=== cache_nway_wb_flat ===
--- config.mk ---
export PLATFORM = sky130hd
export DESIGN_NAME = cache_nway_wb_flat
export DESIGN_NICKNAME = d
export VERILOG_FILES = /design/src/rtl/cache_nway_wb_pkg.sv /design/src/rtl/cache_nway_wb_if.sv /design/src/rtl/cache_nway_wb_lru_age_nway.sv /design/src/rtl/cache_nway_wb.sv /design/src/flat_wrapper.sv
export SDC_FILE = /design/constraint.sdc
export NUM_CORES = 2
export LEC_CHECK = 0
export ABC_AREA = 0
export CORE_MARGIN = 2
export CORE_UTILIZATION = 61
export DETAILED_ROUTE_END_ITERATION = 10
export PLACE_DENSITY = 0.9
export SYNTH_ARGS = -nofsm -noshare
export SYNTH_HDL_FRONTEND = slang
export SYNTH_SLANG_ARGS = --single-unit
--- constraint.sdc ---
create_clock -name clk -period 34.9 [get_ports clk]
set_input_delay 8.725 -clock clk [delete_from_list [all_inputs] [get_ports clk]]
set_output_delay 8.725 -clock clk [all_outputs]
set_load 0.02 [all_outputs]
--- src/rtl/cache_nway_wb_pkg.sv ---
// rtl/cache_nway_wb_pkg.sv - shared FSM encoding and geometry helpers for the N-way cache
package cache_nway_wb_pkg;

  typedef enum logic [1:0] {
    IDLE   = 2'd0,
    WB     = 2'd1,
    REFILL = 2'd2
  } state_t;

  function automatic int num_sets(input int cache_size, input int block_size, input int num_ways);
    return cache_size / (block_size * num_ways);
  endfunction

endpackage

--- src/rtl/cache_nway_wb_if.sv ---
// rtl/cache_nway_wb_if.sv - requester-side and memory-side bus interfaces of the cache
interface cache_cpu_if #(
  parameter int ADDR_WIDTH = 11,
  parameter int DATA_WIDTH = 32
);
  logic                  req;
  logic                  we;
  logic [ADDR_WIDTH-1:0] addr;
  logic [DATA_WIDTH-1:0] wdata;
  logic                  ready;
  logic                  resp_valid;
  logic [DATA_WIDTH-1:0] rdata;
  logic                  hit;

  modport master (output req, we, addr, wdata, input ready, resp_valid, rdata, hit);
  modport slave  (input req, we, addr, wdata, output ready, resp_valid, rdata, hit);
endinterface

interface cache_mem_if #(
  parameter int ADDR_WIDTH = 11,
  parameter int DATA_WIDTH = 32
);
  logic                  req;
  logic                  we;
  logic [ADDR_WIDTH-1:0] addr;
  logic [DATA_WIDTH-1:0] wdata;
  logic                  ready;
  logic [DATA_WIDTH-1:0] rdata;

  modport master (output req, we, addr, wdata, input ready, rdata);
  modport slave  (input req, we, addr, wdata, output ready, rdata);
endinterface

--- src/rtl/cache_nway_wb_lru_age_nway.sv ---
// rtl/cache_nway_wb_lru_age_nway.sv - true-LRU age vector for one set
module lru_age_nway #(
  parameter int NUM_WAYS = 4,
  localparam int AGE_W   = $clog2(NUM_WAYS)
) (
  input  logic                      clk,
  input  logic                      rst,
  input  logic                      touch_en,
  input  logic [AGE_W-1:0]          touch_way,
  output logic [AGE_W-1:0]          victim_way,
  output logic [NUM_WAYS*AGE_W-1:0] ages
);

  logic [AGE_W-1:0] touched_age;

  assign touched_age = ages[touch_way*AGE_W +: AGE_W];

  // Ages stay a permutation: the touched way becomes 0 and only younger ways shift up.
  always_ff @(posedge clk or posedge rst) begin
    if (rst) begin
      for (int w = 0; w < NUM_WAYS; w++) ages[w*AGE_W +: AGE_W] <= AGE_W'(w);
    end else if (touch_en) begin
      for (int w = 0; w < NUM_WAYS; w++) begin
        if (AGE_W'(w) == touch_way)
          ages[w*AGE_W +: AGE_W] <= '0;
        else if (ages[w*AGE_W +: AGE_W] < touched_age)
          ages[w*AGE_W +: AGE_W] <= ages[w*AGE_W +: AGE_W] + 1'b1;
      end
    end
  end

  always_comb begin
    victim_way = '0;
    for (int w = 0; w < NUM_WAYS; w++) begin
      if (ages[w*AGE_W +: AGE_W] == AGE_W'(NUM_WAYS - 1)) victim_way = AGE_W'(w);
    end
  end

endmodule

--- src/rtl/cache_nway_wb.sv ---
// rtl/cache_nway_wb.sv - N-way set-associative write-back/write-allocate cache with true LRU
module cache_nway_wb
  import cache_nway_wb_pkg::*;
#(
  parameter int ADDR_WIDTH = 11,
  parameter int DATA_WIDTH = 32,
  parameter int CACHE_SIZE = 512,
  parameter int BLOCK_SIZE = 32,
  parameter int NUM_WAYS   = 4,
  parameter int CNT_WIDTH  = 16
) (
  input  logic                 clk,
  input  logic                 rst,
  cache_cpu_if.slave           cpu,
  cache_mem_if.master          mem,
  output logic [CNT_WIDTH-1:0] hit_count,
  output logic [CNT_WIDTH-1:0] miss_count
);

  localparam int NUM_SETS = num_sets(CACHE_SIZE, BLOCK_SIZE, NUM_WAYS);
  localparam int OFFSET_W = $clog2(BLOCK_SIZE);
  localparam int INDEX_W  = $clog2(NUM_SETS);
  localparam int TAG_W    = ADDR_WIDTH - OFFSET_W - INDEX_W;
  localparam int WAY_W    = $clog2(NUM_WAYS);

  state_t state;

  logic                  line_valid [NUM_SETS][NUM_WAYS];
  logic                  line_dirty [NUM_SETS][NUM_WAYS];
  logic [TAG_W-1:0]      line_tag   [NUM_SETS][NUM_WAYS];
  logic [DATA_WIDTH-1:0] line_data  [NUM_SETS][NUM_WAYS];

  logic                  lat_we;
  logic [DATA_WIDTH-1:0] lat_wdata;
  logic [TAG_W-1:0]      lat_tag;
  logic [INDEX_W-1:0]    lat_index;
  logic [WAY_W-1:0]      lat_way;

  logic [INDEX_W-1:0]    req_index;
  logic [TAG_W-1:0]      req_tag;
  logic                  hit;
  logic [WAY_W-1:0]      hit_way;
  logic                  inv_found;
  logic [WAY_W-1:0]      inv_way;
  logic [WAY_W-1:0]      victim_way;
  logic                  accept;
  logic                  fill_done;
  logic [WAY_W-1:0]      touch_way;
  logic [NUM_SETS-1:0]   touch_en;

  logic [WAY_W-1:0]          lru_victim [NUM_SETS];
  logic [NUM_WAYS*WAY_W-1:0] set_ages   [NUM_SETS];

  assign req_index = cpu.addr[OFFSET_W +: INDEX_W];
  assign req_tag   = cpu.addr[ADDR_WIDTH-1 -: TAG_W];
  assign accept    = cpu.req && cpu.ready;
  assign fill_done = (state == REFILL) && mem.ready;
  assign touch_way = fill_done ? lat_way : hit_way;

  // Descending scan so the lowest-index invalid way wins.
  always_comb begin
    hit       = 1'b0;
    hit_way   = '0;
    inv_found = 1'b0;
    inv_way   = '0;
    for (int w = NUM_WAYS - 1; w >= 0; w--) begin
      if (!line_valid[req_index][w]) begin
        inv_found = 1'b1;
        inv_way   = WAY_W'(w);
      end
      if (line_valid[req_index][w] && line_tag[req_index][w] == req_tag) begin
        hit     = 1'b1;
        hit_way = WAY_W'(w);
      end
    end
  end

  assign victim_way = inv_found ? inv_way : lru_victim[req_index];

  for (genvar s = 0; s < NUM_SETS; s++) begin : g_set
    assign touch_en[s] = (accept && hit && req_index == INDEX_W'(s)) ||
                         (fill_done && lat_index == INDEX_W'(s));
    lru_age_nway #(.NUM_WAYS(NUM_WAYS)) u_lru (
      .clk       (clk),
      .rst       (rst),
      .touch_en  (touch_en[s]),
      .touch_way (touch_way),
      .victim_way(lru_victim[s]),
      .ages      (set_ages[s])
    );
  end

  always_ff @(posedge clk or posedge rst) begin
    if (rst) begin
      state          <= IDLE;
      cpu.ready      <= 1'b1;
      cpu.resp_valid <= 1'b0;
      cpu.rdata      <= '0;
      cpu.hit        <= 1'b0;
      mem.req        <= 1'b0;
      mem.we         <= 1'b0;
      mem.addr       <= '0;
      mem.wdata      <= '0;
      hit_count      <= '0;
      miss_count     <= '0;
      lat_we         <= 1'b0;
      lat_wdata      <= '0;
      lat_tag        <= '0;
      lat_index      <= '0;
      lat_way        <= '0;
      for (int s = 0; s < NUM_SETS; s++) begin
        for (int w = 0; w < NUM_WAYS; w++) begin
          line_valid[s][w] <= 1'b0;
          line_dirty[s][w] <= 1'b0;
          line_tag[s][w]   <= '0;
          line_data[s][w]  <= '0;
        end
      end
    end else begin
      cpu.resp_valid <= 1'b0;
      case (state)
        IDLE: begin
          if (accept && hit) begin
            cpu.resp_valid <= 1'b1;
            cpu.hit        <= 1'b1;
            if (hit_count != '1) hit_count <= hit_count + 1'b1;
            if (cpu.we) begin
              line_data[req_index][hit_way]  <= cpu.wdata;
              line_dirty[req_index][hit_way] <= 1'b1;
              cpu.rdata                      <= cpu.wdata;
            end else begin
              cpu.rdata <= line_data[req_index][hit_way];
            end
          end else if (accept) begin
            if (miss_count != '1) miss_count <= miss_count + 1'b1;
            lat_we    <= cpu.we;
            lat_wdata <= cpu.wdata;
            lat_tag   <= req_tag;
            lat_index <= req_index;
            lat_way   <= victim_way;
            cpu.ready <= 1'b0;
            mem.req   <= 1'b1;
            if (line_valid[req_index][victim_way] && line_dirty[req_index][victim_way]) begin
              state     <= WB;
              mem.we    <= 1'b1;
              mem.addr  <= {line_tag[req_index][victim_way], req_index, {OFFSET_W{1'b0}}};
              mem.wdata <= line_data[req_index][victim_way];
            end else begin
              state    <= REFILL;
              mem.we   <= 1'b0;
              mem.addr <= {req_tag, req_index, {OFFSET_W{1'b0}}};
            end
          end
        end
        WB: begin
          if (mem.ready) begin
            state    <= REFILL;
            mem.we   <= 1'b0;
            mem.addr <= {lat_tag, lat_index, {OFFSET_W{1'b0}}};
          end
        end
        REFILL: begin
          if (mem.ready) begin
            // A write miss replaces the whole one-word line, so refill data is discarded.
            line_valid[lat_index][lat_way] <= 1'b1;
            line_dirty[lat_index][lat_way] <= lat_we;
            line_tag[lat_index][lat_way]   <= lat_tag;
            line_data[lat_index][lat_way]  <= lat_we ? lat_wdata : mem.rdata;
            cpu.rdata                      <= lat_we ? lat_wdata : mem.rdata;
            cpu.resp_valid                 <= 1'b1;
            cpu.hit                        <= 1'b0;
            cpu.ready                      <= 1'b1;
            mem.req                        <= 1'b0;
            state                          <= IDLE;
          end
        end
        default: state <= IDLE;
      endcase
    end
  end

endmodule

--- src/flat_wrapper.sv ---
// flat-port wrapper written by rule: the top's interface ports become plain ports
module cache_nway_wb_flat import cache_nway_wb_pkg::*;
#(
  parameter int ADDR_WIDTH = 11,
  parameter int DATA_WIDTH = 32,
  parameter int CACHE_SIZE = 512,
  parameter int BLOCK_SIZE = 32,
  parameter int NUM_WAYS   = 4,
  parameter int CNT_WIDTH  = 16
)
  (clk, rst, hit_count, miss_count, cpu_req, cpu_we, cpu_addr, cpu_wdata, cpu_ready, cpu_resp_valid, cpu_rdata, cpu_hit, mem_req, mem_we, mem_addr, mem_wdata, mem_ready, mem_rdata);
  cache_cpu_if #(.ADDR_WIDTH(ADDR_WIDTH), .DATA_WIDTH(DATA_WIDTH)) cpu_i ();
  cache_mem_if #(.ADDR_WIDTH(ADDR_WIDTH), .DATA_WIDTH(DATA_WIDTH)) mem_i ();
  input  logic clk;
  input  logic rst;
  output logic [CNT_WIDTH-1:0] hit_count;
  output logic [CNT_WIDTH-1:0] miss_count;
  input wire logic [$bits(cpu_i.req)-1:0] cpu_req;
  input wire logic [$bits(cpu_i.we)-1:0] cpu_we;
  input wire logic [$bits(cpu_i.addr)-1:0] cpu_addr;
  input wire logic [$bits(cpu_i.wdata)-1:0] cpu_wdata;
  output wire logic [$bits(cpu_i.ready)-1:0] cpu_ready;
  output wire logic [$bits(cpu_i.resp_valid)-1:0] cpu_resp_valid;
  output wire logic [$bits(cpu_i.rdata)-1:0] cpu_rdata;
  output wire logic [$bits(cpu_i.hit)-1:0] cpu_hit;
  output wire logic [$bits(mem_i.req)-1:0] mem_req;
  output wire logic [$bits(mem_i.we)-1:0] mem_we;
  output wire logic [$bits(mem_i.addr)-1:0] mem_addr;
  output wire logic [$bits(mem_i.wdata)-1:0] mem_wdata;
  input wire logic [$bits(mem_i.ready)-1:0] mem_ready;
  input wire logic [$bits(mem_i.rdata)-1:0] mem_rdata;
  assign cpu_i.req = cpu_req;
  assign cpu_i.we = cpu_we;
  assign cpu_i.addr = cpu_addr;
  assign cpu_i.wdata = cpu_wdata;
  assign cpu_ready = cpu_i.ready;
  assign cpu_resp_valid = cpu_i.resp_valid;
  assign cpu_rdata = cpu_i.rdata;
  assign cpu_hit = cpu_i.hit;
  assign mem_req = mem_i.req;
  assign mem_we = mem_i.we;
  assign mem_addr = mem_i.addr;
  assign mem_wdata = mem_i.wdata;
  assign mem_i.ready = mem_ready;
  assign mem_i.rdata = mem_rdata;
  cache_nway_wb #(.ADDR_WIDTH(ADDR_WIDTH), .DATA_WIDTH(DATA_WIDTH), .CACHE_SIZE(CACHE_SIZE), .BLOCK_SIZE(BLOCK_SIZE), .NUM_WAYS(NUM_WAYS), .CNT_WIDTH(CNT_WIDTH)) u_core (.clk(clk), .rst(rst), .cpu(cpu_i), .mem(mem_i), .hit_count(hit_count), .miss_count(miss_count));
endmodule
**cache_nway_wb_flat: supply network**

Bar = 100 um. Pins as bars on the die edge.
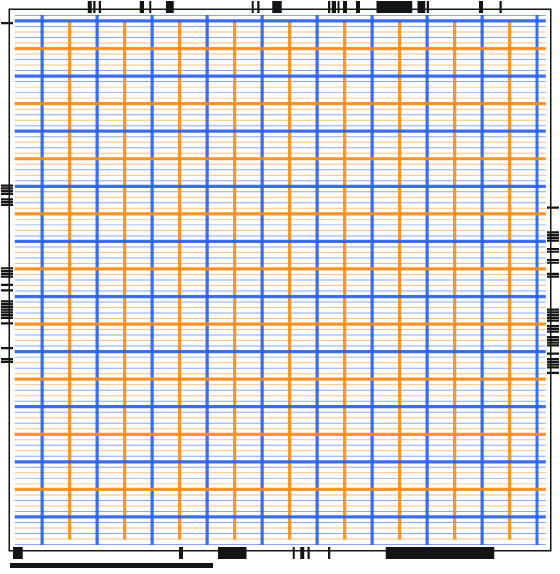
Orange is VDD. Blue is VSS.
The core has 96 rows. 192 signal pins sit on the boundary. 19 straps on met5. 97 met1 rails follow the rows.

**cache_nway_wb_flat: cells colored by class**

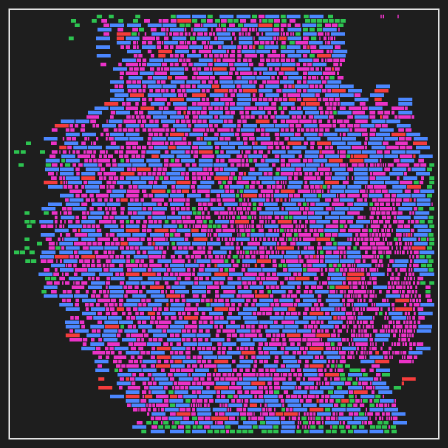
Magenta is all other logic, cells 2427, share of their area 45%. Red is clock drivers and dummy loads, cells 147, share of their area 6.0%. Green is other buffers and delay cells, cells 258, share of their area 5.3%. Blue is flip-flops, cells 790, share of their area 43%.

==> run notes <==
Physical design

Clock network power for this build is 0.902 mW. The highest supply drop recorded on VDD is 0.0615 mV. The setup path with the least slack is of type in -> reg. The cell row count stands at 96. The post-route cell area stands at 46700 sq um. The number of pins exceeding their max-slew limit in the final report stands at 0.

The via count of the routed design stands at 36700. The number of gates resized after CTS was 0. According to the CTS report, the clock sink count is 790. The worst setup path is launched from an input pin. Per the synthesis report, the AND-OR/OR-AND share of the synthesized area is 25.7%. In the global route stage, met3 resource usage came out at 15.2%. The async set or reset register ratio after synthesis stands at 100%.

The tap cell count stands at 882. In the power breakdown, the internal column shows 2.45 mW. The endpoint required time on the critical path stands at 35430 ps. In this run the critical register-to-register path is captured at u_core.mem.wdata[26].

The largest cell class by area is multi-input combinational cells. The netlist uses 62 different library cells. The flip-flop and latch area stands at 19800 sq um. The number of placed instances, taps included stands at 4357. In the finished design, the share of the clock period the worst path needs comes to 40.2%. STA classifies the critical path endpoint as a register. The area reported by Yosys stat stands at 42000 sq um. The path class of the tightest hold or removal check is reg -> reg. The average footprint of a synthesized cell stands at 11.6 sq um. Sequential cells were found to cover 47.1% of the synthesized design area. Logic depth along the worst register-to-register path is recorded as 12. The run finished with clean final reports. For the worst setup path, the data arrival time is 14550 ps. Once layout is complete, the utilization of the core stands at 68.3%. The worst-case reg-to-reg setup slack stands at 29000 ps. The multi-input gate count stands at 2376. The pin closest to its max-slew limit shows a slew of 1330 ps.

The final setup skew stands at 39.1 ps. The final layout report lists a clock buffer count of 128.
**cache_nway_wb_flat: clock network drawn from the DEF**

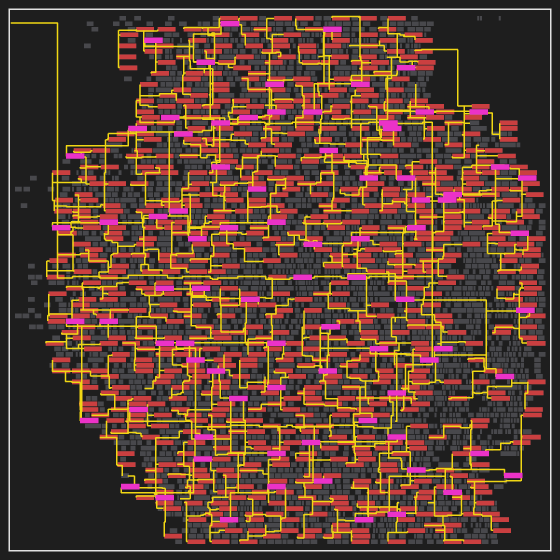
Red is flip-flops, count 790. Magenta is cells driving clock nets, count 82. Yellow is clock wires, length 9610 um.
There are 83 routed clock nets. Position of the flops: widely spread.

-- layer usage --
metal / vias to the layer above / wire, um
met5: - / 102
met4: 10 / 11700
met3: 1025 / 21600
met2: 3408 / 61500
met1: 18100 / 47200
li1: 14100 / -
-- how the worst max path moves through the flow --
stage	to	slack [ps]	depth (start not counted)
after global routing	u_core.line_data[336]	20770	15
after CTS	u_core.mem.wdata[26]	21090	10
after detailed placement	u_core.mem.wdata[26]	20480	10
after global placement	u_core.mem.wdata[23]	20600	10
final	u_core.mem.wdata[26]	20880	10
after floorplan	u_core.cpu.hit	4020	1
-- cell usage after synthesis (26+ instances only) --
library cell and instances:
xnor2_1 31, a221o_1 64, buf_2 109, o21a_1 486
a211oi_1 45, nand2_1 142, mux2i_1 49, clkbuf_1 272
nand3_1 64, mux4_2 158, a31oi_1 62, o22ai_1 35
nor2_1 112, a21oi_1 103, buf_1 26, dfrtp_1 773
o221ai_1 480, nand2b_1 48, nor2b_1 45, inv_1 51
mux2_2 208
-- worst max-delay path, cell delays in order --
cell      delay [ps]
clkbuf_8         540
mux4_2           710
a31oi_4          170
buf_4            530
buf_4            920
mux2i_1          370
a2111o_1         670
nor2_4           770
buf_4            510
mux2_2           400

=== spi_frame_receiver ===
[config.mk]
export PLATFORM = sky130hd
export DESIGN_NAME = spi_frame_receiver
export DESIGN_NICKNAME = d
export VERILOG_FILES = /design/src/rtl/spi_frame_pkg.sv /design/src/rtl/spi_frame_receiver_sync.sv /design/src/rtl/spi_frame_receiver.sv
export SDC_FILE = /design/constraint.sdc
export NUM_CORES = 1
export LEC_CHECK = 0
export CAP_MARGIN = 10
export CORE_MARGIN = 5
export CORE_UTILIZATION = 36
export DETAILED_ROUTE_END_ITERATION = 7
export GPL_TIMING_DRIVEN = 0
export PLACE_DENSITY = 0.6
export SYNTH_ARGS = -nofsm -noshare
export SYNTH_HDL_FRONTEND = slang
export SYNTH_SLANG_ARGS = --single-unit
[constraint.sdc]
create_clock -name clk -period 6.23 [get_ports clk]
set_input_delay 0.9345 -clock clk [delete_from_list [all_inputs] [get_ports clk]]
set_output_delay 0.9345 -clock clk [all_outputs]
set_load 0.03 [all_outputs]
[src/rtl/spi_frame_pkg.sv]
// -----------------------------------------------------------------------------
// spi_frame_pkg
// Shared constants for the SPI frame receiver: frame geometry, field bit
// positions, the default address limit and the receiver FSM state encodings.
// Imported by spi_frame_receiver. The default address limit is only consulted
// when SPI_FRAME_ADDR_FILTER_EN is defined.
// -----------------------------------------------------------------------------
package spi_frame_pkg;

    // Frame geometry: 1 R/W bit + 7 address bits + 8 data bits.
    localparam int FRAME_BITS = 16;
    localparam int ADDR_W     = 7;
    localparam int DATA_W     = 8;
    // Wide enough to hold FRAME_BITS+1, the saturation value of the bit count.
    localparam int CNT_W      = 5;

    // Highest register address accepted when address filtering is enabled.
    localparam logic [ADDR_W-1:0] DEFAULT_MAX_ADDR = 7'h04;

    // Field positions inside the received frame (MSB is the first bit on the wire).
    localparam int RW_BIT   = 15;
    localparam int ADDR_MSB = 14;
    localparam int ADDR_LSB = 8;
    localparam int DATA_MSB = 7;
    localparam int DATA_LSB = 0;

    // Receiver FSM states, kept as plain constants for legacy tools.
    typedef logic [1:0] state_t;
    localparam state_t WAIT_IDLE = 2'd0;
    localparam state_t IDLE      = 2'd1;
    localparam state_t SHIFT     = 2'd2;

endpackage

[src/rtl/spi_frame_receiver_sync.sv]
// -----------------------------------------------------------------------------
// sync_edge_detect
// Multi-flop synchronizer for one asynchronous pin, followed by a single
// history flop used to detect edges on the synchronized level.
//
// Parameters:
//   SYNC_STAGES  number of synchronizer flops (2 or 3)
//   RESET_VAL    value loaded into every flop on reset (the pin's idle level)
// Ports:
//   clk, rst_n   system clock, asynchronous active-low reset
//   pin_in       raw asynchronous pin
//   level        synchronized pin level
//   rise         one-cycle strobe on a 0->1 transition of level
//   fall         one-cycle strobe on a 1->0 transition of level
// -----------------------------------------------------------------------------
module sync_edge_detect #(
    parameter int   SYNC_STAGES = 2,
    parameter logic RESET_VAL   = 1'b0
) (
    input  logic clk,
    input  logic rst_n,
    input  logic pin_in,
    output logic level,
    output logic rise,
    output logic fall
);

    logic [SYNC_STAGES-1:0] sync_q;
    logic                   level_d;

    // Resetting the history flop to the same idle value as the chain means no
    // spurious edge is reported while the chain flushes after reset.
    always_ff @(posedge clk or negedge rst_n) begin
        if (!rst_n) begin
            sync_q  <= {SYNC_STAGES{RESET_VAL}};
            level_d <= RESET_VAL;
        end else begin
            sync_q  <= {sync_q[SYNC_STAGES-2:0], pin_in};
            level_d <= sync_q[SYNC_STAGES-1];
        end
    end

    assign level = sync_q[SYNC_STAGES-1];
    assign rise  = level & ~level_d;
    assign fall  = ~level & level_d;

endmodule

[src/rtl/spi_frame_receiver.sv]
// -----------------------------------------------------------------------------
// spi_frame_receiver
// Synchronizes the raw SPI pins into the clk domain and deserializes 16-bit
// mode-0 frames (MSB first). Each chip-select window yields either one
// frame_valid strobe with the decoded frame, or one frame_error strobe when
// the window did not contain exactly FRAME_BITS clock rises.
//
// Optional feature (macro SPI_FRAME_ADDR_FILTER_EN): when defined, complete
// frames whose address exceeds MAX_ADDR are dropped with no strobe at all.
//
// Ports:
//   clk          system clock
//   rst_n        asynchronous active-low reset
//   sclk         raw SPI clock pin
//   copi         raw SPI data-in pin
//   ncs          raw active-low chip select
//   frame_valid  one-cycle strobe, new frame on frame_* outputs
//   frame_write  R/W bit of the last valid frame (1 = write)
//   frame_addr   address field of the last valid frame
//   frame_data   data field of the last valid frame
//   frame_error  one-cycle strobe, malformed frame discarded
// -----------------------------------------------------------------------------
module spi_frame_receiver #(
    parameter int SYNC_STAGES = 2,
    // The field layout is fixed; this only documents the expected frame length.
    parameter int FRAME_BITS  = spi_frame_pkg::FRAME_BITS
`ifdef SPI_FRAME_ADDR_FILTER_EN
    ,
    parameter logic [spi_frame_pkg::ADDR_W-1:0] MAX_ADDR = spi_frame_pkg::DEFAULT_MAX_ADDR
`endif
) (
    input  logic                             clk,
    input  logic                             rst_n,
    input  logic                             sclk,
    input  logic                             copi,
    input  logic                             ncs,
    output logic                             frame_valid,
    output logic                             frame_write,
    output logic [spi_frame_pkg::ADDR_W-1:0] frame_addr,
    output logic [spi_frame_pkg::DATA_W-1:0] frame_data,
    output logic                             frame_error
);

    import spi_frame_pkg::*;

    localparam logic [CNT_W-1:0] CNT_FULL   = CNT_W'(FRAME_BITS);
    localparam logic [CNT_W-1:0] CNT_SAT    = CNT_W'(FRAME_BITS + 1);
    localparam logic [CNT_W-1:0] CNT_SETTLE = CNT_W'(SYNC_STAGES);

    logic sclk_level, sclk_rise, sclk_fall;
    logic ncs_level, ncs_rise, ncs_fall;
    logic copi_level, copi_rise, copi_fall;
    logic edges_unused;

    state_t                  state;
    logic [FRAME_BITS-1:0]   shift_reg;
    logic [CNT_W-1:0]        bit_cnt;
    logic                    addr_ok;

    sync_edge_detect #(.SYNC_STAGES(SYNC_STAGES), .RESET_VAL(1'b0)) u_sync_sclk (
        .clk    (clk),
        .rst_n  (rst_n),
        .pin_in (sclk),
        .level  (sclk_level),
        .rise   (sclk_rise),
        .fall   (sclk_fall)
    );

    sync_edge_detect #(.SYNC_STAGES(SYNC_STAGES), .RESET_VAL(1'b1)) u_sync_ncs (
        .clk    (clk),
        .rst_n  (rst_n),
        .pin_in (ncs),
        .level  (ncs_level),
        .rise   (ncs_rise),
        .fall   (ncs_fall)
    );

    sync_edge_detect #(.SYNC_STAGES(SYNC_STAGES), .RESET_VAL(1'b0)) u_sync_copi (
        .clk    (clk),
        .rst_n  (rst_n),
        .pin_in (copi),
        .level  (copi_level),
        .rise   (copi_rise),
        .fall   (copi_fall)
    );

    // Only the sclk rise and the copi level are needed by the receiver.
    assign edges_unused = sclk_level | sclk_fall | copi_rise | copi_fall;

    // Address check applied to a complete frame before it is forwarded.
`ifdef SPI_FRAME_ADDR_FILTER_EN
    assign addr_ok = (shift_reg[ADDR_MSB:ADDR_LSB] <= MAX_ADDR);
`else
    assign addr_ok = 1'b1;
`endif

    // Receiver FSM.
    // WAIT_IDLE: the ncs synchronizer resets to the idle (high) level, so its
    // first SYNC_STAGES samples after reset say nothing about the pin. The bit
    // counter doubles as a settle counter here: only SYNC_STAGES+1 consecutive
    // high samples prove the select is genuinely released, which guarantees a
    // select already low at reset release is never mistaken for a new frame.
    // SHIFT: an ncs rise takes priority over an sclk rise in the same cycle,
    // and evaluation happens on that same edge so the registered strobe
    // appears one cycle after the rise is detected.
    always_ff @(posedge clk or negedge rst_n) begin
        if (!rst_n) begin
            state       <= WAIT_IDLE;
            shift_reg   <= '0;
            bit_cnt     <= '0;
            frame_valid <= 1'b0;
            frame_error <= 1'b0;
            frame_write <= 1'b0;
            frame_addr  <= '0;
            frame_data  <= '0;
        end else begin
            frame_valid <= 1'b0;
            frame_error <= 1'b0;
            case (state)
                WAIT_IDLE: begin
                    if (ncs_level) begin
                        if (bit_cnt == CNT_SETTLE) begin
                            state   <= IDLE;
                            bit_cnt <= '0;
                        end else begin
                            bit_cnt <= bit_cnt + 1'b1;
                        end
                    end else begin
                        bit_cnt <= '0;
                    end
                end
                IDLE: begin
                    if (ncs_fall) begin
                        shift_reg <= '0;
                        bit_cnt   <= '0;
                        state     <= SHIFT;
                    end
                end
                SHIFT: begin
                    if (ncs_rise) begin
                        state <= IDLE;
                        if (bit_cnt == CNT_FULL) begin
                            if (addr_ok) begin
                                frame_valid <= 1'b1;
                                frame_write <= shift_reg[RW_BIT];
                                frame_addr  <= shift_reg[ADDR_MSB:ADDR_LSB];
                                frame_data  <= shift_reg[DATA_MSB:DATA_LSB];
                            end
                        end else begin
                            frame_error <= 1'b1;
                        end
                    end else if (sclk_rise) begin
                        if (bit_cnt < CNT_FULL) begin
                            shift_reg <= {shift_reg[FRAME_BITS-2:0], copi_level};
                        end
                        if (bit_cnt != CNT_SAT) begin
                            bit_cnt <= bit_cnt + 1'b1;
                        end
                    end
                end
                default: begin
                    state <= WAIT_IDLE;
                end
            endcase
        end
    end

endmodule

**spi_frame_receiver: clock network drawn from the DEF**

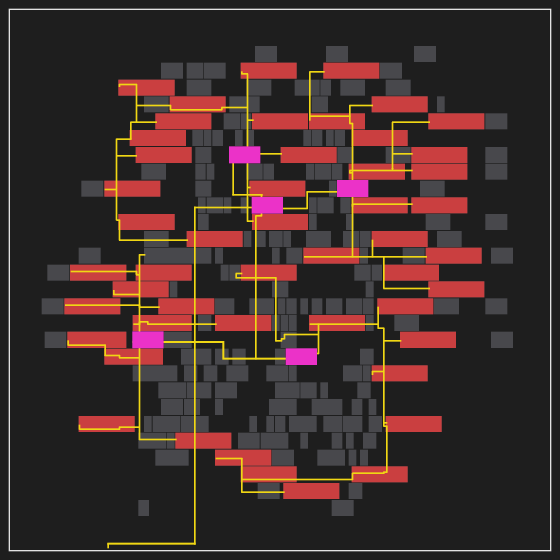
Magenta is cells driving clock nets, count 5. Red is flip-flops, count 49. Yellow is clock wires, length 615 um.
There are 6 routed clock nets.

**spi_frame_receiver: signal wires by layer**

Bar = 20 um.
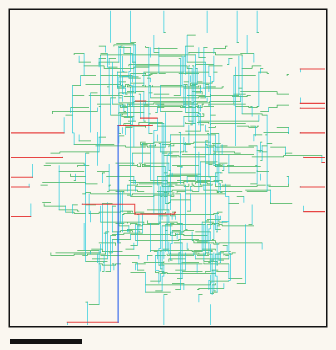
Red is met3, wire length 150 um. Cyan is met2, wire length 1730 um. Green is met1, wire length 1970 um. Blue is met4, wire length 54.4 um.

**spi_frame_receiver: routing congestion**

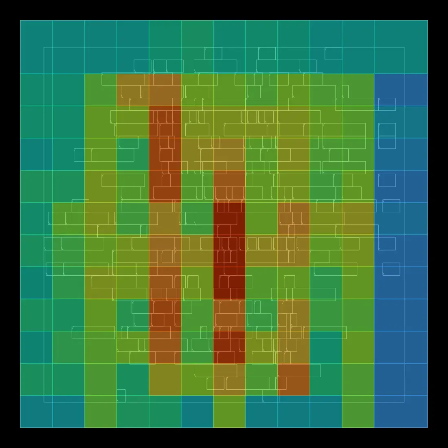
mean routed wirelength per cell: 13.5 um
Global Route Usage Sum: 11.3%
core utilization of the finished layout: 44.2%
GR Util met3: 2.93%

[final cells by class]
| type | count | area (sq um) |
|---|---|---|
| plain buffers | 11 | 42.5 |
| clock buffers | 6 | 82.6 |
| clock inverters | 2 | 37.5 |
| fillers | 563 | 3280 |
| inverters | 10 | 37.5 |
| multi-input cells | 112 | 845 |
| flip-flops and latches | 49 | 1230 |
| well taps | 75 | 93.8 |
| repair buffers | 23 | 235 |
[power groups by stage]
stage | Combinational, mW | Sequential [mW] | Clock (mW)
floorplan | 0.207 | 0.358 | 0
global placement | 0.276 | 0.360 | 0
detailed placement | 0.282 | 0.360 | 0
CTS | 0.284 | 0.354 | 0.244
global route | 0.317 | 0.356 | 0.254
finish | 0.281 | 0.354 | 0.235
[kinds of logic (layout without fill, tap and decap cells)]
logic type	Yosys count	in the layout	share of synthesized area, %
compound gates	45	45	14.3
fa+ha+maj	9	9	5.23
buf+inv	21	52	3.72
flops	49	49	57.1
mux	20	20	10.5
simple gates	38	38	9.18
[per-layer routing]
layer	GRT usage [%]	routed length, um	vias to the layer above
met1	15.9	1970	676
met4	5.44	54	0
met2	16.2	1730	22
met5	0	0	-
met3	2.93	149	2
li1	-	-	707
==> run notes <==
Physical design

After detailed routing, the number of vias per cell comes to 4.89. The total of endpoints with negative setup slack in the final report stands at 0. The area growth from synthesis to layout is 20.8%. Setup total negative slack on the finished layout was measured at 0 ps. After the flow finishes, the layout carries non-filler instances totaling 288.

For this design, the slowest cell found on the critical path is o21ai_1. The maximum fanout count along the critical path stands at 10. The count of antenna-violating nets left after detailed routing stands at 0. STA lists the startpoint of the worst hold path as u_sync_sclk.sync_q[0]. The area reported by Yosys stat stands at 2150 sq um. The run finished with clean final reports. The number of hold violations in the final report stands at 0.

Among all flip-flop cells after synthesis, the most frequent one is dfrtp_1. STA classifies the critical path startpoint as a register. The number of nets in the synthesized netlist is 196. After technology mapping, the gate count stands at 182.

The number of buffers created by CTS stands at 5. The clock arrives with 6.80 ps of skew. The synthesized netlist contains 32 unique library cells. The number of remaining DRC errors stands at 0. Yosys stat counts 182 cells in the synthesized netlist. STA classifies the critical path endpoint as a register. The minimum setup slack after placement stands at 3790 ps. The number of cells on the critical path stands at 8. At the worst endpoint, the arrival time is 2620 ps.

The floorplan step defined a die boundary enclosing 7630 sq um. Per the OpenROAD power report, switching power amounts to 0.304 mW. Each instance of the synthesized netlist takes up on average 11.8 sq um.

In this run, synthesis inferred 0 flip-flops with an integrated enable. The floorplan report gives the top-level pin count as 23. The deepest clock path buffer count stands at 2. For this configuration, the core starts out at a cell density of 36.6%. The slew at the pin closest to its max-slew limit stands at 559 ps. The overall power consumption stands at 0.870 mW. In the Yosys report, the sequential cells make up 57.1% of the chip area. Row generation in the floorplan step produced 28 rows. The normalized max-slew margin stands at 62.5%.

Per the run summary, max-cap violations total 0. The die is 87.4 um wide. The count of state elements after synthesis stands at 49. The number of placed instances, taps included stands at 280. Max-slew check failures listed in the final report amount to 0.

=== if2_id_queue ===
**if2_id_queue: supply network**

Bar = 50 um. Pins as bars on the die edge.
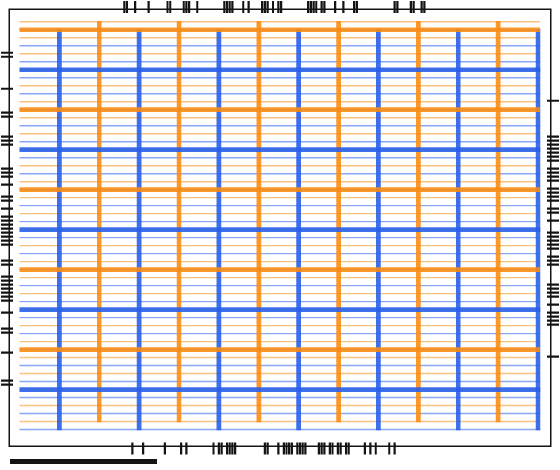
**if2_id_queue: cells colored by class**

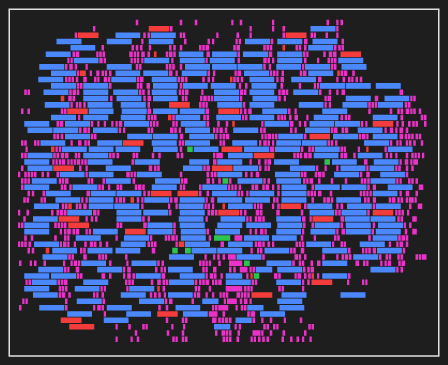
**if2_id_queue: clock network drawn from the DEF**

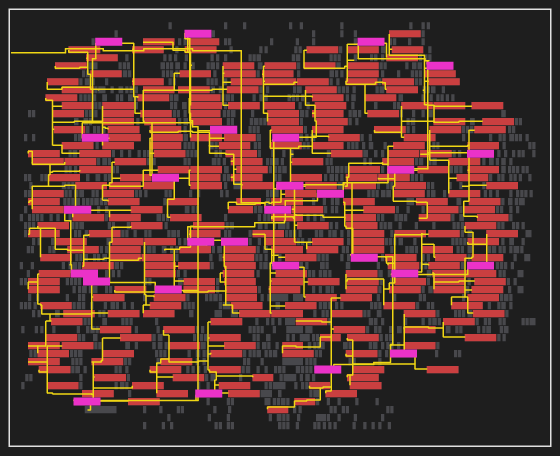
==> config.mk <==
export PLATFORM = sky130hd
export DESIGN_NAME = if2_id_queue
export DESIGN_NICKNAME = d
export VERILOG_FILES = /design/src/rtl/if2_id_queue_pkg.sv /design/src/rtl/if2_id_queue_mem.sv /design/src/rtl/if2_id_queue.sv
export SDC_FILE = /design/constraint.sdc
export NUM_CORES = 1
export LEC_CHECK = 0
export ABC_AREA = 1
export CORE_ASPECT_RATIO = 0.8
export CORE_MARGIN = 3
export CORE_UTILIZATION = 52
export DETAILED_ROUTE_END_ITERATION = 7
export DONT_BUFFER_PORTS = 1
export MAX_ROUTING_LAYER = met4
export PLACE_DENSITY = 0.74
export SYNTH_ARGS = -nofsm -noshare
export SYNTH_HDL_FRONTEND = slang
export SYNTH_HIERARCHICAL = 1
export SYNTH_SLANG_ARGS = --single-unit
==> constraint.sdc <==
create_clock -name clk -period 6.7 [get_ports clk]
set_clock_uncertainty 0.15 [all_clocks]
set_input_delay 1.005 -clock clk [delete_from_list [all_inputs] [get_ports clk]]
set_output_delay 1.005 -clock clk [all_outputs]
set_load 0.01 [all_outputs]
==> src/rtl/if2_id_queue_pkg.sv <==
// Entry layout shared by the IF2->ID queue and its storage array.
// The first 68 bits are fixed fields; predictor metadata sits on top.
package if2_id_queue_pkg;

   localparam int META_W_DFLT     = 2;
   localparam int IF_ENTRY_BASE_W = 32 + 32 + 1 + 1 + 1 + 1;

   localparam int OFF_PC      = 0;
   localparam int OFF_INST    = 32;
   localparam int OFF_ADEF    = 64;
   localparam int OFF_HIT     = 65;
   localparam int OFF_BP      = 66;
   localparam int OFF_FLUSHED = 67;
   localparam int OFF_META    = 68;

   function automatic int if_entry_w(input int meta_w);
      return IF_ENTRY_BASE_W + meta_w;
   endfunction

   localparam int IF_ENTRY_W = IF_ENTRY_BASE_W + META_W_DFLT;

endpackage

==> src/rtl/if2_id_queue_mem.sv <==
// DEPTH x W entry storage: one synchronous write port, one asynchronous read port.
// Data carries no reset; the queue gates everything it reads with out_valid.
module if2_id_queue_mem
   import if2_id_queue_pkg::*;
#(
   parameter int DEPTH = 4,
   parameter int W     = IF_ENTRY_W
) (
   input  logic                     clk,
   input  logic                     we,
   input  logic [$clog2(DEPTH)-1:0] waddr,
   input  logic [W-1:0]             wdata,
   input  logic [$clog2(DEPTH)-1:0] raddr,
   output logic [W-1:0]             rdata
);

   logic [W-1:0] mem [DEPTH];

   always_ff @(posedge clk) begin
      if (we) mem[waddr] <= wdata;
   end

   assign rdata = mem[raddr];

endmodule

==> src/rtl/if2_id_queue.sv <==
// IF2->ID decoupling FIFO with valid/ready on both sides; replaces the single
// IF2/ID register so fetch stalls are absorbed by buffering.
module if2_id_queue
   import if2_id_queue_pkg::*;
#(
   parameter int DEPTH  = 4,
   parameter int META_W = 2
) (
   input  logic                       clk,
   input  logic                       rst_n,
   input  logic                       flush,
   input  logic                       in_valid,
   output logic                       in_ready,
   input  logic [31:0]                in_pc,
   input  logic [31:0]                in_inst,
   input  logic                       in_inst_valid,
   input  logic                       in_adef,
   input  logic                       in_hit,
   input  logic                       in_branch_bp,
   input  logic [META_W-1:0]          in_meta,
   output logic                       out_valid,
   input  logic                       out_ready,
   output logic [31:0]                out_pc,
   output logic [31:0]                out_inst,
   output logic                       out_adef,
   output logic                       out_hit,
   output logic                       out_branch_bp,
   output logic [META_W-1:0]          out_meta,
   output logic                       out_flushed,
   output logic [$clog2(DEPTH+1)-1:0] count
);

   localparam int PW = $clog2(DEPTH);
   localparam int CW = $clog2(DEPTH + 1);
   localparam int EW = if_entry_w(META_W);

   logic [PW-1:0] wr_ptr, rd_ptr;
   logic          pend_flush;
   logic          enq, deq;
   logic [EW-1:0] wr_entry, rd_entry;

   // in_ready looks only at registered occupancy, never at out_ready.
   assign in_ready  = rst_n && (count < CW'(DEPTH));
   assign out_valid = (count != '0);
   assign enq       = in_valid && in_ready;
   assign deq       = out_valid && out_ready;

   always_comb begin
      wr_entry                      = '0;
      wr_entry[OFF_PC +: 32]        = in_pc;
      wr_entry[OFF_INST +: 32]      = in_inst_valid ? in_inst : 32'h0;
      wr_entry[OFF_ADEF]            = in_adef;
      wr_entry[OFF_HIT]             = in_inst_valid & in_hit;
      wr_entry[OFF_BP]              = in_branch_bp;
      wr_entry[OFF_FLUSHED]         = pend_flush;
      wr_entry[OFF_META +: META_W]  = in_meta;
   end

   // Flush and reset share one path; any same-cycle handshake is dropped.
   always_ff @(posedge clk) begin
      if (!rst_n || flush) begin
         wr_ptr     <= '0;
         rd_ptr     <= '0;
         count      <= '0;
         pend_flush <= 1'b1;
      end else begin
         if (enq) begin
            wr_ptr     <= wr_ptr + 1'b1;
            pend_flush <= 1'b0;
         end
         if (deq) rd_ptr <= rd_ptr + 1'b1;
         count <= count + CW'(enq) - CW'(deq);
      end
   end

   if2_id_queue_mem #(.DEPTH(DEPTH), .W(EW)) u_mem (
      .clk   (clk),
      .we    (enq && !flush),
      .waddr (wr_ptr),
      .wdata (wr_entry),
      .raddr (rd_ptr),
      .rdata (rd_entry)
   );

   assign out_pc        = out_valid ? rd_entry[OFF_PC +: 32]       : '0;
   assign out_inst      = out_valid ? rd_entry[OFF_INST +: 32]     : '0;
   assign out_adef      = out_valid & rd_entry[OFF_ADEF];
   assign out_hit       = out_valid & rd_entry[OFF_HIT];
   assign out_branch_bp = out_valid & rd_entry[OFF_BP];
   assign out_flushed   = out_valid & rd_entry[OFF_FLUSHED];
   assign out_meta      = out_valid ? rd_entry[OFF_META +: META_W] : '0;

endmodule

==> run notes <==
Physical design

Per the synthesis report, the AND-OR/OR-AND share of the synthesized area is 0.190%. Sorting the Yosys area breakdown by cell type puts at the top edfxtp_1. According to the dpl log, the detail-placed design has an HPWL of 15600 um.

The worst setup path is of the reg -> out kind. The cell row count stands at 51. Per the final layout report, the fraction of cells sized above drive strength 1 comes to 4.64%. The async set or reset register ratio after synthesis stands at 0%. The first-pass detailed-route iteration total stands at 5. After synthesis, the design contains 1383 cells according to Yosys. The commonest register cell is edfxtp_1. The final critical-path setup slack stands at 2390 ps.

The number of fill cells in the layout stands at 2078. The number of warnings issued by yosys stands at 6. The cell area power density stands at 254 nW/um^2. In this run the clock root is driven by a clkbuf_16. The area growth from synthesis to layout is 6.74%. The adder-cell share of the synthesized area stands at 0.343%. The launch point of the critical path was reported as rd_ptr[0]. The post-layout net count stands at 1441.

According to the I/O placement log, the pin count is 150. The count of antenna-violating nets left after detailed routing stands at 0. Setup repair after global routing left no endpoint under its margin.

In this run the VDD rail shows a maximum IR drop of 0.199 mV. The number of maximum-capacitance violations stands at 0. Counting I/O delays and the setup requirement, the final critical path takes 4310 ps. The per-cell via count in the routed design stands at 4.94. The total of endpoints with negative setup slack in the final report stands at 0.

Per the post-CTS timing run, clock transition at the registers of the reported paths is 60 ps. The final report gives the core utilization as 57.1%. Counting every instance in the synthesized netlist gives 1383.

The via count of the first global-routing pass stands at 8269. The number of buffers added on ports stands at 0. The first-pass GRT wire length stands at 41900 um. Timing would allow up to 232 MHz. Ranked by total cell area, the synthesized netlist is headed by edfxtp_1 64%, inv_1 11%, nand2_1 11%, nand3_1 5.4%, nor2_1 2.0%. The chip width stands at 184 um. For reference, the top logic cell family by area is simple AND/OR/NAND/NOR gates. The final report gives the standard cell area, fillers excluded, as 14000 sq um. In the layout the commonest cells are 400 x inv_1, 400 x nand2_1, 280 x edfxtp_1. The endpoint required time on the critical path stands at 5540 ps. The flow ran to the end, and the final reports show no timing, DRC or antenna violations. The number of placed instances, taps included stands at 1652. The portion of synthesized cell area occupied by the leading cell type stands at 64.0%. The normalized max-slew margin stands at 29.4%.

In the final layout, flip-flops and latches occupy 8580 sq um.
## Picture notes: 'supply network' of if2_id_queue
Blue is VSS. Orange is VDD.
52 met1 rails follow the rows. 13 straps on met4. 150 signal pins sit on the boundary. 10 straps on met5.

## Picture notes: 'cells colored by class' of if2_id_queue
Blue is flip-flops, cells 288, share of their area 63%. Magenta is all other logic, cells 1038, share of their area 31%. Green is other buffers and delay cells, cells 8, share of their area 0.53%. Red is clock drivers and dummy loads, cells 46, share of their area 5.8%.

## Picture notes: 'clock network drawn from the DEF' of if2_id_queue
Yellow is clock wires, length 3050 um. Red is flip-flops, count 288. Magenta is cells driving clock nets, count 27.
There are 28 routed clock nets. Position of the flops: widely spread.

==> worst min-delay path, stage by stage, from the launching register on <==
cell	delay, ps
dfxtp_1	360
nand2_1	80
nand2_1	40
==> state kept, by name, summed over array words and instances, names as in the netlist <==
signal      count
wr_ptr          2
u_mem/mem     280
rd_ptr          2
pend_flush      1
count           3
==> power breakdown <==
part           switching, mW  leakage, nW  internal (mW)
Combinational          0.132         3.73         0.0386
Clock                  0.616        0.385          0.771
Sequential            0.0108         2.60           2.00
==> layer usage <==
metal  part of all wire, %  up-vias  global-route usage, %
met3                   6.5       72                   3.64
met2                    47      258                   32.4
met1                    42     3933                   25.3
met4                   3.8        0                   7.59
met5                     0        -                      -
li1                      -     4117                      -
==> worst paths after layout <==
check | to | slack (ps) | cells after the start
max | out_inst[16] | 2390 | 7
min | pend_flush | 380 | 2
max reg2reg | count[2] | 4010 | 11
min reg2reg | pend_flush | 380 | 2
==> final cells by class <==
class / instances / share of cell area, %
tap: 318 / 2.84
timing repair buffer: 8 / 0.517
inverter: 403 / 10.8
clock inverter: 15 / 0.696
sequential: 288 / 61.2
clock buffer: 31 / 4.93
multi-input combinational: 635 / 19.0

=== intra_tbseq_flat ===
**intra_tbseq_flat: supply network**

Bar = 20 um. Pins as bars on the die edge.
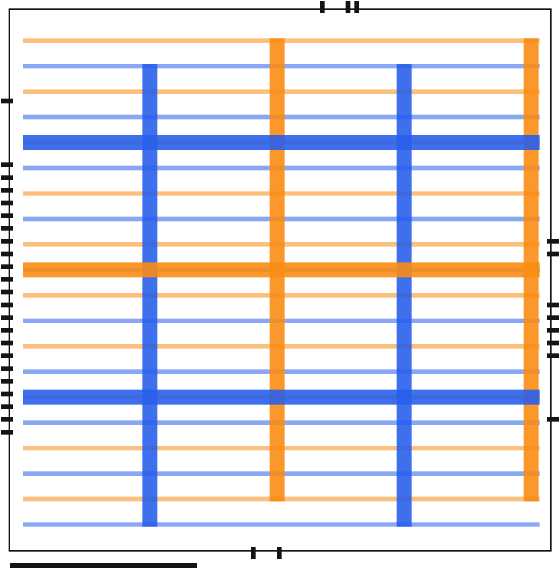
**intra_tbseq_flat: cells colored by class**

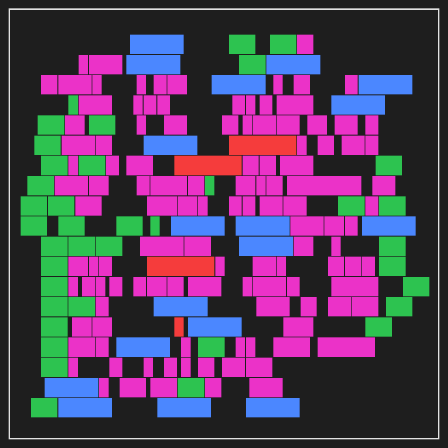
**src/rtl/intra_tbseq_pkg.sv**
```systemverilog
// intra_pkg: shared types and constants for the intra TB sequencer.
// Contents: component index encodings, phase enum, legal TB log2 range and
// a helper that clamps a requested TB log2 into that range.
package intra_pkg;

  localparam logic [1:0] CIDX_Y  = 2'd0;
  localparam logic [1:0] CIDX_CB = 2'd1;
  localparam logic [1:0] CIDX_CR = 2'd2;

  localparam logic [2:0] LOG2_MIN = 3'd2;
  localparam logic [2:0] LOG2_MAX = 3'd5;

  typedef enum logic [1:0] {
    PH_Y  = 2'd0,
    PH_CB = 2'd1,
    PH_CR = 2'd2
  } phase_e;

  // Out-of-range TB sizes are pinned to the nearest legal size
  function automatic logic [2:0] clampLog2(input logic [2:0] l);
    if (l < LOG2_MIN) return LOG2_MIN;
    if (l > LOG2_MAX) return LOG2_MAX;
    return l;
  endfunction

endpackage

```
**src/rtl/intra_tbseq_if.sv**
```systemverilog
// intra_tbseq_if: bundles the three TB request queues, the downstream stall
// and the per-cycle TB context produced by the sequencer.
// Modports: master = request/stall source and context sink (testbench side),
//           slave  = the sequencer itself.
// Optional macro INTRA_TBSEQ_MONO_EN adds the 'mono' request-side signal.
interface intra_tbseq_if #(
  parameter int unsigned CNT_W = 6
);
  logic             y_val;
  logic [2:0]       y_log2;
  logic             y_lastInCu;
  logic             y_in64;
  logic             y_rdy;
  logic             cb_val;
  logic [2:0]       cb_log2;
  logic             cb_lastInCu;
  logic             cb_rdy;
  logic             cr_val;
  logic [2:0]       cr_log2;
  logic             cr_lastInCu;
  logic             cr_rdy;
  logic             bStop;
  logic             tb_val;
  logic [1:0]       cIdx;
  logic [2:0]       tb_log2;
  logic [CNT_W-1:0] cycCnt;
  logic             isLastCycInTb;
  logic             isLast32In64_inter;
`ifdef INTRA_TBSEQ_MONO_EN
  logic             mono;
`endif

  modport master (
`ifdef INTRA_TBSEQ_MONO_EN
    output mono,
`endif
    output y_val, y_log2, y_lastInCu, y_in64,
    output cb_val, cb_log2, cb_lastInCu,
    output cr_val, cr_log2, cr_lastInCu,
    output bStop,
    input  y_rdy, cb_rdy, cr_rdy,
    input  tb_val, cIdx, tb_log2, cycCnt, isLastCycInTb, isLast32In64_inter
  );

  modport slave (
`ifdef INTRA_TBSEQ_MONO_EN
    input  mono,
`endif
    input  y_val, y_log2, y_lastInCu, y_in64,
    input  cb_val, cb_log2, cb_lastInCu,
    input  cr_val, cr_log2, cr_lastInCu,
    input  bStop,
    output y_rdy, cb_rdy, cr_rdy,
    output tb_val, cIdx, tb_log2, cycCnt, isLastCycInTb, isLast32In64_inter
  );

endinterface

```
**src/rtl/intra_tbseq_cyccnt.sv**
```systemverilog
// intra_tbCycCnt: cycle counter for the active TB.
// Ports: clk, rst (sync, active-high), load (new TB starts next cycle),
//        active (a TB is on the datapath), stall (hold), tbLog2 (size of the
//        active TB), cycCnt (cycle index), isLast (active and on final cycle).
module intra_tbCycCnt #(
  parameter int unsigned SPC_LOG2 = 4,
  parameter int unsigned CNT_W    = 6
) (
  input  logic             clk,
  input  logic             rst,
  input  logic             load,
  input  logic             active,
  input  logic             stall,
  input  logic [2:0]       tbLog2,
  output logic [CNT_W-1:0] cycCnt,
  output logic             isLast
);

  logic [CNT_W-1:0] lastCnt;

  // nCyc-1 = 2^(2*log2 - SPC_LOG2) - 1, floored at 0 for TBs below one cycle
  always_comb begin
    int sh;
    sh      = 2 * int'(tbLog2) - int'(SPC_LOG2);
    lastCnt = '0;
    if (sh > 0) lastCnt = CNT_W'((32'd1 << sh) - 32'd1);
  end

  assign isLast = active && (cycCnt == lastCnt);

  // Restart on load or completion, otherwise advance on unstalled cycles
  always_ff @(posedge clk) begin
    if (rst) begin
      cycCnt <= '0;
    end else if (load || (isLast && !stall)) begin
      cycCnt <= '0;
    end else if (active && !stall) begin
      cycCnt <= cycCnt + CNT_W'(1);
    end
  end

endmodule

```
**src/rtl/intra_tbseq.sv**
```systemverilog
// intra_tbseq: transform-block sequencer in front of intra reconstruction.
// Serves luma, Cb and Cr TB queues in coding order (Y TBs of a CU, then Cb,
// then Cr), meters each TB over its cycle budget and emits the per-cycle TB
// context (cIdx, tb_log2, cycCnt, isLastCycInTb, isLast32In64_inter).
// Ports: clk, rst (sync, active-high), bus (intra_tbseq_if.slave).
// Optional macro INTRA_TBSEQ_MONO_EN: monochrome CUs skip the chroma phases.
module intra_tbseq
  import intra_pkg::*;
#(
  parameter int unsigned SPC_LOG2 = 4,
  parameter int unsigned CNT_W    = 6
) (
  input logic          clk,
  input logic          rst,
  intra_tbseq_if.slave bus
);

  phase_e     phase, phaseNxt;
  logic       tbVal;
  logic [1:0] cIdxQ;
  logic [2:0] log2Q;
  logic       lastInCuQ;
  logic       in64Q;
  logic [1:0] q64;
`ifdef INTRA_TBSEQ_MONO_EN
  logic       monoQ;
`endif

  logic       isLast, done, loadOk, load;
  logic       yRdy, cbRdy, crRdy;
  logic [1:0] selCidx;
  logic [2:0] selLog2;
  logic       selLast, selIn64;

  assign done = tbVal && isLast && !bus.bStop;

  // Phase state register
  always_ff @(posedge clk) begin
    if (rst) phase <= PH_Y;
    else     phase <= phaseNxt;
  end

  // Phase advances when the CU's last TB of the current component completes
  always_comb begin
    phaseNxt = phase;
    if (done && lastInCuQ) begin
      case (phase)
        PH_Y: begin
          phaseNxt = PH_CB;
`ifdef INTRA_TBSEQ_MONO_EN
          if (monoQ) phaseNxt = PH_Y;
`endif
        end
        PH_CB:   phaseNxt = PH_CR;
        PH_CR:   phaseNxt = PH_Y;
        default: phaseNxt = PH_Y;
      endcase
    end
  end

  // Load selection follows the post-completion phase so a CU boundary
  // costs no bubble cycle
  always_comb begin
    yRdy    = 1'b0;
    cbRdy   = 1'b0;
    crRdy   = 1'b0;
    selCidx = CIDX_Y;
    selLog2 = bus.y_log2;
    selLast = bus.y_lastInCu;
    selIn64 = bus.y_in64;
    loadOk  = !rst && !bus.bStop && (!tbVal || isLast);
    case (phaseNxt)
      PH_Y: yRdy = loadOk && bus.y_val;
      PH_CB: begin
        cbRdy   = loadOk && bus.cb_val;
        selCidx = CIDX_CB;
        selLog2 = bus.cb_log2;
        selLast = bus.cb_lastInCu;
        selIn64 = 1'b0;
      end
      PH_CR: begin
        crRdy   = loadOk && bus.cr_val;
        selCidx = CIDX_CR;
        selLog2 = bus.cr_log2;
        selLast = bus.cr_lastInCu;
        selIn64 = 1'b0;
      end
      default: ;
    endcase
  end

  assign load = yRdy || cbRdy || crRdy;

  // Active-TB context and 64x64 quadrant tracking
  always_ff @(posedge clk) begin
    if (rst) begin
      tbVal     <= 1'b0;
      cIdxQ     <= CIDX_Y;
      log2Q     <= 3'd0;
      lastInCuQ <= 1'b0;
      in64Q     <= 1'b0;
      q64       <= 2'd0;
`ifdef INTRA_TBSEQ_MONO_EN
      monoQ     <= 1'b0;
`endif
    end else begin
      if (load) begin
        tbVal     <= 1'b1;
        cIdxQ     <= selCidx;
        log2Q     <= clampLog2(selLog2);
        lastInCuQ <= selLast;
        in64Q     <= selIn64;
      end else if (done) begin
        tbVal <= 1'b0;
      end
      if (done && (cIdxQ == CIDX_Y) && in64Q) q64 <= q64 + 2'd1;
`ifdef INTRA_TBSEQ_MONO_EN
      if (yRdy) monoQ <= bus.mono;
`endif
    end
  end

  intra_tbCycCnt #(
    .SPC_LOG2(SPC_LOG2),
    .CNT_W   (CNT_W)
  ) u_cycCnt (
    .clk   (clk),
    .rst   (rst),
    .load  (load),
    .active(tbVal),
    .stall (bus.bStop),
    .tbLog2(log2Q),
    .cycCnt(bus.cycCnt),
    .isLast(isLast)
  );

  assign bus.y_rdy              = yRdy;
  assign bus.cb_rdy             = cbRdy;
  assign bus.cr_rdy             = crRdy;
  assign bus.tb_val             = tbVal;
  assign bus.cIdx               = cIdxQ;
  assign bus.tb_log2            = log2Q;
  assign bus.isLastCycInTb      = isLast;
  // Only luma quadrants 0..2 of a 64x64 CU are not the final 32x32 piece
  assign bus.isLast32In64_inter = !(tbVal && (cIdxQ == CIDX_Y) && in64Q && (q64 != 2'd3));

endmodule
```
**src/flat_wrapper.sv**
```systemverilog
// flat-port wrapper written by rule: the top's interface ports become plain ports
module intra_tbseq_flat import intra_pkg::*;
#(
  parameter int unsigned SPC_LOG2 = 4,
  parameter int unsigned CNT_W    = 6
)
  (clk, rst, bus_y_val, bus_y_log2, bus_y_lastInCu, bus_y_in64, bus_cb_val, bus_cb_log2, bus_cb_lastInCu, bus_cr_val, bus_cr_log2, bus_cr_lastInCu, bus_bStop, bus_y_rdy, bus_cb_rdy, bus_cr_rdy, bus_tb_val, bus_cIdx, bus_tb_log2, bus_cycCnt, bus_isLastCycInTb, bus_isLast32In64_inter);
  intra_tbseq_if #(.CNT_W(CNT_W)) bus_i ();
  input logic clk;
  input logic rst;
  input wire logic [$bits(bus_i.y_val)-1:0] bus_y_val;
  input wire logic [$bits(bus_i.y_log2)-1:0] bus_y_log2;
  input wire logic [$bits(bus_i.y_lastInCu)-1:0] bus_y_lastInCu;
  input wire logic [$bits(bus_i.y_in64)-1:0] bus_y_in64;
  input wire logic [$bits(bus_i.cb_val)-1:0] bus_cb_val;
  input wire logic [$bits(bus_i.cb_log2)-1:0] bus_cb_log2;
  input wire logic [$bits(bus_i.cb_lastInCu)-1:0] bus_cb_lastInCu;
  input wire logic [$bits(bus_i.cr_val)-1:0] bus_cr_val;
  input wire logic [$bits(bus_i.cr_log2)-1:0] bus_cr_log2;
  input wire logic [$bits(bus_i.cr_lastInCu)-1:0] bus_cr_lastInCu;
  input wire logic [$bits(bus_i.bStop)-1:0] bus_bStop;
  output wire logic [$bits(bus_i.y_rdy)-1:0] bus_y_rdy;
  output wire logic [$bits(bus_i.cb_rdy)-1:0] bus_cb_rdy;
  output wire logic [$bits(bus_i.cr_rdy)-1:0] bus_cr_rdy;
  output wire logic [$bits(bus_i.tb_val)-1:0] bus_tb_val;
  output wire logic [$bits(bus_i.cIdx)-1:0] bus_cIdx;
  output wire logic [$bits(bus_i.tb_log2)-1:0] bus_tb_log2;
  output wire logic [$bits(bus_i.cycCnt)-1:0] bus_cycCnt;
  output wire logic [$bits(bus_i.isLastCycInTb)-1:0] bus_isLastCycInTb;
  output wire logic [$bits(bus_i.isLast32In64_inter)-1:0] bus_isLast32In64_inter;
  assign bus_i.y_val = bus_y_val;
  assign bus_i.y_log2 = bus_y_log2;
  assign bus_i.y_lastInCu = bus_y_lastInCu;
  assign bus_i.y_in64 = bus_y_in64;
  assign bus_i.cb_val = bus_cb_val;
  assign bus_i.cb_log2 = bus_cb_log2;
  assign bus_i.cb_lastInCu = bus_cb_lastInCu;
  assign bus_i.cr_val = bus_cr_val;
  assign bus_i.cr_log2 = bus_cr_log2;
  assign bus_i.cr_lastInCu = bus_cr_lastInCu;
  assign bus_i.bStop = bus_bStop;
  assign bus_y_rdy = bus_i.y_rdy;
  assign bus_cb_rdy = bus_i.cb_rdy;
  assign bus_cr_rdy = bus_i.cr_rdy;
  assign bus_tb_val = bus_i.tb_val;
  assign bus_cIdx = bus_i.cIdx;
  assign bus_tb_log2 = bus_i.tb_log2;
  assign bus_cycCnt = bus_i.cycCnt;
  assign bus_isLastCycInTb = bus_i.isLastCycInTb;
  assign bus_isLast32In64_inter = bus_i.isLast32In64_inter;
  intra_tbseq #(.SPC_LOG2(SPC_LOG2), .CNT_W(CNT_W)) u_core (.clk(clk), .rst(rst), .bus(bus_i));
endmodule
```
**config.mk**
```make
export PLATFORM = sky130hd
export DESIGN_NAME = intra_tbseq_flat
export DESIGN_NICKNAME = d
export VERILOG_FILES = /design/src/rtl/intra_tbseq_pkg.sv /design/src/rtl/intra_tbseq_if.sv /design/src/rtl/intra_tbseq_cyccnt.sv /design/src/rtl/intra_tbseq.sv /design/src/flat_wrapper.sv
export SDC_FILE = /design/constraint.sdc
export NUM_CORES = 1
export LEC_CHECK = 0
export CORE_UTILIZATION = 40
export CTS_BUF_LIST = sky130_fd_sc_hd__clkbuf_16
export CTS_CLUSTER_SIZE = 25
export DETAILED_ROUTE_END_ITERATION = 7
export GPL_TIMING_DRIVEN = 0
export HOLD_SLACK_MARGIN = 0.1
export PLACE_DENSITY = 0.68
export SETUP_SLACK_MARGIN = 0.02
export SYNTH_ARGS = -nofsm -noshare
export SYNTH_HDL_FRONTEND = slang
export SYNTH_HIERARCHICAL = 1
export SYNTH_SLANG_ARGS = --single-unit
```
**constraint.sdc**
```tcl
create_clock -name clk -period 13.2 [get_ports clk]
set_input_delay 2.64 -clock clk [delete_from_list [all_inputs] [get_ports clk]]
set_output_delay 2.64 -clock clk [all_outputs]
set_load 0.01 [all_outputs]
```
==> run notes <==
Physical design

The flow ran to the end, but the final reports show violations. The final reports fail on DRC. Sequential cells placed in the final layout were counted as 18. The period utilization stands at 58.6%. After detailed routing, no signal wire sits above met4.

In this run the critical path is formed by clkdlybuf4s50_1 > nand4b_1 > a21oi_1 > ha_1 > and3_2 > clkdlybuf4s50_1. The critical path ends at bus_cb_rdy. Leaving out fill and tap cells, the most frequent cells in the layout are 35 x clkdlybuf4s50_1, 18 x dfxtp_1, 12 x nor2_1. During tapcell insertion the tool placed 31 well taps. STA classifies the critical path startpoint as an input pin. The deepest clock path buffer count stands at 2. STA reports a reg2reg setup slack of 8080 ps.

The count of instantiated cells in the yosys netlist stands at 138. The cell resize tally after clock tree synthesis stands at 0. Synthesis produced a netlist with a net count of 166. The endpoint required time on the critical path stands at 10560 ps. The aggregate global routing overflow stands at 0. The hold path depth stands at 2. In the final report, the number of pins over their slew limit comes to 0. The area fraction in compound gates stands at 20.3%. The area taken by sequential standard cells is reported as 360 sq um. In this run the clock root is driven by a clkbuf_16. The clock tree cell share of total cell area stands at 4.62%. For this configuration, the core starts out at a cell density of 43.5%.

RePlAce ended its routability-driven mode at a weighted congestion of 0.776. After detailed routing, the number of remaining DRC violations is 2. The slowest stage of the critical path is the clkdlybuf4s50_1 cell. The multi-input gate share of total cell area stands at 48.8%. The number of fill cells in the layout stands at 263. Timing analysis after detailed placement gives a worst setup slack of 5460 ps. According to the timing report, the critical path is launched from bus_bStop.

The proportion of final cell area spent on non-clock buffers stands at 21.2%. Hold repair after CTS inserted 0 buffers. The per-cell via count in the routed design stands at 5.45.
Notes on 'supply network' of intra_tbseq_flat above:
Orange is VDD. Blue is VSS.
3 straps on met5. The core has 19 rows.

Notes on 'cells colored by class' of intra_tbseq_flat above:
Green is other buffers and delay cells, cells 38, share of their area 22%. Magenta is all other logic, cells 117, share of their area 52%. Blue is flip-flops, cells 18, share of their area 22%. Red is clock drivers and dummy loads, cells 4, share of their area 4.7%.

==> cells by family after synthesis <==
logic type / after synthesis
AND/OR/NAND/NOR: 61
AND-OR/OR-AND: 31
flip-flops: 18
buffers and inverters: 9
adder cells (fa/ha/maj): 9
multiplexers: 6
XOR/XNOR: 4
==> registers in the layout, indices dropped and copies added (netlist names) <==
name and count:
u_core/bus.tb_val 1, u_core/bus.tb_log2 3, u_core/bus.cIdx 2, u_core/in64Q 1
u_core/q64 2, u_core/lastInCuQ 1, u_core/phase 2, u_core/u_cycCnt/cycCnt 6
==> cells in the mapped netlist (2+ instances only) <==
master	instances
nand3_1	6
mux2i_1	5
dfxtp_1	18
inv_1	5
xor2_1	3
nand2b_1	4
a22oi_1	4
ha_1	9
nor2b_4	2
and3_1	2
nor3_1	5
nand2_1	9
nor2_1	12
o41ai_1	4
o21ai_0	5
a21oi_1	7
and3_2	3
clkbuf_1	2
nor4_1	2
and2_1	2
==> where the power goes <==
group	switching, mW	internal [mW]
logic	0.0103	0.0121
clock network	0.0206	0.0403
registers	0.00148	0.0553

=== decim_ctrl ===
[src/rtl/decim_ctrl.sv]
// Decimation-chain sequencer: per-stage clock-enable strobes, settle phase and output sample register.
// Optional DECIM_CTRL_SAMPLE_CNT_EN builds a 32-bit count of delivered samples.
module decim_ctrl #(
  parameter int CIC_DECIM      = 16,
  parameter int HB1_DECIM      = 4,
  parameter int HB2_DECIM      = 3,
  parameter int SETTLE_SAMPLES = 64,
  parameter int FIR_LAT        = 3
) (
  input  logic        clk,
  input  logic        reset_n,
  input  logic        enable,
  input  logic [15:0] fir_data,
  output logic        cic_ce,
  output logic        hb2_ce,
  output logic        fir_ce,
  output logic [1:0]  state,
  output logic [15:0] audio_sample,
  output logic        audio_valid,
  output logic [31:0] sample_count
);

  localparam int CIC_W = (CIC_DECIM > 1) ? $clog2(CIC_DECIM) : 1;
  localparam int HB1_W = (HB1_DECIM > 1) ? $clog2(HB1_DECIM) : 1;
  localparam int HB2_W = (HB2_DECIM > 1) ? $clog2(HB2_DECIM) : 1;
  localparam int SET_W = $clog2(SETTLE_SAMPLES + 1);

  localparam logic [CIC_W-1:0] CIC_LAST = CIC_W'(CIC_DECIM - 1);
  localparam logic [CIC_W-1:0] CIC_ONE  = CIC_W'(1);
  localparam logic [HB1_W-1:0] HB1_LAST = HB1_W'(HB1_DECIM - 1);
  localparam logic [HB1_W-1:0] HB1_ONE  = HB1_W'(1);
  localparam logic [HB2_W-1:0] HB2_LAST = HB2_W'(HB2_DECIM - 1);
  localparam logic [HB2_W-1:0] HB2_ONE  = HB2_W'(1);
  localparam logic [SET_W-1:0] SET_LAST = SET_W'(SETTLE_SAMPLES - 1);
  localparam logic [SET_W-1:0] SET_ONE  = SET_W'(1);

  localparam logic [1:0] ST_IDLE   = 2'b00;
  localparam logic [1:0] ST_SETTLE = 2'b01;
  localparam logic [1:0] ST_RUN    = 2'b10;

  logic [1:0]         state_r;
  logic [1:0]         state_nxt_s;
  logic [CIC_W-1:0]   cic_cnt_r;
  logic [HB1_W-1:0]   hb1_ph_r;
  logic [HB2_W-1:0]   hb2_ph_r;
  logic [SET_W-1:0]   settle_cnt_r;
  logic [FIR_LAT-1:0] dly_r;
  logic [FIR_LAT-1:0] dly_nxt_s;
  logic [15:0]        audio_sample_r;
  logic               active_s;
  logic               run_s;
  logic               settling_s;
  logic               cic_ce_s;
  logic               hb2_ce_s;
  logic               fir_ce_s;
  logic               settle_done_s;

  // State register
  always_ff @(posedge clk or negedge reset_n) begin
    if (!reset_n) begin
      state_r <= ST_IDLE;
    end else begin
      state_r <= state_nxt_s;
    end
  end

  // Next-state decode; dropping enable returns to IDLE from anywhere
  always_comb begin
    state_nxt_s = state_r;
    case (state_r)
      ST_IDLE:   state_nxt_s = enable ? ST_SETTLE : ST_IDLE;
      ST_SETTLE: begin
        if (!enable) begin
          state_nxt_s = ST_IDLE;
        end else if (settle_done_s) begin
          state_nxt_s = ST_RUN;
        end else begin
          state_nxt_s = ST_SETTLE;
        end
      end
      ST_RUN:    state_nxt_s = enable ? ST_RUN : ST_IDLE;
      default:   state_nxt_s = ST_IDLE;
    endcase
  end

  // State-dependent qualifiers
  always_comb begin
    active_s   = 1'b0;
    run_s      = 1'b0;
    settling_s = 1'b0;
    case (state_r)
      ST_SETTLE: begin
        active_s   = 1'b1;
        settling_s = 1'b1;
      end
      ST_RUN: begin
        active_s = 1'b1;
        run_s    = 1'b1;
      end
      default: begin
        active_s   = 1'b0;
        run_s      = 1'b0;
        settling_s = 1'b0;
      end
    endcase
  end

  // Strobes decode directly from the registered phase counters
  always_comb begin
    cic_ce_s      = active_s && (cic_cnt_r == CIC_LAST);
    hb2_ce_s      = cic_ce_s && (hb1_ph_r == HB1_LAST);
    fir_ce_s      = hb2_ce_s && (hb2_ph_r == HB2_LAST);
    settle_done_s = settling_s && fir_ce_s && (settle_cnt_r == SET_LAST);
  end

  // Phase and settle counters; cleared whenever the chain is about to go idle
  always_ff @(posedge clk or negedge reset_n) begin
    if (!reset_n) begin
      cic_cnt_r    <= {CIC_W{1'b0}};
      hb1_ph_r     <= {HB1_W{1'b0}};
      hb2_ph_r     <= {HB2_W{1'b0}};
      settle_cnt_r <= {SET_W{1'b0}};
    end else if (!enable) begin
      cic_cnt_r    <= {CIC_W{1'b0}};
      hb1_ph_r     <= {HB1_W{1'b0}};
      hb2_ph_r     <= {HB2_W{1'b0}};
      settle_cnt_r <= {SET_W{1'b0}};
    end else if (active_s) begin
      cic_cnt_r <= cic_ce_s ? {CIC_W{1'b0}} : (cic_cnt_r + CIC_ONE);
      if (cic_ce_s) begin
        hb1_ph_r <= (hb1_ph_r == HB1_LAST) ? {HB1_W{1'b0}} : (hb1_ph_r + HB1_ONE);
      end else begin
        hb1_ph_r <= hb1_ph_r;
      end
      if (hb2_ce_s) begin
        hb2_ph_r <= (hb2_ph_r == HB2_LAST) ? {HB2_W{1'b0}} : (hb2_ph_r + HB2_ONE);
      end else begin
        hb2_ph_r <= hb2_ph_r;
      end
      if (settling_s && fir_ce_s && !settle_done_s) begin
        settle_cnt_r <= settle_cnt_r + SET_ONE;
      end else begin
        settle_cnt_r <= settle_cnt_r;
      end
    end else begin
      cic_cnt_r    <= cic_cnt_r;
      hb1_ph_r     <= hb1_ph_r;
      hb2_ph_r     <= hb2_ph_r;
      settle_cnt_r <= settle_cnt_r;
    end
  end

  // Valid delay line input: only RUN-phase FIR strobes produce output samples
  always_comb begin
    dly_nxt_s    = {FIR_LAT{1'b0}};
    dly_nxt_s[0] = run_s && fir_ce_s;
    for (int i = 1; i < FIR_LAT; i++) begin
      dly_nxt_s[i] = dly_r[i-1];
    end
  end

  // Delay line and output sample; the sample loads on the edge that raises audio_valid
  always_ff @(posedge clk or negedge reset_n) begin
    if (!reset_n) begin
      dly_r          <= {FIR_LAT{1'b0}};
      audio_sample_r <= 16'h0000;
    end else if (!enable) begin
      dly_r          <= {FIR_LAT{1'b0}};
      audio_sample_r <= audio_sample_r;
    end else begin
      dly_r          <= dly_nxt_s;
      audio_sample_r <= dly_nxt_s[FIR_LAT-1] ? fir_data : audio_sample_r;
    end
  end

`ifdef DECIM_CTRL_SAMPLE_CNT_EN
  logic [31:0] sample_cnt_r;

  // Delivered-sample counter, cleared only by reset and wrapping naturally
  always_ff @(posedge clk or negedge reset_n) begin
    if (!reset_n) begin
      sample_cnt_r <= 32'd0;
    end else if (dly_r[FIR_LAT-1]) begin
      sample_cnt_r <= sample_cnt_r + 32'd1;
    end else begin
      sample_cnt_r <= sample_cnt_r;
    end
  end

  assign sample_count = sample_cnt_r;
`else
  assign sample_count = 32'd0;
`endif

  assign cic_ce       = cic_ce_s;
  assign hb2_ce       = hb2_ce_s;
  assign fir_ce       = fir_ce_s;
  assign state        = state_r;
  assign audio_sample = audio_sample_r;
  assign audio_valid  = dly_r[FIR_LAT-1];

endmodule
[config.mk]
export PLATFORM = sky130hd
export DESIGN_NAME = decim_ctrl
export DESIGN_NICKNAME = d
export VERILOG_FILES = /design/src/rtl/decim_ctrl.sv
export SDC_FILE = /design/constraint.sdc
export NUM_CORES = 1
export LEC_CHECK = 0
export CORE_MARGIN = 3
export CORE_UTILIZATION = 44
export DETAILED_ROUTE_END_ITERATION = 7
export PLACE_DENSITY = 0.77
export REMOVE_ABC_BUFFERS = 1
export SYNTH_ARGS = -nofsm -noshare
export SYNTH_HDL_FRONTEND = slang
export SYNTH_SLANG_ARGS = --single-unit
[constraint.sdc]
create_clock -name clk -period 2.45 [get_ports clk]
set_input_delay 0.735 -clock clk [delete_from_list [all_inputs] [get_ports clk]]
set_output_delay 0.735 -clock clk [all_outputs]
set_load 0.01 [all_outputs]
==> run notes <==
Physical design

After synthesis the cells add up to 1900 sq um. The power report puts the leakage power at 1.22 nW. Per the log, the first TritonRoute iteration ended with a DRC count of 54. In the synthesized netlist the async set-or-reset flop fraction comes to 100%.

In the final design database the tool counted 249 nets. After routing the design area is 2410 sq um. The number of buffers added on ports stands at 40. The height of the die stands at 71.7 um.

The clock network consumes a total of 0.435 mW. According to the report, the first pass of detailed routing completed in 4 iterations. The endpoint required time on the critical path stands at 1710 ps. The final setup skew stands at 7.71 ps. The cell area power density stands at 475 nW/um^2. By instance count after routing, the leading logic cell type is clkdlybuf4s50_1. The number of cells on the critical path stands at 6. The flow reports power dissipated in combinational cells as 0.108 mW. OpenSTA lists the critical path startpoint as state[1].

Looking at the clock tree report, the maximum root-to-sink buffer count equals 2. In this run the mean area of a mapped cell was 11.3 sq um. STA reports the tightest min-delay check as being of type reg -> reg. The stage-log warning count stands at 28. The cell area after placement stands at 2300 sq um. In the synthesis report, Yosys lists the chip area as 1900 sq um. Per report_power, the combinational group accounts for 9.5% of the total. The signal on the critical path passes through inv_1 > ha_4 > nand4_4 > clkinv_2 > buf_4 > dlygate4sd2_1.

The run finished with clean final reports. STA classifies the critical path startpoint as a register. Summed over all nets, wire length on met3 after detailed routing comes to 208 um. In this run the power spent charging and discharging nets is 0.270 mW. In the final report, the number of endpoints failing setup comes to 0. The clock latency reported for the late side of the worst-skew pair stands at 280 ps. Of the total synthesized cell area, the portion taken by XOR and XNOR cells is 0.922%.

The critical path is of the reg -> out type. The global routing report lists met1 layer usage as 16.8%. Grouping non-sequential cells by family puts the most area in buffers and inverters.
state kept, by name (all words and copies together) (netlist names):
signal / cells
audio_sample: 16
cic_cnt_r: 4
dly_r: 3
hb1_ph_r: 2
hb2_ph_r: 2
settle_cnt_r: 7
state: 2
stage by stage:
step	hold slack (ps)	util [%]	worst slack, ps	std cells
floorplan	434	-	90.0	162
global placement	485	56.3	23.6	264
detailed placement	472	56.3	-30.2	264
CTS	503	58.8	1.52	272
global route	516	59.0	41.9	274
finish	506	59.0	140	274
layout make-up:
cell class                      count  area [sq um]
Timing Repair Buffer               54           494
Tap cell                           50          62.6
Multi-Input combinational cell    120           835
Fill cell                         341          1680
Clock inverter                      1          7.51
Clock buffer                        7          86.3
Sequential cell                    36           901
Inverter                            6          23.8
synth_stat cells (2+ instances only):
cell type,n
dfrtp_1,36
buf_4,32
mux2_2,16
nand2_1,9
a21oi_1,7
ha_1,7
nor2b_1,6
inv_1,5
and3_1,4
a21boi_0,3
and2_1,3
buf_2,3
nand3_1,3
nor2_1,3
a31oi_1,2
and3b_1,2
mux2i_1,2
nand4_1,2
nand4b_1,2
o21ai_0,2
xnor2_1,2
**decim_ctrl: cells colored by class**

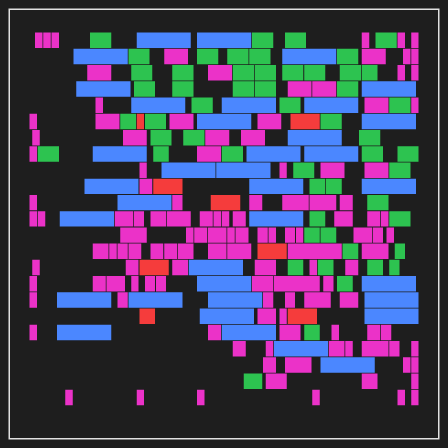
Magenta is all other logic, cells 126, share of their area 37%. Blue is flip-flops, cells 36, share of their area 38%. Green is other buffers and delay cells, cells 54, share of their area 21%. Red is clock drivers and dummy loads, cells 8, share of their area 4.0%.


=== sar_search ===
<file path="src/rtl/sar_search_pkg.sv">
// Shared definitions for the sequential ALU blocks: FSM state encodings and default operand width.
package sar_search_pkg;

    localparam int SAR_WIDTH = 8;

    typedef enum logic [1:0] {
        ST_IDLE = 2'd0,
        ST_TEST = 2'd1,
        ST_DONE = 2'd2
    } sar_state_t;

endpackage

</file>
<file path="src/rtl/sar_mask.sv">
// Low-bit mask generator: mask = 2^k - 1, i.e. every bit strictly below bit k set.
module sar_mask #(
    parameter int WIDTH = 8,
    parameter int KW    = (WIDTH > 1) ? $clog2(WIDTH) : 1
) (
    input  logic [KW-1:0]    k,
    output logic [WIDTH-1:0] mask
);

    localparam logic [WIDTH-1:0] ONE = {{(WIDTH-1){1'b0}}, 1'b1};

    assign mask = (ONE << k) - ONE;

endmodule

</file>
<file path="src/rtl/sar_search.sv">
// Successive-approximation search of an unsigned target using an external greater-than comparator.
// guess is registered: each edge loads the guess for the bit tested in the following cycle.
module sar_search
    import sar_search_pkg::*;
#(
    parameter int WIDTH = SAR_WIDTH
) (
    input  logic             clk,
    input  logic             rst,
    input  logic             start,
    input  logic             gt,
    output logic [WIDTH-1:0] guess,
    output logic [WIDTH-1:0] result,
    output logic             busy,
    output logic             done
);

    localparam int            KW     = (WIDTH > 1) ? $clog2(WIDTH) : 1;
    localparam logic [KW-1:0] K_TOP  = KW'(WIDTH - 1);
    localparam logic [KW-1:0] K_ONE  = {{(KW-1){1'b0}}, 1'b1};

    sar_state_t       state_r;
    logic [KW-1:0]    k_r;
    logic [KW-1:0]    k_nxt_s;
    logic [WIDTH-1:0] res_upd_s;
    logic [WIDTH-1:0] mask_s;

    // Result with the bit under test resolved, and the bit index tested next cycle.
    always_comb begin
        res_upd_s      = result;
        res_upd_s[k_r] = gt;
        if (state_r == ST_TEST) begin
            k_nxt_s = k_r - K_ONE;
        end else begin
            k_nxt_s = K_TOP;
        end
    end

    sar_mask #(.WIDTH(WIDTH), .KW(KW)) u_mask (
        .k    (k_nxt_s),
        .mask (mask_s)
    );

    // FSM and datapath; bits below the next k are still zero, so OR-ing the mask forms the guess.
    always_ff @(posedge clk or posedge rst) begin
        if (rst) begin
            state_r <= ST_IDLE;
            k_r     <= K_TOP;
            result  <= '0;
            guess   <= '0;
            busy    <= 1'b0;
            done    <= 1'b0;
        end else begin
            case (state_r)
                ST_IDLE, ST_DONE: begin
                    done <= 1'b0;
                    if (start) begin
                        state_r <= ST_TEST;
                        k_r     <= K_TOP;
                        result  <= '0;
                        guess   <= mask_s;
                        busy    <= 1'b1;
                    end else begin
                        state_r <= ST_IDLE;
                        guess   <= '0;
                        busy    <= 1'b0;
                    end
                end
                ST_TEST: begin
                    result <= res_upd_s;
                    if (k_r == '0) begin
                        state_r <= ST_DONE;
                        k_r     <= K_TOP;
                        guess   <= '0;
                        busy    <= 1'b0;
                        done    <= 1'b1;
                    end else begin
                        k_r     <= k_nxt_s;
                        guess   <= res_upd_s | mask_s;
                        busy    <= 1'b1;
                        done    <= 1'b0;
                    end
                end
                default: begin
                    state_r <= ST_IDLE;
                    k_r     <= K_TOP;
                    guess   <= '0;
                    busy    <= 1'b0;
                    done    <= 1'b0;
                end
            endcase
        end
    end

endmodule

</file>
<file path="config.mk">
export PLATFORM = sky130hd
export DESIGN_NAME = sar_search
export DESIGN_NICKNAME = d
export VERILOG_FILES = /design/src/rtl/sar_search_pkg.sv /design/src/rtl/sar_mask.sv /design/src/rtl/sar_search.sv
export SDC_FILE = /design/constraint.sdc
export NUM_CORES = 1
export LEC_CHECK = 0
export ABC_AREA = 1
export CELL_PAD_IN_SITES_DETAIL_PLACEMENT = 1
export CELL_PAD_IN_SITES_GLOBAL_PLACEMENT = 1
export CORE_MARGIN = 2
export CORE_UTILIZATION = 33
export CTS_CLUSTER_DIAMETER = 150
export DETAILED_ROUTE_END_ITERATION = 7
export PLACE_DENSITY_LB_ADDON = 0.1
export SLEW_MARGIN = 20
export SYNTH_ARGS = -nofsm -noshare
export SYNTH_HDL_FRONTEND = slang
export SYNTH_SLANG_ARGS = --single-unit
</file>
<file path="constraint.sdc">
create_clock -name clk -period 1.55 [get_ports clk]
set_clock_uncertainty 0.05 [all_clocks]
set_input_delay 0.465 -clock clk [delete_from_list [all_inputs] [get_ports clk]]
set_output_delay 0.465 -clock clk [all_outputs]
set_load 0.05 [all_outputs]
</file>
**sar_search: routing congestion**

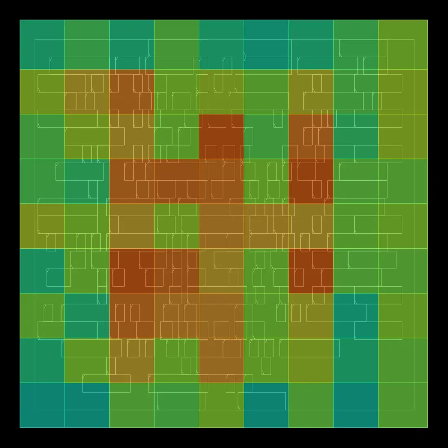
met2 track demand over resource in global routing: 29.6%
met1 Usage GRT: 21.9%
core utilization of the finished layout: 51.2%
mean routed wirelength per cell: 13.9 um

==> run notes <==
Physical design

The total of endpoints with negative setup slack in the final report stands at 0. The number of nets produced by synthesis stands at 142. The run finished with clean final reports. The number of buffers added on ports stands at 21. Per STA, the endpoint of the critical path is guess[0]. RePlAce ended its routability-driven mode at a weighted congestion of 0.877. Setup slack closes at 36.1 ps. The minimum setup slack after placement stands at -219 ps. The slew at the pin closest to its max-slew limit stands at 347 ps.

In the synthesis report, Yosys lists the chip area as 1140 sq um. The normalized max-slew margin stands at 76.8%. The cell resize tally after clock tree synthesis stands at 2.

The area taken by multi-input logic gates stands at 477 sq um. The post-route cell area stands at 1710 sq um. The final total negative setup slack stands at 0 ps.
[worst max-delay path, stage by stage (launching register included)]
cell and delay, ps:
dfstp_2 570, inv_2 60, ha_4 160, inv_1 50, nor2_1 50, nor2_1 250
o211ai_1 180, nand2_1 90
[kinds of logic (layout without fill, tap and decap cells)]
logic type / Yosys count / count (layout) / share of synthesized area, %
AND/OR/NAND/NOR: 61 / 61 / 24.8
buffers and inverters: 24 / 57 / 9.54
flip-flops: 23 / 23 / 50.8
AND-OR/OR-AND: 26 / 26 / 12.7
adder cells (fa/ha/maj): 2 / 2 / 2.19
[registers in the layout (all words and copies together), names as in the netlist]
signal / cells
busy: 1
done: 1
guess: 8
k_r: 3
result: 8
state_r: 2
[cell type report]
class / count / area share [%]
timing repair buffer: 32 / 28.4
clock buffer: 3 / 1.32
multi-input combinational: 89 / 27.9
clock inverter: 1 / 0.293
sequential: 23 / 33.9
tap: 46 / 3.37
inverter: 21 / 4.76
[routing by layer]
metal  track usage [%]  vias to the layer above  wire [um]
met5                 0                        -          0
met4              4.17                        0         13
met3              1.98                        2         84
met2              29.6                       19       1440
met1              21.9                      528       1450
li1                  -                      504          -

=== uart_tx_buf ===
**uart_tx_buf: signal wires by layer**

Bar = 20 um.
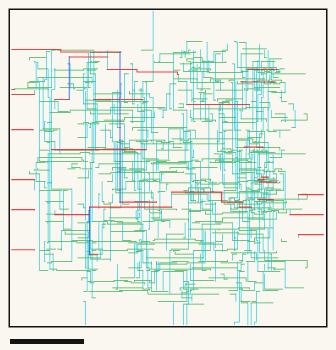
**uart_tx_buf: cells colored by class**

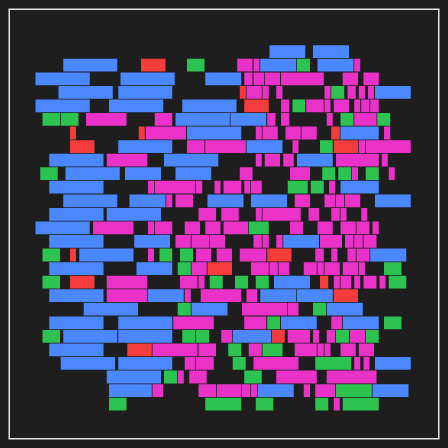
**uart_tx_buf: clock network drawn from the DEF**

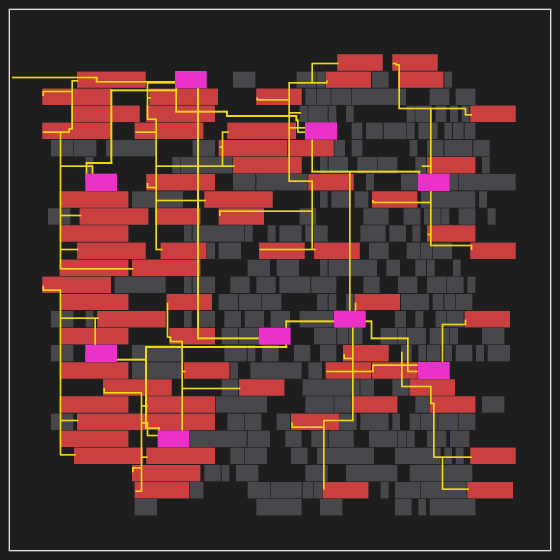
===== src/rtl/uart_pkg.sv =====
// Shared UART definitions used by the transmit and receive paths.
//   DATA_BITS    : payload bits per frame
//   uart_state_e : serializer/deserializer state encoding
//   even_parity  : XOR of the payload bits (1 when the count of ones is odd)
package uart_pkg;

  localparam int unsigned DATA_BITS = 8;
  localparam int unsigned BIT_IDX_W = $clog2(DATA_BITS);

  typedef enum logic [2:0] {
    ST_IDLE   = 3'd0,
    ST_START  = 3'd1,
    ST_DATA   = 3'd2,
    ST_PARITY = 3'd3,
    ST_STOP   = 3'd4
  } uart_state_e;

  function automatic logic even_parity(input logic [DATA_BITS-1:0] data);
    return ^data;
  endfunction

endpackage


===== src/rtl/uart_sync_fifo.sv =====
// Synchronous FIFO with extra-bit pointers; status is derived from registered pointers.
// Ports:
//   clk, rst             : rising-edge clock, synchronous active-high reset
//   wr_en, wr_data       : push request (ignored while full)
//   rd_en                : pop request (ignored while empty)
//   rd_data_c            : head entry, valid while !empty_c
//   full_c, empty_c      : occupancy flags
//   level_c              : occupancy count, 0..DEPTH
module uart_sync_fifo #(
  parameter int unsigned WIDTH = 8,
  parameter int unsigned DEPTH = 4
) (
  input  logic                       clk,
  input  logic                       rst,
  input  logic                       wr_en,
  input  logic [WIDTH-1:0]           wr_data,
  input  logic                       rd_en,
  output logic [WIDTH-1:0]           rd_data_c,
  output logic                       full_c,
  output logic                       empty_c,
  output logic [$clog2(DEPTH):0]     level_c
);

  localparam int unsigned AW = $clog2(DEPTH);
  localparam int unsigned PW = AW + 1;

  logic [WIDTH-1:0] mem_q [DEPTH];
  logic [PW-1:0]    wr_ptr_q, wr_ptr_d;
  logic [PW-1:0]    rd_ptr_q, rd_ptr_d;
  logic             do_wr, do_rd;

  // Status from pointers; a same-cycle pop never frees space for this cycle's push.
  always_comb begin
    level_c   = wr_ptr_q - rd_ptr_q;
    full_c    = (level_c == PW'(DEPTH));
    empty_c   = (wr_ptr_q == rd_ptr_q);
    do_wr     = wr_en & ~full_c;
    do_rd     = rd_en & ~empty_c;
    wr_ptr_d  = wr_ptr_q + PW'(do_wr);
    rd_ptr_d  = rd_ptr_q + PW'(do_rd);
    rd_data_c = mem_q[rd_ptr_q[AW-1:0]];
  end

  always_ff @(posedge clk) begin
    if (rst) begin
      wr_ptr_q <= '0;
      rd_ptr_q <= '0;
    end else begin
      wr_ptr_q <= wr_ptr_d;
      rd_ptr_q <= rd_ptr_d;
    end
  end

  // Storage needs no reset; pointers define what is valid.
  always_ff @(posedge clk) begin
    if (do_wr) mem_q[wr_ptr_q[AW-1:0]] <= wr_data;
  end

endmodule


===== src/rtl/uart_tx_buf.sv =====
// Buffered UART transmitter: FIFO in front of a baud-timed 8N1 / 8E1 serializer.
// Optional feature macro: UART_TX_BREAK_EN adds input brk (line held low while idle).
// Ports:
//   clk, rst          : rising-edge clock, synchronous active-high reset
//   wr_en, wr_data    : host byte write (dropped while full)
//   full, empty, level: FIFO status
//   overflow          : sticky, set by a write attempted while full
//   tx_busy           : serializer is transmitting a frame
//   txd               : registered serial line, idles high
//   brk               : (UART_TX_BREAK_EN only) break request
module uart_tx_buf
  import uart_pkg::*;
#(
  parameter int unsigned CLK_FREQ   = 10000000,
  parameter int unsigned BAUDRATE   = 9600,
  parameter int unsigned PARITY_EN  = 0,
  parameter int unsigned FIFO_DEPTH = 4
) (
  input  logic                          clk,
  input  logic                          rst,
  input  logic                          wr_en,
  input  logic [7:0]                    wr_data,
  output logic                          full,
  output logic                          empty,
  output logic [$clog2(FIFO_DEPTH):0]   level,
  output logic                          overflow,
  output logic                          tx_busy,
  output logic                          txd
`ifdef UART_TX_BREAK_EN
  ,
  input  logic                          brk
`endif
);

  localparam int unsigned DIV   = CLK_FREQ / BAUDRATE;
  localparam int unsigned CNT_W = (DIV > 1) ? $clog2(DIV) : 1;

  uart_state_e            state_q, state_d;
  logic [CNT_W-1:0]       cnt_q, cnt_d;
  logic [BIT_IDX_W-1:0]   bit_idx_q, bit_idx_d;
  logic [DATA_BITS-1:0]   data_q, data_d;
  logic                   txd_q, txd_d;
  logic                   tx_busy_q, tx_busy_d;
  logic                   overflow_q, overflow_d;
  logic                   pop_c;
  logic                   bit_end_c;
  logic                   brk_c;
  logic [DATA_BITS-1:0]   fifo_data_c;

`ifdef UART_TX_BREAK_EN
  assign brk_c = brk;
`else
  assign brk_c = 1'b0;
`endif

  uart_sync_fifo #(
    .WIDTH (DATA_BITS),
    .DEPTH (FIFO_DEPTH)
  ) u_fifo (
    .clk       (clk),
    .rst       (rst),
    .wr_en     (wr_en),
    .wr_data   (wr_data),
    .rd_en     (pop_c),
    .rd_data_c (fifo_data_c),
    .full_c    (full),
    .empty_c   (empty),
    .level_c   (level)
  );

  // Next-state, baud timing and line value; txd is computed from the next state so it is registered.
  always_comb begin
    state_d    = state_q;
    cnt_d      = cnt_q + CNT_W'(1);
    bit_idx_d  = bit_idx_q;
    data_d     = data_q;
    pop_c      = 1'b0;
    overflow_d = overflow_q | (wr_en & full);
    bit_end_c  = (cnt_q == CNT_W'(DIV - 1));

    case (state_q)
      ST_IDLE: begin
        cnt_d = '0;
        if (!empty && !brk_c) begin
          pop_c   = 1'b1;
          data_d  = fifo_data_c;
          state_d = ST_START;
        end
      end
      ST_START: begin
        if (bit_end_c) begin
          cnt_d     = '0;
          bit_idx_d = '0;
          state_d   = ST_DATA;
        end
      end
      ST_DATA: begin
        if (bit_end_c) begin
          cnt_d = '0;
          if (bit_idx_q == BIT_IDX_W'(DATA_BITS - 1)) begin
            state_d = (PARITY_EN != 0) ? ST_PARITY : ST_STOP;
          end else begin
            bit_idx_d = bit_idx_q + BIT_IDX_W'(1);
          end
        end
      end
      ST_PARITY: begin
        if (bit_end_c) begin
          cnt_d   = '0;
          state_d = ST_STOP;
        end
      end
      ST_STOP: begin
        if (bit_end_c) begin
          cnt_d = '0;
          // Back-to-back: the next start bit follows the stop bit with no idle gap.
          if (!empty) begin
            pop_c   = 1'b1;
            data_d  = fifo_data_c;
            state_d = ST_START;
          end else begin
            state_d = ST_IDLE;
          end
        end
      end
      default: begin
        cnt_d   = '0;
        state_d = ST_IDLE;
      end
    endcase

    case (state_d)
      ST_IDLE:   txd_d = ~brk_c;
      ST_START:  txd_d = 1'b0;
      ST_DATA:   txd_d = data_d[bit_idx_d];
      ST_PARITY: txd_d = even_parity(data_d);
      default:   txd_d = 1'b1;
    endcase

    tx_busy_d = (state_d != ST_IDLE);
  end

  always_ff @(posedge clk) begin
    if (rst) begin
      state_q    <= ST_IDLE;
      cnt_q      <= '0;
      bit_idx_q  <= '0;
      data_q     <= '0;
      txd_q      <= 1'b1;
      tx_busy_q  <= 1'b0;
      overflow_q <= 1'b0;
    end else begin
      state_q    <= state_d;
      cnt_q      <= cnt_d;
      bit_idx_q  <= bit_idx_d;
      data_q     <= data_d;
      txd_q      <= txd_d;
      tx_busy_q  <= tx_busy_d;
      overflow_q <= overflow_d;
    end
  end

  assign txd      = txd_q;
  assign tx_busy  = tx_busy_q;
  assign overflow = overflow_q;

endmodule


===== config.mk =====
export PLATFORM = sky130hd
export DESIGN_NAME = uart_tx_buf
export DESIGN_NICKNAME = d
export VERILOG_FILES = /design/src/rtl/uart_pkg.sv /design/src/rtl/uart_sync_fifo.sv /design/src/rtl/uart_tx_buf.sv
export SDC_FILE = /design/constraint.sdc
export NUM_CORES = 1
export LEC_CHECK = 0
export CAP_MARGIN = 20
export CORE_MARGIN = 5
export CORE_UTILIZATION = 50
export DETAILED_ROUTE_END_ITERATION = 10
export PLACE_DENSITY = 0.68
export SLEW_MARGIN = 5
export SYNTH_ARGS = -nofsm -noshare
export SYNTH_HDL_FRONTEND = slang
export SYNTH_SLANG_ARGS = --single-unit

===== constraint.sdc =====
create_clock -name clk -period 2.6 [get_ports clk]
set_clock_uncertainty 0.1 [all_clocks]
set_input_delay 0.52 -clock clk [delete_from_list [all_inputs] [get_ports clk]]
set_output_delay 0.52 -clock clk [all_outputs]
set_load 0.05 [all_outputs]

==> run notes <==
Physical design

The via count of the first global-routing pass stands at 1764. From synthesis to final layout, the design area changed by 28.6%. The detailed placer reported the number of placed instances as 338.

For this run, the slowest stage of the critical path takes 440 ps. The synthesis report gives the async set-or-reset register share as 0%. The slew at the pin closest to its max-slew limit stands at 609 ps. The global routing report lists met2 layer usage as 22.6%. The maximum frequency from static timing analysis stands at 393 MHz.

The library cells used most frequently in the layout, excluding fill and tap cells, are 35 x nor2_1, 32 x edfxtp_1, 30 x dfxtp_1. The number of flops mapped to enable cells by yosys stands at 32. The flow ran to the end, and the final reports show no timing, DRC or antenna violations. The maximum fanout count along the critical path stands at 4. STA on the placed design reports a worst setup slack of 88.1 ps. The detailed placement HPWL stands at 3580 um.

The worst hold margin stands at 379 ps. The register with the most flip-flops in the layout has 32 of them. The initial core utilization stands at 52.0%. In this run, CTS created clock tree buffers numbering 9. The register clock-pin slew on the reported worst setup and hold paths stands at 60 ps. Yosys instantiated no cell more often than nor2_1. The hold path depth stands at 2. The largest individual stage delay along the critical path comes from the cell or3_4. The commonest register cell is dfxtp_1.
Notes on 'signal wires by layer' of uart_tx_buf above:
Red is met3, wire length 279 um. Cyan is met2, wire length 2430 um. Blue is met4, wire length 65.3 um. Green is met1, wire length 2340 um.

Notes on 'cells colored by class' of uart_tx_buf above:
Magenta is all other logic, cells 157, share of their area 38%. Red is clock drivers and dummy loads, cells 16, share of their area 4.3%. Blue is flip-flops, cells 66, share of their area 46%. Green is other buffers and delay cells, cells 47, share of their area 12%.

Notes on 'clock network drawn from the DEF' of uart_tx_buf above:
Magenta is cells driving clock nets, count 9. Yellow is clock wires, length 786 um. Red is flip-flops, count 66.
Position of the flops: widely spread.

==> final cells by class <==
cell class,count,area share [%]
Clock buffer,12,3.65
Tap cell,72,2.43
Inverter,9,1.08
Sequential cell,66,44.5
Multi-Input combinational cell,148,35.7
Timing Repair Buffer,47,12.1
Clock inverter,4,0.575
==> where the power goes <==
group / internal (mW) / total (mW) / switching (mW)
Sequential: 1.29 / 1.38 / 0.0881
Clock: 0.340 / 0.697 / 0.357
Combinational: 1.09 / 2.19 / 1.10
Total: 2.73 / 4.27 / 1.54
==> worst register-to-register path, cell delays in order, from the launching register on <==
cell and delay (ps):
dfxtp_2 320, inv_2 60, ha_4 120, nor4b_4 220, nand3_2 150, or3_4 440, a22oi_4 240, buf_6 140
mux2i_1 220, a22oi_1 130, a32o_1 230, a21oi_1 100
==> worst max-delay path by stage <==
stage | startpoint | endpoint | slack [ps]
floorplan | u_fifo.wr_ptr_q[0] | u_fifo.wr_ptr_q[1] | -70
global placement | cnt_q[0] | txd | 120
detailed placement | cnt_q[0] | txd | 90
CTS | u_fifo.wr_ptr_q[0] | full | 30
global route | cnt_q[1] | txd | -110
finish | cnt_q[1] | txd | 50

=== uart_rx_fifo ===
`config.mk`:
```
export PLATFORM = sky130hd
export DESIGN_NAME = uart_rx_fifo
export DESIGN_NICKNAME = d
export VERILOG_FILES = /design/src/rtl/uart_rx_fifo.sv
export SDC_FILE = /design/constraint.sdc
export NUM_CORES = 1
export LEC_CHECK = 0
export CAP_MARGIN = 20
export CORE_MARGIN = 5
export CORE_UTILIZATION = 35
export CTS_BUF_LIST = sky130_fd_sc_hd__clkbuf_16
export DETAILED_ROUTE_END_ITERATION = 7
export GPL_TIMING_DRIVEN = 0
export PLACE_DENSITY_LB_ADDON = 0.05
export SLEW_MARGIN = 0
export SYNTH_ARGS = -nofsm -noshare
export SYNTH_HDL_FRONTEND = slang
export SYNTH_SLANG_ARGS = --single-unit
```
`constraint.sdc`:
```
create_clock -name clk -period 3.7 [get_ports clk]
set_input_delay 0.555 -clock clk [delete_from_list [all_inputs] [get_ports clk]]
set_output_delay 0.555 -clock clk [all_outputs]
set_load 0.05 [all_outputs]
```
`src/rtl/uart_rx_fifo.sv`:
```
// Receive FIFO behind the UART receiver; optional error-frame dropping under UART_RX_DROP_ERR_EN.
// Latency: push visible on out_* one cycle later (FWFT). Backpressure: none upstream; full FIFO drops and flags overrun.
module uart_rx_fifo #(
   parameter int DATA_BITS = 8,
   parameter int DEPTH     = 16
) (
   input  logic                     clk,
   input  logic                     rst_n,
   input  logic [DATA_BITS-1:0]     rx_data,
   input  logic                     rx_done,
   input  logic                     rx_error,
   output logic [DATA_BITS-1:0]     out_data,
   output logic                     out_err,
   output logic                     out_valid,
   input  logic                     out_ready,
   output logic [$clog2(DEPTH):0]   count,
   output logic                     full,
   output logic                     empty,
   output logic                     overrun,
   input  logic                     clr_overrun,
   output logic [7:0]               err_drop_cnt
);

   localparam int AW = $clog2(DEPTH);
   localparam int CW = AW + 1;

   logic [DATA_BITS:0]  mem_q [DEPTH];
   logic [AW-1:0]       wr_ptr_q, wr_ptr_d;
   logic [AW-1:0]       rd_ptr_q, rd_ptr_d;
   logic [CW-1:0]       count_q, count_d;
   logic                overrun_q, overrun_d;
   logic                wr_req, push, pop, ovr_evt;
   logic [DATA_BITS:0]  head;

   assign empty     = (count_q == '0);
   assign full      = (count_q == CW'(DEPTH));
   assign out_valid = ~empty;
   assign count     = count_q;
   assign overrun   = overrun_q;
   assign pop       = out_valid & out_ready;

`ifdef UART_RX_DROP_ERR_EN
   logic [7:0] err_drop_cnt_q, err_drop_cnt_d;
   logic       drop_evt;

   assign drop_evt     = rx_done & rx_error;
   assign wr_req       = rx_done & ~rx_error;
   assign err_drop_cnt = err_drop_cnt_q;

   always_comb begin
      err_drop_cnt_d = err_drop_cnt_q;
      if (drop_evt && (err_drop_cnt_q != 8'hFF))
         err_drop_cnt_d = err_drop_cnt_q + 8'd1;
   end

   always_ff @(posedge clk or negedge rst_n) begin
      if (!rst_n) err_drop_cnt_q <= 8'd0;
      else        err_drop_cnt_q <= err_drop_cnt_d;
   end
`else
   assign wr_req       = rx_done;
   assign err_drop_cnt = 8'd0;
`endif

   // A full FIFO still accepts a write when the head leaves in the same cycle.
   assign push    = wr_req & (~full | pop);
   assign ovr_evt = wr_req & full & ~pop;

   always_comb begin
      wr_ptr_d  = wr_ptr_q;
      rd_ptr_d  = rd_ptr_q;
      count_d   = count_q;
      overrun_d = overrun_q;
      if (push) wr_ptr_d = wr_ptr_q + AW'(1);
      if (pop)  rd_ptr_d = rd_ptr_q + AW'(1);
      if (push && !pop)      count_d = count_q + CW'(1);
      else if (pop && !push) count_d = count_q - CW'(1);
      if (clr_overrun) overrun_d = 1'b0;
      if (ovr_evt)     overrun_d = 1'b1;
   end

   always_ff @(posedge clk or negedge rst_n) begin
      if (!rst_n) begin
         wr_ptr_q  <= '0;
         rd_ptr_q  <= '0;
         count_q   <= '0;
         overrun_q <= 1'b0;
      end else begin
         wr_ptr_q  <= wr_ptr_d;
         rd_ptr_q  <= rd_ptr_d;
         count_q   <= count_d;
         overrun_q <= overrun_d;
      end
   end

   // Storage is deliberately left out of reset.
   always_ff @(posedge clk) begin
      if (push) mem_q[wr_ptr_q] <= {rx_error, rx_data};
   end

   assign head     = mem_q[rd_ptr_q];
   assign out_data = out_valid ? head[DATA_BITS-1:0] : '0;
   assign out_err  = out_valid & head[DATA_BITS];

endmodule

```
**uart_rx_fifo: clock network drawn from the DEF**

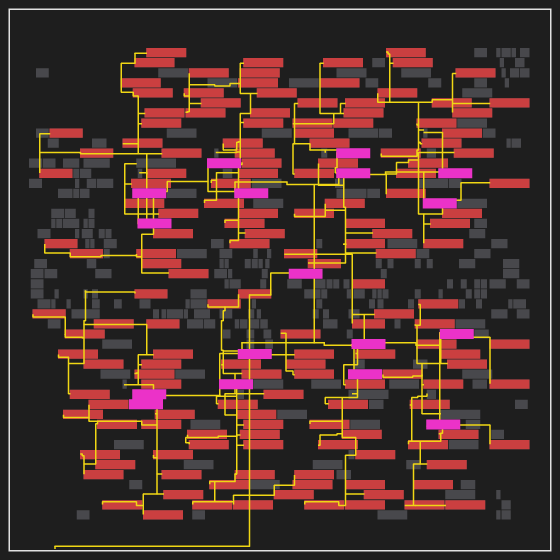
Red is flip-flops, count 158. Yellow is clock wires, length 1930 um. Magenta is cells driving clock nets, count 17.
Position of the flops: widely spread. There are 18 routed clock nets.

**uart_rx_fifo: routing congestion**

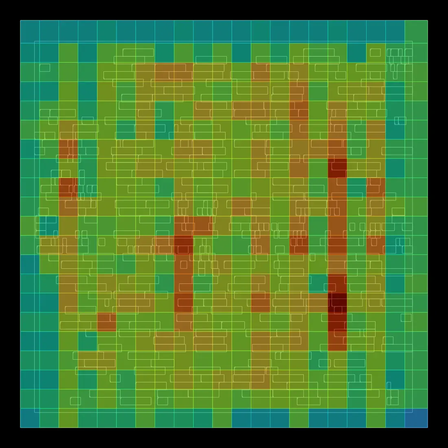
met1 Usage GRT: 20.4%
most congested layer reported by global routing: met2
core utilization of the finished layout: 42.7%

**uart_rx_fifo: supply network**

Bar = 50 um. Pins as bars on the die edge.
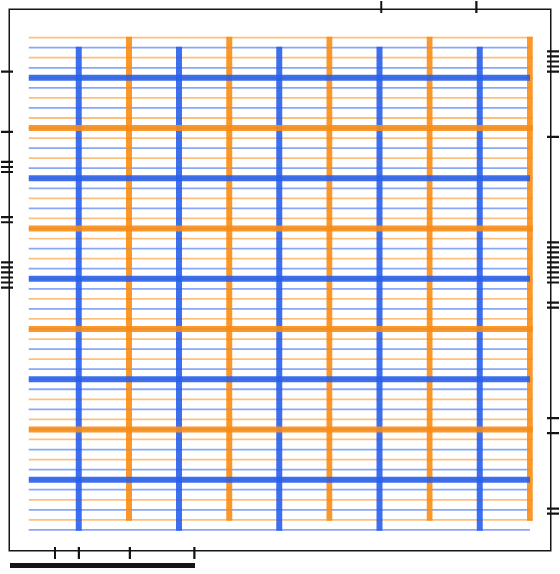
Orange is VDD. Blue is VSS.
40 signal pins sit on the boundary. 50 met1 rails follow the rows.

==> run notes <==
Physical design

The reported leakage power stands at 2.68 nW. The main area contributors are edfxtp_1 67%, mux4_2 12%, dfrtp_1 5.4%, mux2_2 1.9%, ha_1 1.7%. The CTS H-tree depth stands at 4. In the routed layout, each cell is associated on average with a via count of 5.03.

The number of placed instances, taps included stands at 606. The endpoint required time on the critical path stands at 3140 ps. Yosys mapped a number of flops with a built-in enable equal to 144. The global routing usage on met2 stands at 20.7%. Per the layout area report, the register area comes to 4670 sq um. The maximum number of pins on one net before global-route repair stands at 17. The first global-routing pass estimated 21600 um of wire. The share of post-route cells with drive strength above 1 stands at 24.5%. The wire length recorded after detailed routing is 14400 um. After floorplanning, the core was divided into 49 placement rows. The tightest min-delay check is of the reg -> reg type.

The report lists the power per cell area as 849 nW/um^2. The clock latency reported for the late side of the worst-skew pair stands at 410 ps. After synthesis, flip-flops and latches occupy 72.0% of the total area. The global router's overall resource usage stands at 14.0%.

Looking at the critical path, the single cell with the biggest stage delay is clkdlybuf4s50_1. The detailed placement HPWL stands at 9340 um. At the pin with the least slew margin, the transition time is 985 ps.

The flow ran to the end, and the final reports show no timing, DRC or antenna violations. Of all flip-flops after synthesis, the portion carrying an async set or reset was 8.86%. The number of library cell types mapped by synthesis stands at 35. The synthesis run shows the most used standard cells to be 144 x edfxtp_1, 36 x mux4_2, 14 x dfrtp_1.
## kinds of logic (layout without fill, tap and decap cells)
family,Yosys count,count (layout),synth area share (%)
mux,57,57,15.9
flops,158,158,72.0
xor+xnor,9,9,1.21
buf+inv,32,94,2.52
compound gates,31,31,2.89
fa+ha+maj,10,10,2.04
simple gates,41,41,3.33
other cells,1,8,0.0578
## power groups by stage
stage,clock (mW),sequential (mW),combinational [mW]
finish,1.72,2.29,2.55
global route,1.84,2.32,2.75
CTS,1.76,2.30,2.62
detailed placement,0,2.33,2.61
global placement,0,2.32,2.59
floorplan,0,2.40,1.70
## layout by cell type (no fill, tap or decap), types with 3 or more instances in the layout
cell	count
bufinv_16	3
mux4_2	36
buf_4	8
nor3_1	4
nor2_1	7
nor3_2	3
clkinvlp_4	4
ha_1	9
and3_1	3
clkbuf_1	5
clkdlybuf4s50_1	23
nand2_1	9
a21oi_1	11
buf_2	9
o21ai_0	13
dlymetal6s2s_1	8
clkbuf_16	17
conb_1	8
mux2i_1	10
and2_1	4
inv_1	10
xnor2_1	7
edfxtp_1	144
nand3_1	6
dfrtp_1	14
mux2_2	11

=== ecm_k_broadcaster ===
## config.mk

```make
export PLATFORM = sky130hd
export DESIGN_NAME = ecm_k_broadcaster
export DESIGN_NICKNAME = d
export VERILOG_FILES = /design/src/rtl/ecm_pkg.sv /design/src/rtl/ecm_k_broadcaster.sv
export SDC_FILE = /design/constraint.sdc
export NUM_CORES = 1
export LEC_CHECK = 0
export ABC_CLOCK_PERIOD_IN_PS = 3200
export CELL_PAD_IN_SITES_DETAIL_PLACEMENT = 1
export CELL_PAD_IN_SITES_GLOBAL_PLACEMENT = 1
export CORE_ASPECT_RATIO = 1.25
export CORE_MARGIN = 2
export CORE_UTILIZATION = 40
export CTS_BUF_LIST = sky130_fd_sc_hd__clkbuf_8
export DETAILED_ROUTE_END_ITERATION = 7
export PLACE_DENSITY_LB_ADDON = 0.1
export SLEW_MARGIN = 20
export SYNTH_ARGS = -nofsm -noshare
export SYNTH_HDL_FRONTEND = slang
export SYNTH_SLANG_ARGS = --single-unit
```

## constraint.sdc

```tcl
create_clock -name clk -period 3.2 [get_ports clk]
set_input_delay 0.32 -clock clk [delete_from_list [all_inputs] [get_ports clk]]
set_output_delay 0.32 -clock clk [all_outputs]
set_load 0.05 [all_outputs]
```

## src/rtl/ecm_pkg.sv

```systemverilog
// Shared definitions for the ECM scalar broadcaster and the Montgomery ladder
// it feeds: default widths, broadcaster state encoding and the k-stream
// handshake groups.
package ecm_pkg;

  // Default scalar width and matching bit-index width.
  localparam int K_WIDTH_DEF   = 256;
  localparam int IDX_WIDTH_DEF = 8;

  // Broadcaster states.
  typedef enum logic [1:0] {
    IDLE   = 2'd0,
    SCAN   = 2'd1,
    STREAM = 2'd2
  } bc_state_t;

  // Ladder -> broadcaster: one-cycle request for the next scalar bit.
  typedef struct packed {
    logic req;
  } k_req_t;

  // Broadcaster -> ladder: one-cycle valid carrying the bit and a last flag.
  typedef struct packed {
    logic val;
    logic kbit;
    logic last;
  } k_rsp_t;

  // Bit-index width needed to address a scalar of the given width.
  function automatic int idx_width_for(input int width);
    return $clog2(width);
  endfunction

endpackage

```

## src/rtl/ecm_k_broadcaster.sv

```systemverilog
// ECM scalar broadcaster: captures K on load, scans downward for the most
// significant set bit, then hands K to the ladder MSB-first, one bit per
// k_req. Flags a zero scalar and signals completion to the controlling FSM.
//
// state  | meaning
// -------+---------------------------------------------------------------
// IDLE   | waiting for load; k_req ignored
// SCAN   | testing k_reg[idx] one bit per cycle, idx counting down
// STREAM | answering requests with k_reg[idx]; done after the last bit
module ecm_k_broadcaster
  import ecm_pkg::*;
#(
  parameter int K_WIDTH   = K_WIDTH_DEF,
  parameter int IDX_WIDTH = IDX_WIDTH_DEF
) (
  input  logic                 clk,
  input  logic                 rst_n,
  input  logic                 load,
  input  logic [K_WIDTH-1:0]   k_in,
  input  logic                 k_req,
  output logic                 k_val,
  output logic                 k_bit,
  output logic                 k_last,
  output logic                 busy,
  output logic                 done,
  output logic                 err_zero,
  output logic [IDX_WIDTH-1:0] msb_idx
);

  localparam logic [IDX_WIDTH-1:0] IDX_TOP = IDX_WIDTH'(K_WIDTH - 1);

  bc_state_t            state;
  logic [K_WIDTH-1:0]   k_reg;
  logic [IDX_WIDTH-1:0] idx;
  logic                 pend;
  k_rsp_t               rsp;
  k_req_t               req_in;

  logic                 cur_bit;
  logic                 idx_zero;
  logic                 last_sent;
  logic                 want_bit;

  // Scan and stream share the same index counter and bit mux.
  assign cur_bit   = k_reg[idx];
  assign idx_zero  = (idx == '0);
  assign req_in    = '{req: k_req};

  // The k_val carrying k_last is on the outputs this cycle: the run is over.
  assign last_sent = rsp.val & rsp.last;

  // A request held over from SCAN counts the same as a live request.
  assign want_bit  = req_in.req | pend;

  assign k_val  = rsp.val;
  assign k_bit  = rsp.kbit;
  assign k_last = rsp.last;

  // Controller: state, index counter, pending request and all registered outputs.
  always_ff @(posedge clk or negedge rst_n) begin
    if (!rst_n) begin
      state    <= IDLE;
      k_reg    <= '0;
      idx      <= '0;
      pend     <= 1'b0;
      rsp      <= '0;
      busy     <= 1'b0;
      done     <= 1'b0;
      err_zero <= 1'b0;
      msb_idx  <= '0;
    end else begin
      rsp      <= '0;
      done     <= 1'b0;
      err_zero <= 1'b0;

      case (state)
        IDLE: begin
          if (load) begin
            k_reg <= k_in;
            idx   <= IDX_TOP;
            pend  <= 1'b0;
            busy  <= 1'b1;
            state <= SCAN;
          end
        end

        SCAN: begin
          // Requests that arrive before the first bit is known are remembered,
          // including one in the same cycle as the move to STREAM.
          if (req_in.req) begin
            pend <= 1'b1;
          end
          if (cur_bit) begin
            msb_idx <= idx;
            state   <= STREAM;
          end else if (idx_zero) begin
            err_zero <= 1'b1;
            busy     <= 1'b0;
            pend     <= 1'b0;
            state    <= IDLE;
          end else begin
            idx <= idx - 1'b1;
          end
        end

        STREAM: begin
          if (last_sent) begin
            // Anything requested alongside the last bit is dropped here.
            done  <= 1'b1;
            busy  <= 1'b0;
            pend  <= 1'b0;
            state <= IDLE;
          end else if (want_bit) begin
            rsp.val  <= 1'b1;
            rsp.kbit <= cur_bit;
            rsp.last <= idx_zero;
            if (!idx_zero) begin
              idx <= idx - 1'b1;
            end
            // A held-over request and a live one in the same cycle are two
            // requests: serve one now and keep the other pending.
            pend <= pend & req_in.req;
          end
        end

        default: begin
          busy  <= 1'b0;
          pend  <= 1'b0;
          state <= IDLE;
        end
      endcase
    end
  end

endmodule

```

**ecm_k_broadcaster: supply network**

Bar = 50 um. Pins as bars on the die edge.
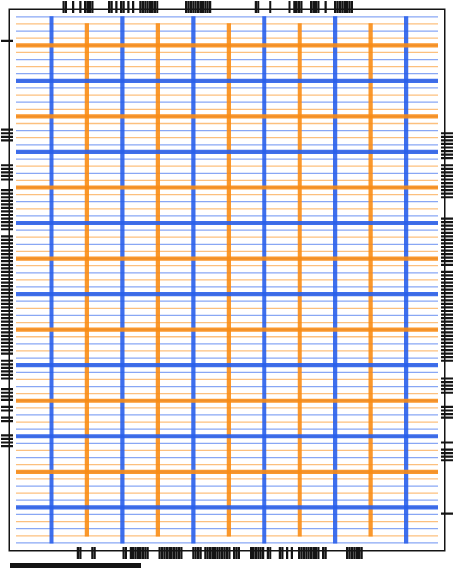
Orange is VDD. Blue is VSS.
11 straps on met4. 14 straps on met5. 274 signal pins sit on the boundary. 75 met1 rails follow the rows. The core has 74 rows.

==> run notes <==
Physical design

The via count of the first global-routing pass stands at 9749. The area fraction in mux cells stands at 34.7%. The slew at the pin closest to its max-slew limit stands at 708 ps. In the routed layout, each cell is associated on average with a via count of 5.29. In this run the tightest slew margin relative to its limit is 52.8%. The number of antenna violations at the first check in global routing is 1. After synthesis, the netlist uses 55 different library cells. In the final report, the number of endpoints failing setup comes to 0. The period utilization stands at 96.8%.

For this run, the leading register cell type out of synthesis is dfrtp_1. The flow ran to the end, and the final reports show no timing, DRC or antenna violations. In this run the worst setup path begins at idx[1]. Across all hold checks on the routed design, the worst slack comes to 291 ps.

The synthesis report lists the Yosys warning total as 0. The area of the core region stands at 32500 sq um. CTS reports a maximum clock tree buffer depth of 3.
[cell type report]
| type | instances | area (sq um) |
|---|---|---|
| fillers | 3183 | 14900 |
| flip-flops and latches | 281 | 7040 |
| multi-input cells | 548 | 5720 |
| repair buffers | 321 | 3280 |
| clock buffers | 64 | 881 |
| well taps | 418 | 523 |
| clock inverters | 20 | 85.1 |
| inverters | 6 | 26.3 |
| diodes | 2 | 5.00 |
[routing by layer]
metal  share of wire, %  GRT usage, %  vias up
met5                  0             0        -
li1                   -             -     3950
met3                4.7          4.06       56
met2                 50          38.2      269
met4                2.5          6.80        0
met1                 43          29.0     4504
[power breakdown]
part           total (mW)  leakage (nW)  internal [mW]  switching, mW
logic                6.76          3.73           3.86           2.90
registers            6.39          3.28           5.34           1.05
clock network        3.22         0.554           1.77           1.45
[worst max-delay path, stage by stage, from the launching register on]
cell and delay (ps):
dfrtp_4 530, buf_4 210, mux4_2 530, a2111oi_0 530, nor4b_2 120, buf_4 160, o211ai_1 180, o22ai_2 110
nor2b_2 270, mux2_4 330
[metrics by stage]
stage                     instance area [sq um]  std cells
after floorplan                           13100        894
after global placement                    16600       1573
after detailed placement                  16600       1573
after CTS                                 17500       1658
after global routing                      17600       1658
final                                     17600       1660

=== vr_elastic_buffer ===
==> src/rtl/vr_pkg.sv <==
// -----------------------------------------------------------------------------
// vr_pkg
// Shared constants and beat type for the valid/ready elastic buffer.
//   VR_ADDR_W / VR_DATA_W / VR_DEPTH : default field widths and entry count
//   vr_beat_t                        : packed {addr, data} at default widths
// -----------------------------------------------------------------------------
package vr_pkg;

    localparam int VR_ADDR_W = 2;
    localparam int VR_DATA_W = 4;
    localparam int VR_DEPTH  = 4;

    typedef struct packed {
        logic [VR_ADDR_W-1:0] addr;
        logic [VR_DATA_W-1:0] data;
    } vr_beat_t;

endpackage

==> src/rtl/vr_stability_checker.sv <==
// -----------------------------------------------------------------------------
// vr_stability_checker
// Watches a valid/ready producer interface. Once a beat has been offered and
// stalled (valid && !ready), the producer must keep valid high and hold addr
// and data unchanged on the following cycle. Any breach sets a sticky error
// that only reset clears. Only instantiated when VR_STABILITY_CHECK_EN is
// defined.
// Ports:
//   clk, rst     : clock, synchronous active-low reset
//   valid, ready : producer handshake being observed
//   addr, data   : producer payload being observed
//   err          : sticky protocol-violation flag (registered)
// -----------------------------------------------------------------------------
module vr_stability_checker
    import vr_pkg::*;
#(
    parameter int ADDR_W = VR_ADDR_W,
    parameter int DATA_W = VR_DATA_W
) (
    input  logic              clk,
    input  logic              rst,
    input  logic              valid,
    input  logic              ready,
    input  logic [ADDR_W-1:0] addr,
    input  logic [DATA_W-1:0] data,
    output logic              err
);

    logic              stall_r;
    logic [ADDR_W-1:0] addr_r;
    logic [DATA_W-1:0] data_r;
    logic              err_r;
    logic              violation_s;

    // Violation: previous cycle stalled, and this cycle the beat was dropped or altered.
    always_comb begin
        violation_s = 1'b0;
        if (stall_r) begin
            violation_s = !valid || (addr != addr_r) || (data != data_r);
        end else begin
            violation_s = 1'b0;
        end
    end

    // Remember last cycle's stall state and payload; accumulate the sticky error.
    always_ff @(posedge clk) begin
        if (!rst) begin
            stall_r <= 1'b0;
            addr_r  <= '0;
            data_r  <= '0;
            err_r   <= 1'b0;
        end else begin
            stall_r <= valid && !ready;
            addr_r  <= addr;
            data_r  <= data;
            if (violation_s) begin
                err_r <= 1'b1;
            end
        end
    end

    assign err = err_r;

    // Report every individual violation as it happens.
    stable_while_stalled_a: assert property (@(posedge clk) disable iff (!rst) !violation_s)
        else $error("vr_stability_checker: producer beat dropped or changed while stalled");

endmodule

==> src/rtl/vr_elastic_buffer.sv <==
// -----------------------------------------------------------------------------
// vr_elastic_buffer
// DEPTH-entry circular valid/ready buffer for address/data beats. Full/empty
// come from a registered occupancy count (never from pointer compare), so
// s_ready has no combinational path from m_ready, and a write into an empty
// buffer appears on m_* one cycle later (no fall-through).
// Optional feature: define VR_STABILITY_CHECK_EN to elaborate the producer
// stability checker driving proto_err; otherwise proto_err is tied low.
// Ports:
//   clk, rst                   : clock, synchronous active-low reset
//   s_valid/s_ready/s_addr/s_data : producer side
//   m_valid/m_ready/m_addr/m_data : consumer side (head entry)
//   count                      : current occupancy
//   proto_err                  : sticky producer-protocol violation
// -----------------------------------------------------------------------------
module vr_elastic_buffer
    import vr_pkg::*;
#(
    parameter int ADDR_W = VR_ADDR_W,
    parameter int DATA_W = VR_DATA_W,
    parameter int DEPTH  = VR_DEPTH
) (
    input  logic                       clk,
    input  logic                       rst,
    input  logic                       s_valid,
    output logic                       s_ready,
    input  logic [ADDR_W-1:0]          s_addr,
    input  logic [DATA_W-1:0]          s_data,
    output logic                       m_valid,
    input  logic                       m_ready,
    output logic [ADDR_W-1:0]          m_addr,
    output logic [DATA_W-1:0]          m_data,
    output logic [$clog2(DEPTH+1)-1:0] count,
    output logic                       proto_err
);

    localparam int PTR_W = $clog2(DEPTH);
    localparam int CNT_W = $clog2(DEPTH + 1);

    logic [ADDR_W-1:0] addr_mem_r [DEPTH];
    logic [DATA_W-1:0] data_mem_r [DEPTH];

    logic [PTR_W-1:0]  wr_ptr_r;
    logic [PTR_W-1:0]  rd_ptr_r;
    logic [CNT_W-1:0]  count_r;
    logic              s_ready_r;
    logic              m_valid_r;
    logic [ADDR_W-1:0] m_addr_r;
    logic [DATA_W-1:0] m_data_r;

    logic              wr_en_s;
    logic              rd_en_s;
    logic [PTR_W-1:0]  wr_ptr_next_s;
    logic [PTR_W-1:0]  rd_ptr_next_s;
    logic [CNT_W-1:0]  count_next_s;
    logic [ADDR_W-1:0] head_addr_next_s;
    logic [DATA_W-1:0] head_data_next_s;
    logic              proto_err_s;

    assign wr_en_s = s_valid && s_ready_r;
    assign rd_en_s = m_valid_r && m_ready;

    // Next pointers, occupancy and head entry.
    always_comb begin
        wr_ptr_next_s    = wr_ptr_r;
        rd_ptr_next_s    = rd_ptr_r;
        count_next_s     = count_r;
        head_addr_next_s = addr_mem_r[rd_ptr_r];
        head_data_next_s = data_mem_r[rd_ptr_r];

        if (wr_en_s) begin
            wr_ptr_next_s = wr_ptr_r + PTR_W'(1);
        end else begin
            wr_ptr_next_s = wr_ptr_r;
        end

        if (rd_en_s) begin
            rd_ptr_next_s = rd_ptr_r + PTR_W'(1);
        end else begin
            rd_ptr_next_s = rd_ptr_r;
        end

        case ({wr_en_s, rd_en_s})
            2'b10:   count_next_s = count_r + CNT_W'(1);
            2'b01:   count_next_s = count_r - CNT_W'(1);
            default: count_next_s = count_r;
        endcase

        // The head register mirrors store[rd_ptr]; if this cycle's write lands
        // on the slot that becomes the head, take the incoming beat directly.
        if (wr_en_s && (wr_ptr_r == rd_ptr_next_s)) begin
            head_addr_next_s = s_addr;
            head_data_next_s = s_data;
        end else begin
            head_addr_next_s = addr_mem_r[rd_ptr_next_s];
            head_data_next_s = data_mem_r[rd_ptr_next_s];
        end
    end

    // Beat store; contents deliberately not cleared by reset.
    always_ff @(posedge clk) begin
        if (rst && wr_en_s) begin
            addr_mem_r[wr_ptr_r] <= s_addr;
            data_mem_r[wr_ptr_r] <= s_data;
        end
    end

    // Pointers, occupancy and registered handshake/head outputs.
    always_ff @(posedge clk) begin
        if (!rst) begin
            wr_ptr_r  <= '0;
            rd_ptr_r  <= '0;
            count_r   <= '0;
            s_ready_r <= 1'b1;
            m_valid_r <= 1'b0;
            m_addr_r  <= '0;
            m_data_r  <= '0;
        end else begin
            wr_ptr_r  <= wr_ptr_next_s;
            rd_ptr_r  <= rd_ptr_next_s;
            count_r   <= count_next_s;
            s_ready_r <= (count_next_s != CNT_W'(DEPTH));
            m_valid_r <= (count_next_s != CNT_W'(0));
            m_addr_r  <= head_addr_next_s;
            m_data_r  <= head_data_next_s;
        end
    end

`ifdef VR_STABILITY_CHECK_EN
    vr_stability_checker #(
        .ADDR_W (ADDR_W),
        .DATA_W (DATA_W)
    ) u_stability_checker (
        .clk   (clk),
        .rst   (rst),
        .valid (s_valid),
        .ready (s_ready_r),
        .addr  (s_addr),
        .data  (s_data),
        .err   (proto_err_s)
    );
`else
    assign proto_err_s = 1'b0;
`endif

    assign s_ready   = s_ready_r;
    assign m_valid   = m_valid_r;
    assign m_addr    = m_addr_r;
    assign m_data    = m_data_r;
    assign count     = count_r;
    assign proto_err = proto_err_s;

endmodule

==> config.mk <==
export PLATFORM = sky130hd
export DESIGN_NAME = vr_elastic_buffer
export DESIGN_NICKNAME = d
export VERILOG_FILES = /design/src/rtl/vr_pkg.sv /design/src/rtl/vr_stability_checker.sv /design/src/rtl/vr_elastic_buffer.sv
export SDC_FILE = /design/constraint.sdc
export NUM_CORES = 1
export LEC_CHECK = 0
export ABC_AREA = 1
export CAP_MARGIN = 20
export CORE_MARGIN = 3
export CORE_UTILIZATION = 55
export DETAILED_ROUTE_END_ITERATION = 8
export PLACE_DENSITY = 0.79
export SYNTH_ARGS = -nofsm -noshare
export SYNTH_HDL_FRONTEND = slang
export SYNTH_SLANG_ARGS = --single-unit
==> constraint.sdc <==
create_clock -name clk -period 2.7 [get_ports clk]
set_input_delay 0.54 -clock clk [delete_from_list [all_inputs] [get_ports clk]]
set_output_delay 0.54 -clock clk [all_outputs]
set_load 0.01 [all_outputs]
==> run notes <==
Physical design

The run finished with clean final reports. By instance count after routing, the leading logic cell types are 59 x nand2_1, 24 x edfxtp_1, 22 x inv_1, 22 x nor2_1, 20 x clkdlybuf4s50_1. The average footprint of a synthesized cell stands at 9.23 sq um. Per the OpenROAD power report, switching power amounts to 0.563 mW. By startpoint and endpoint, the worst setup path is classified as in -> reg. The last timing report of the flow puts the setup violation total at 0. The combinational cell power stands at 0.578 mW. Setup slack on the critical path of the routed design comes to 476 ps. The script computed the net switching share of total power as 32.9%. The cell row count stands at 19. For this run, the script counts the antenna cells in the layout as 0. The synthesized netlist has a Yosys-reported chip area of 1750 sq um. Buffers inserted during clock tree synthesis total 5. Derived from the worst setup path, the maximum achievable clock frequency is 450 MHz. The die area stands at 3900 sq um.

The minimum setup slack after placement stands at 130 ps. The number of nets in the synthesized netlist is 206. Per the CTS log, the buffer count on the longest clock path is 2.

Note, the detailed placer reported a final HPWL of 2700 um. The clock network consumes a total of 0.381 mW. The biggest area contributor in the post-synthesis netlist is edfxtp_1.

The synthesis run shows multiplexers occupying 0% of the cell area. After detailed routing, the average wire length per cell comes to 13.8 um.
## critical path, delay by kind of cell
family | cells | cell delay, ps
XOR/XNOR | 1 | 150
buffers and inverters | 2 | 520
AND-OR/OR-AND | 2 | 250
AND/OR/NAND/NOR | 3 | 330
adder cells (fa/ha/maj) | 2 | 660
## routing by layer
metal / up-vias / global-route usage (%) / share of wire, %
li1: 660 / - / -
met1: 649 / 22.0 / 41
met2: 27 / 37.9 / 55
met3: 4 / 5.04 / 4.0
met4: 0 / 7.16 / 0.79
met5: - / 0 / 0
## final cells by class
class                      count  area (sq um)  share of cell area [%]
tap                           42          52.6                    2.47
clock buffer                   5          37.5                    1.76
clock inverter                 3          43.8                    2.06
inverter                      22          82.6                    3.88
multi-input combinational    123           607                    28.5
timing repair buffer          31           283                    13.3
sequential                    39          1020                    48.0
## state kept, by name, summed over array words and instances, names as in the netlist
name / flops
count: 3
data_mem_r: 16
m_addr: 2
rd_ptr_r: 2
m_data: 4
addr_mem_r: 8
wr_ptr_r: 2
m_valid: 1
s_ready: 1
**vr_elastic_buffer: supply network**

Bar = 20 um. Pins as bars on the die edge.
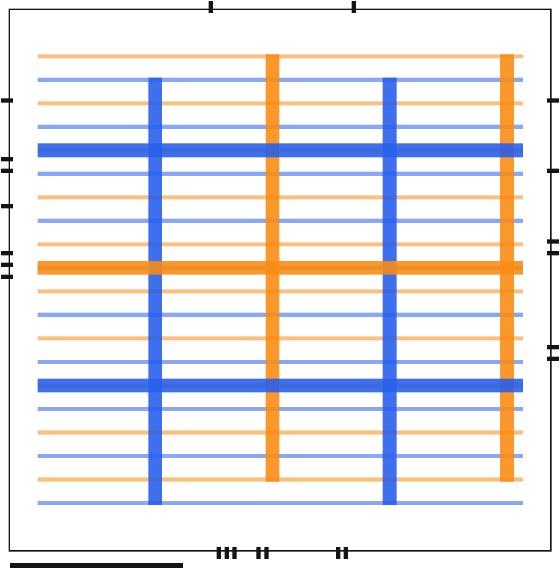
Orange is VDD. Blue is VSS.
20 met1 rails follow the rows. 4 straps on met4. The core has 19 rows. 22 signal pins sit on the boundary. 3 straps on met5.



==> layout pictures side by side <==
Routing congestion.
(a)
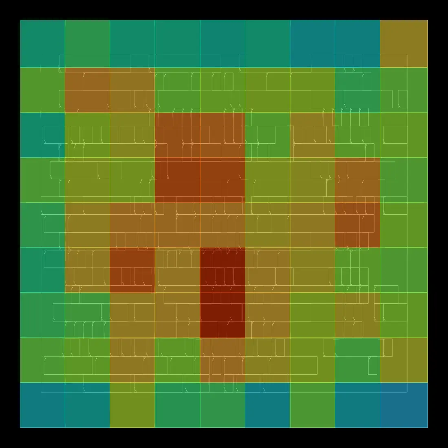
(b)
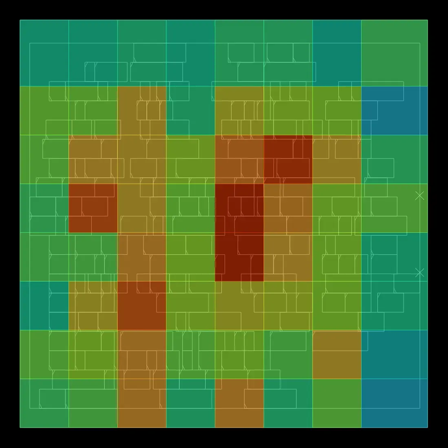
(c)
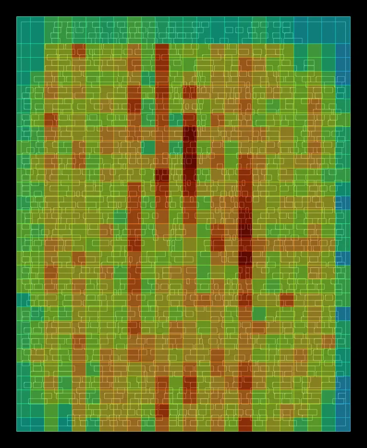
(d)
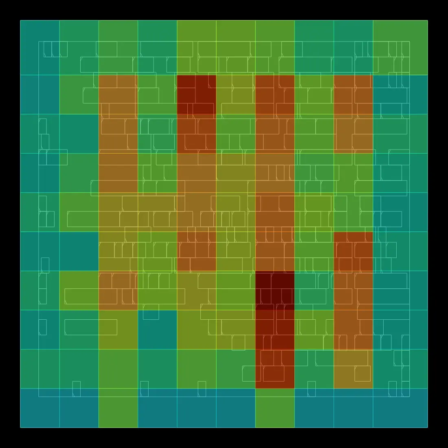
(e)
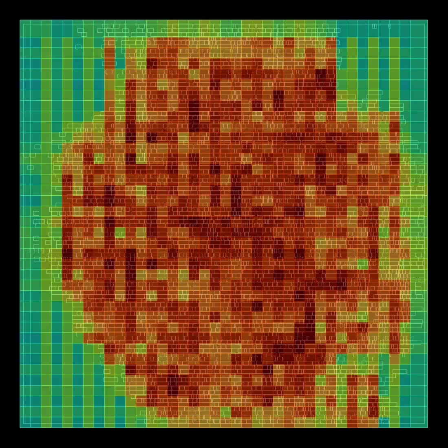
(f)
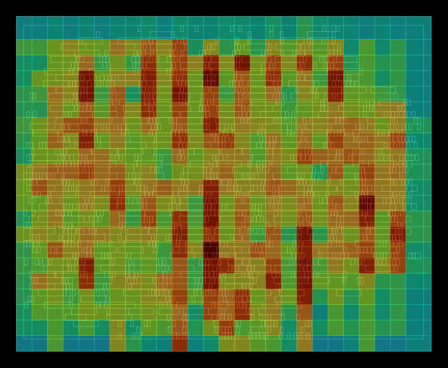
| from | picture |
|---|---|
| intra_tbseq_flat | (b) |
| cache_nway_wb_flat | (e) |
| decim_ctrl | (d) |
| ecm_k_broadcaster | (c) |
| if2_id_queue | (f) |
| vr_elastic_buffer | (a) |
Of these, highest track usage: (e)
Of these, most wire per cell: (e)


==> gallery <==
Cells colored by class.
picture 1
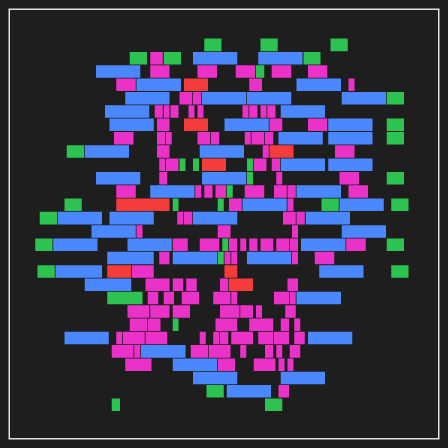
picture 2
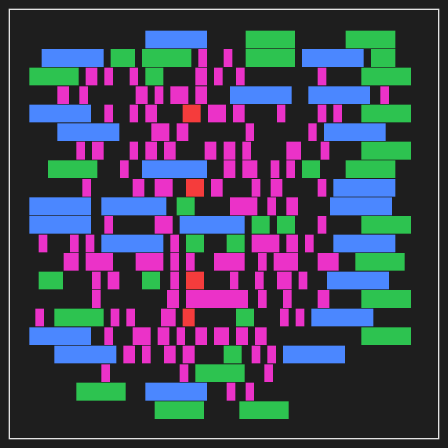
picture 3
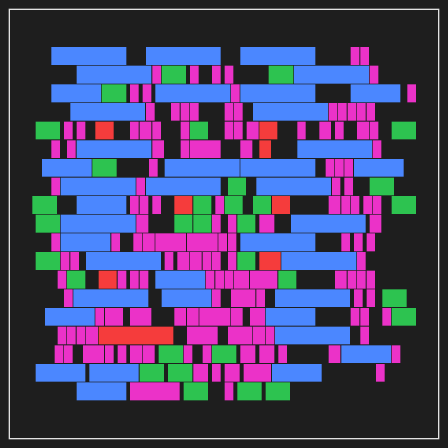
picture 4
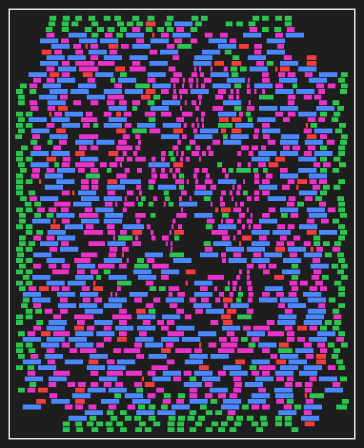
picture 5
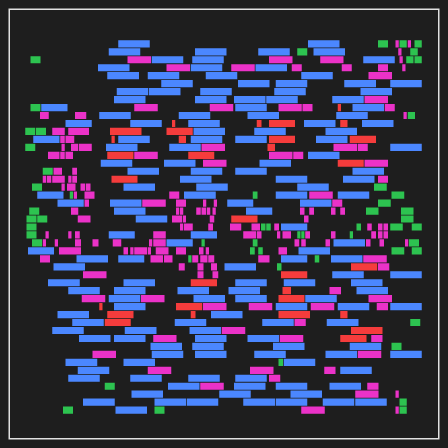
picture 3: vr_elastic_buffer
picture 5: uart_rx_fifo
picture 1: spi_frame_receiver
picture 4: ecm_k_broadcaster
picture 2: sar_search

Power figures rest on the tool's default switching activity, not on a simulated workload.
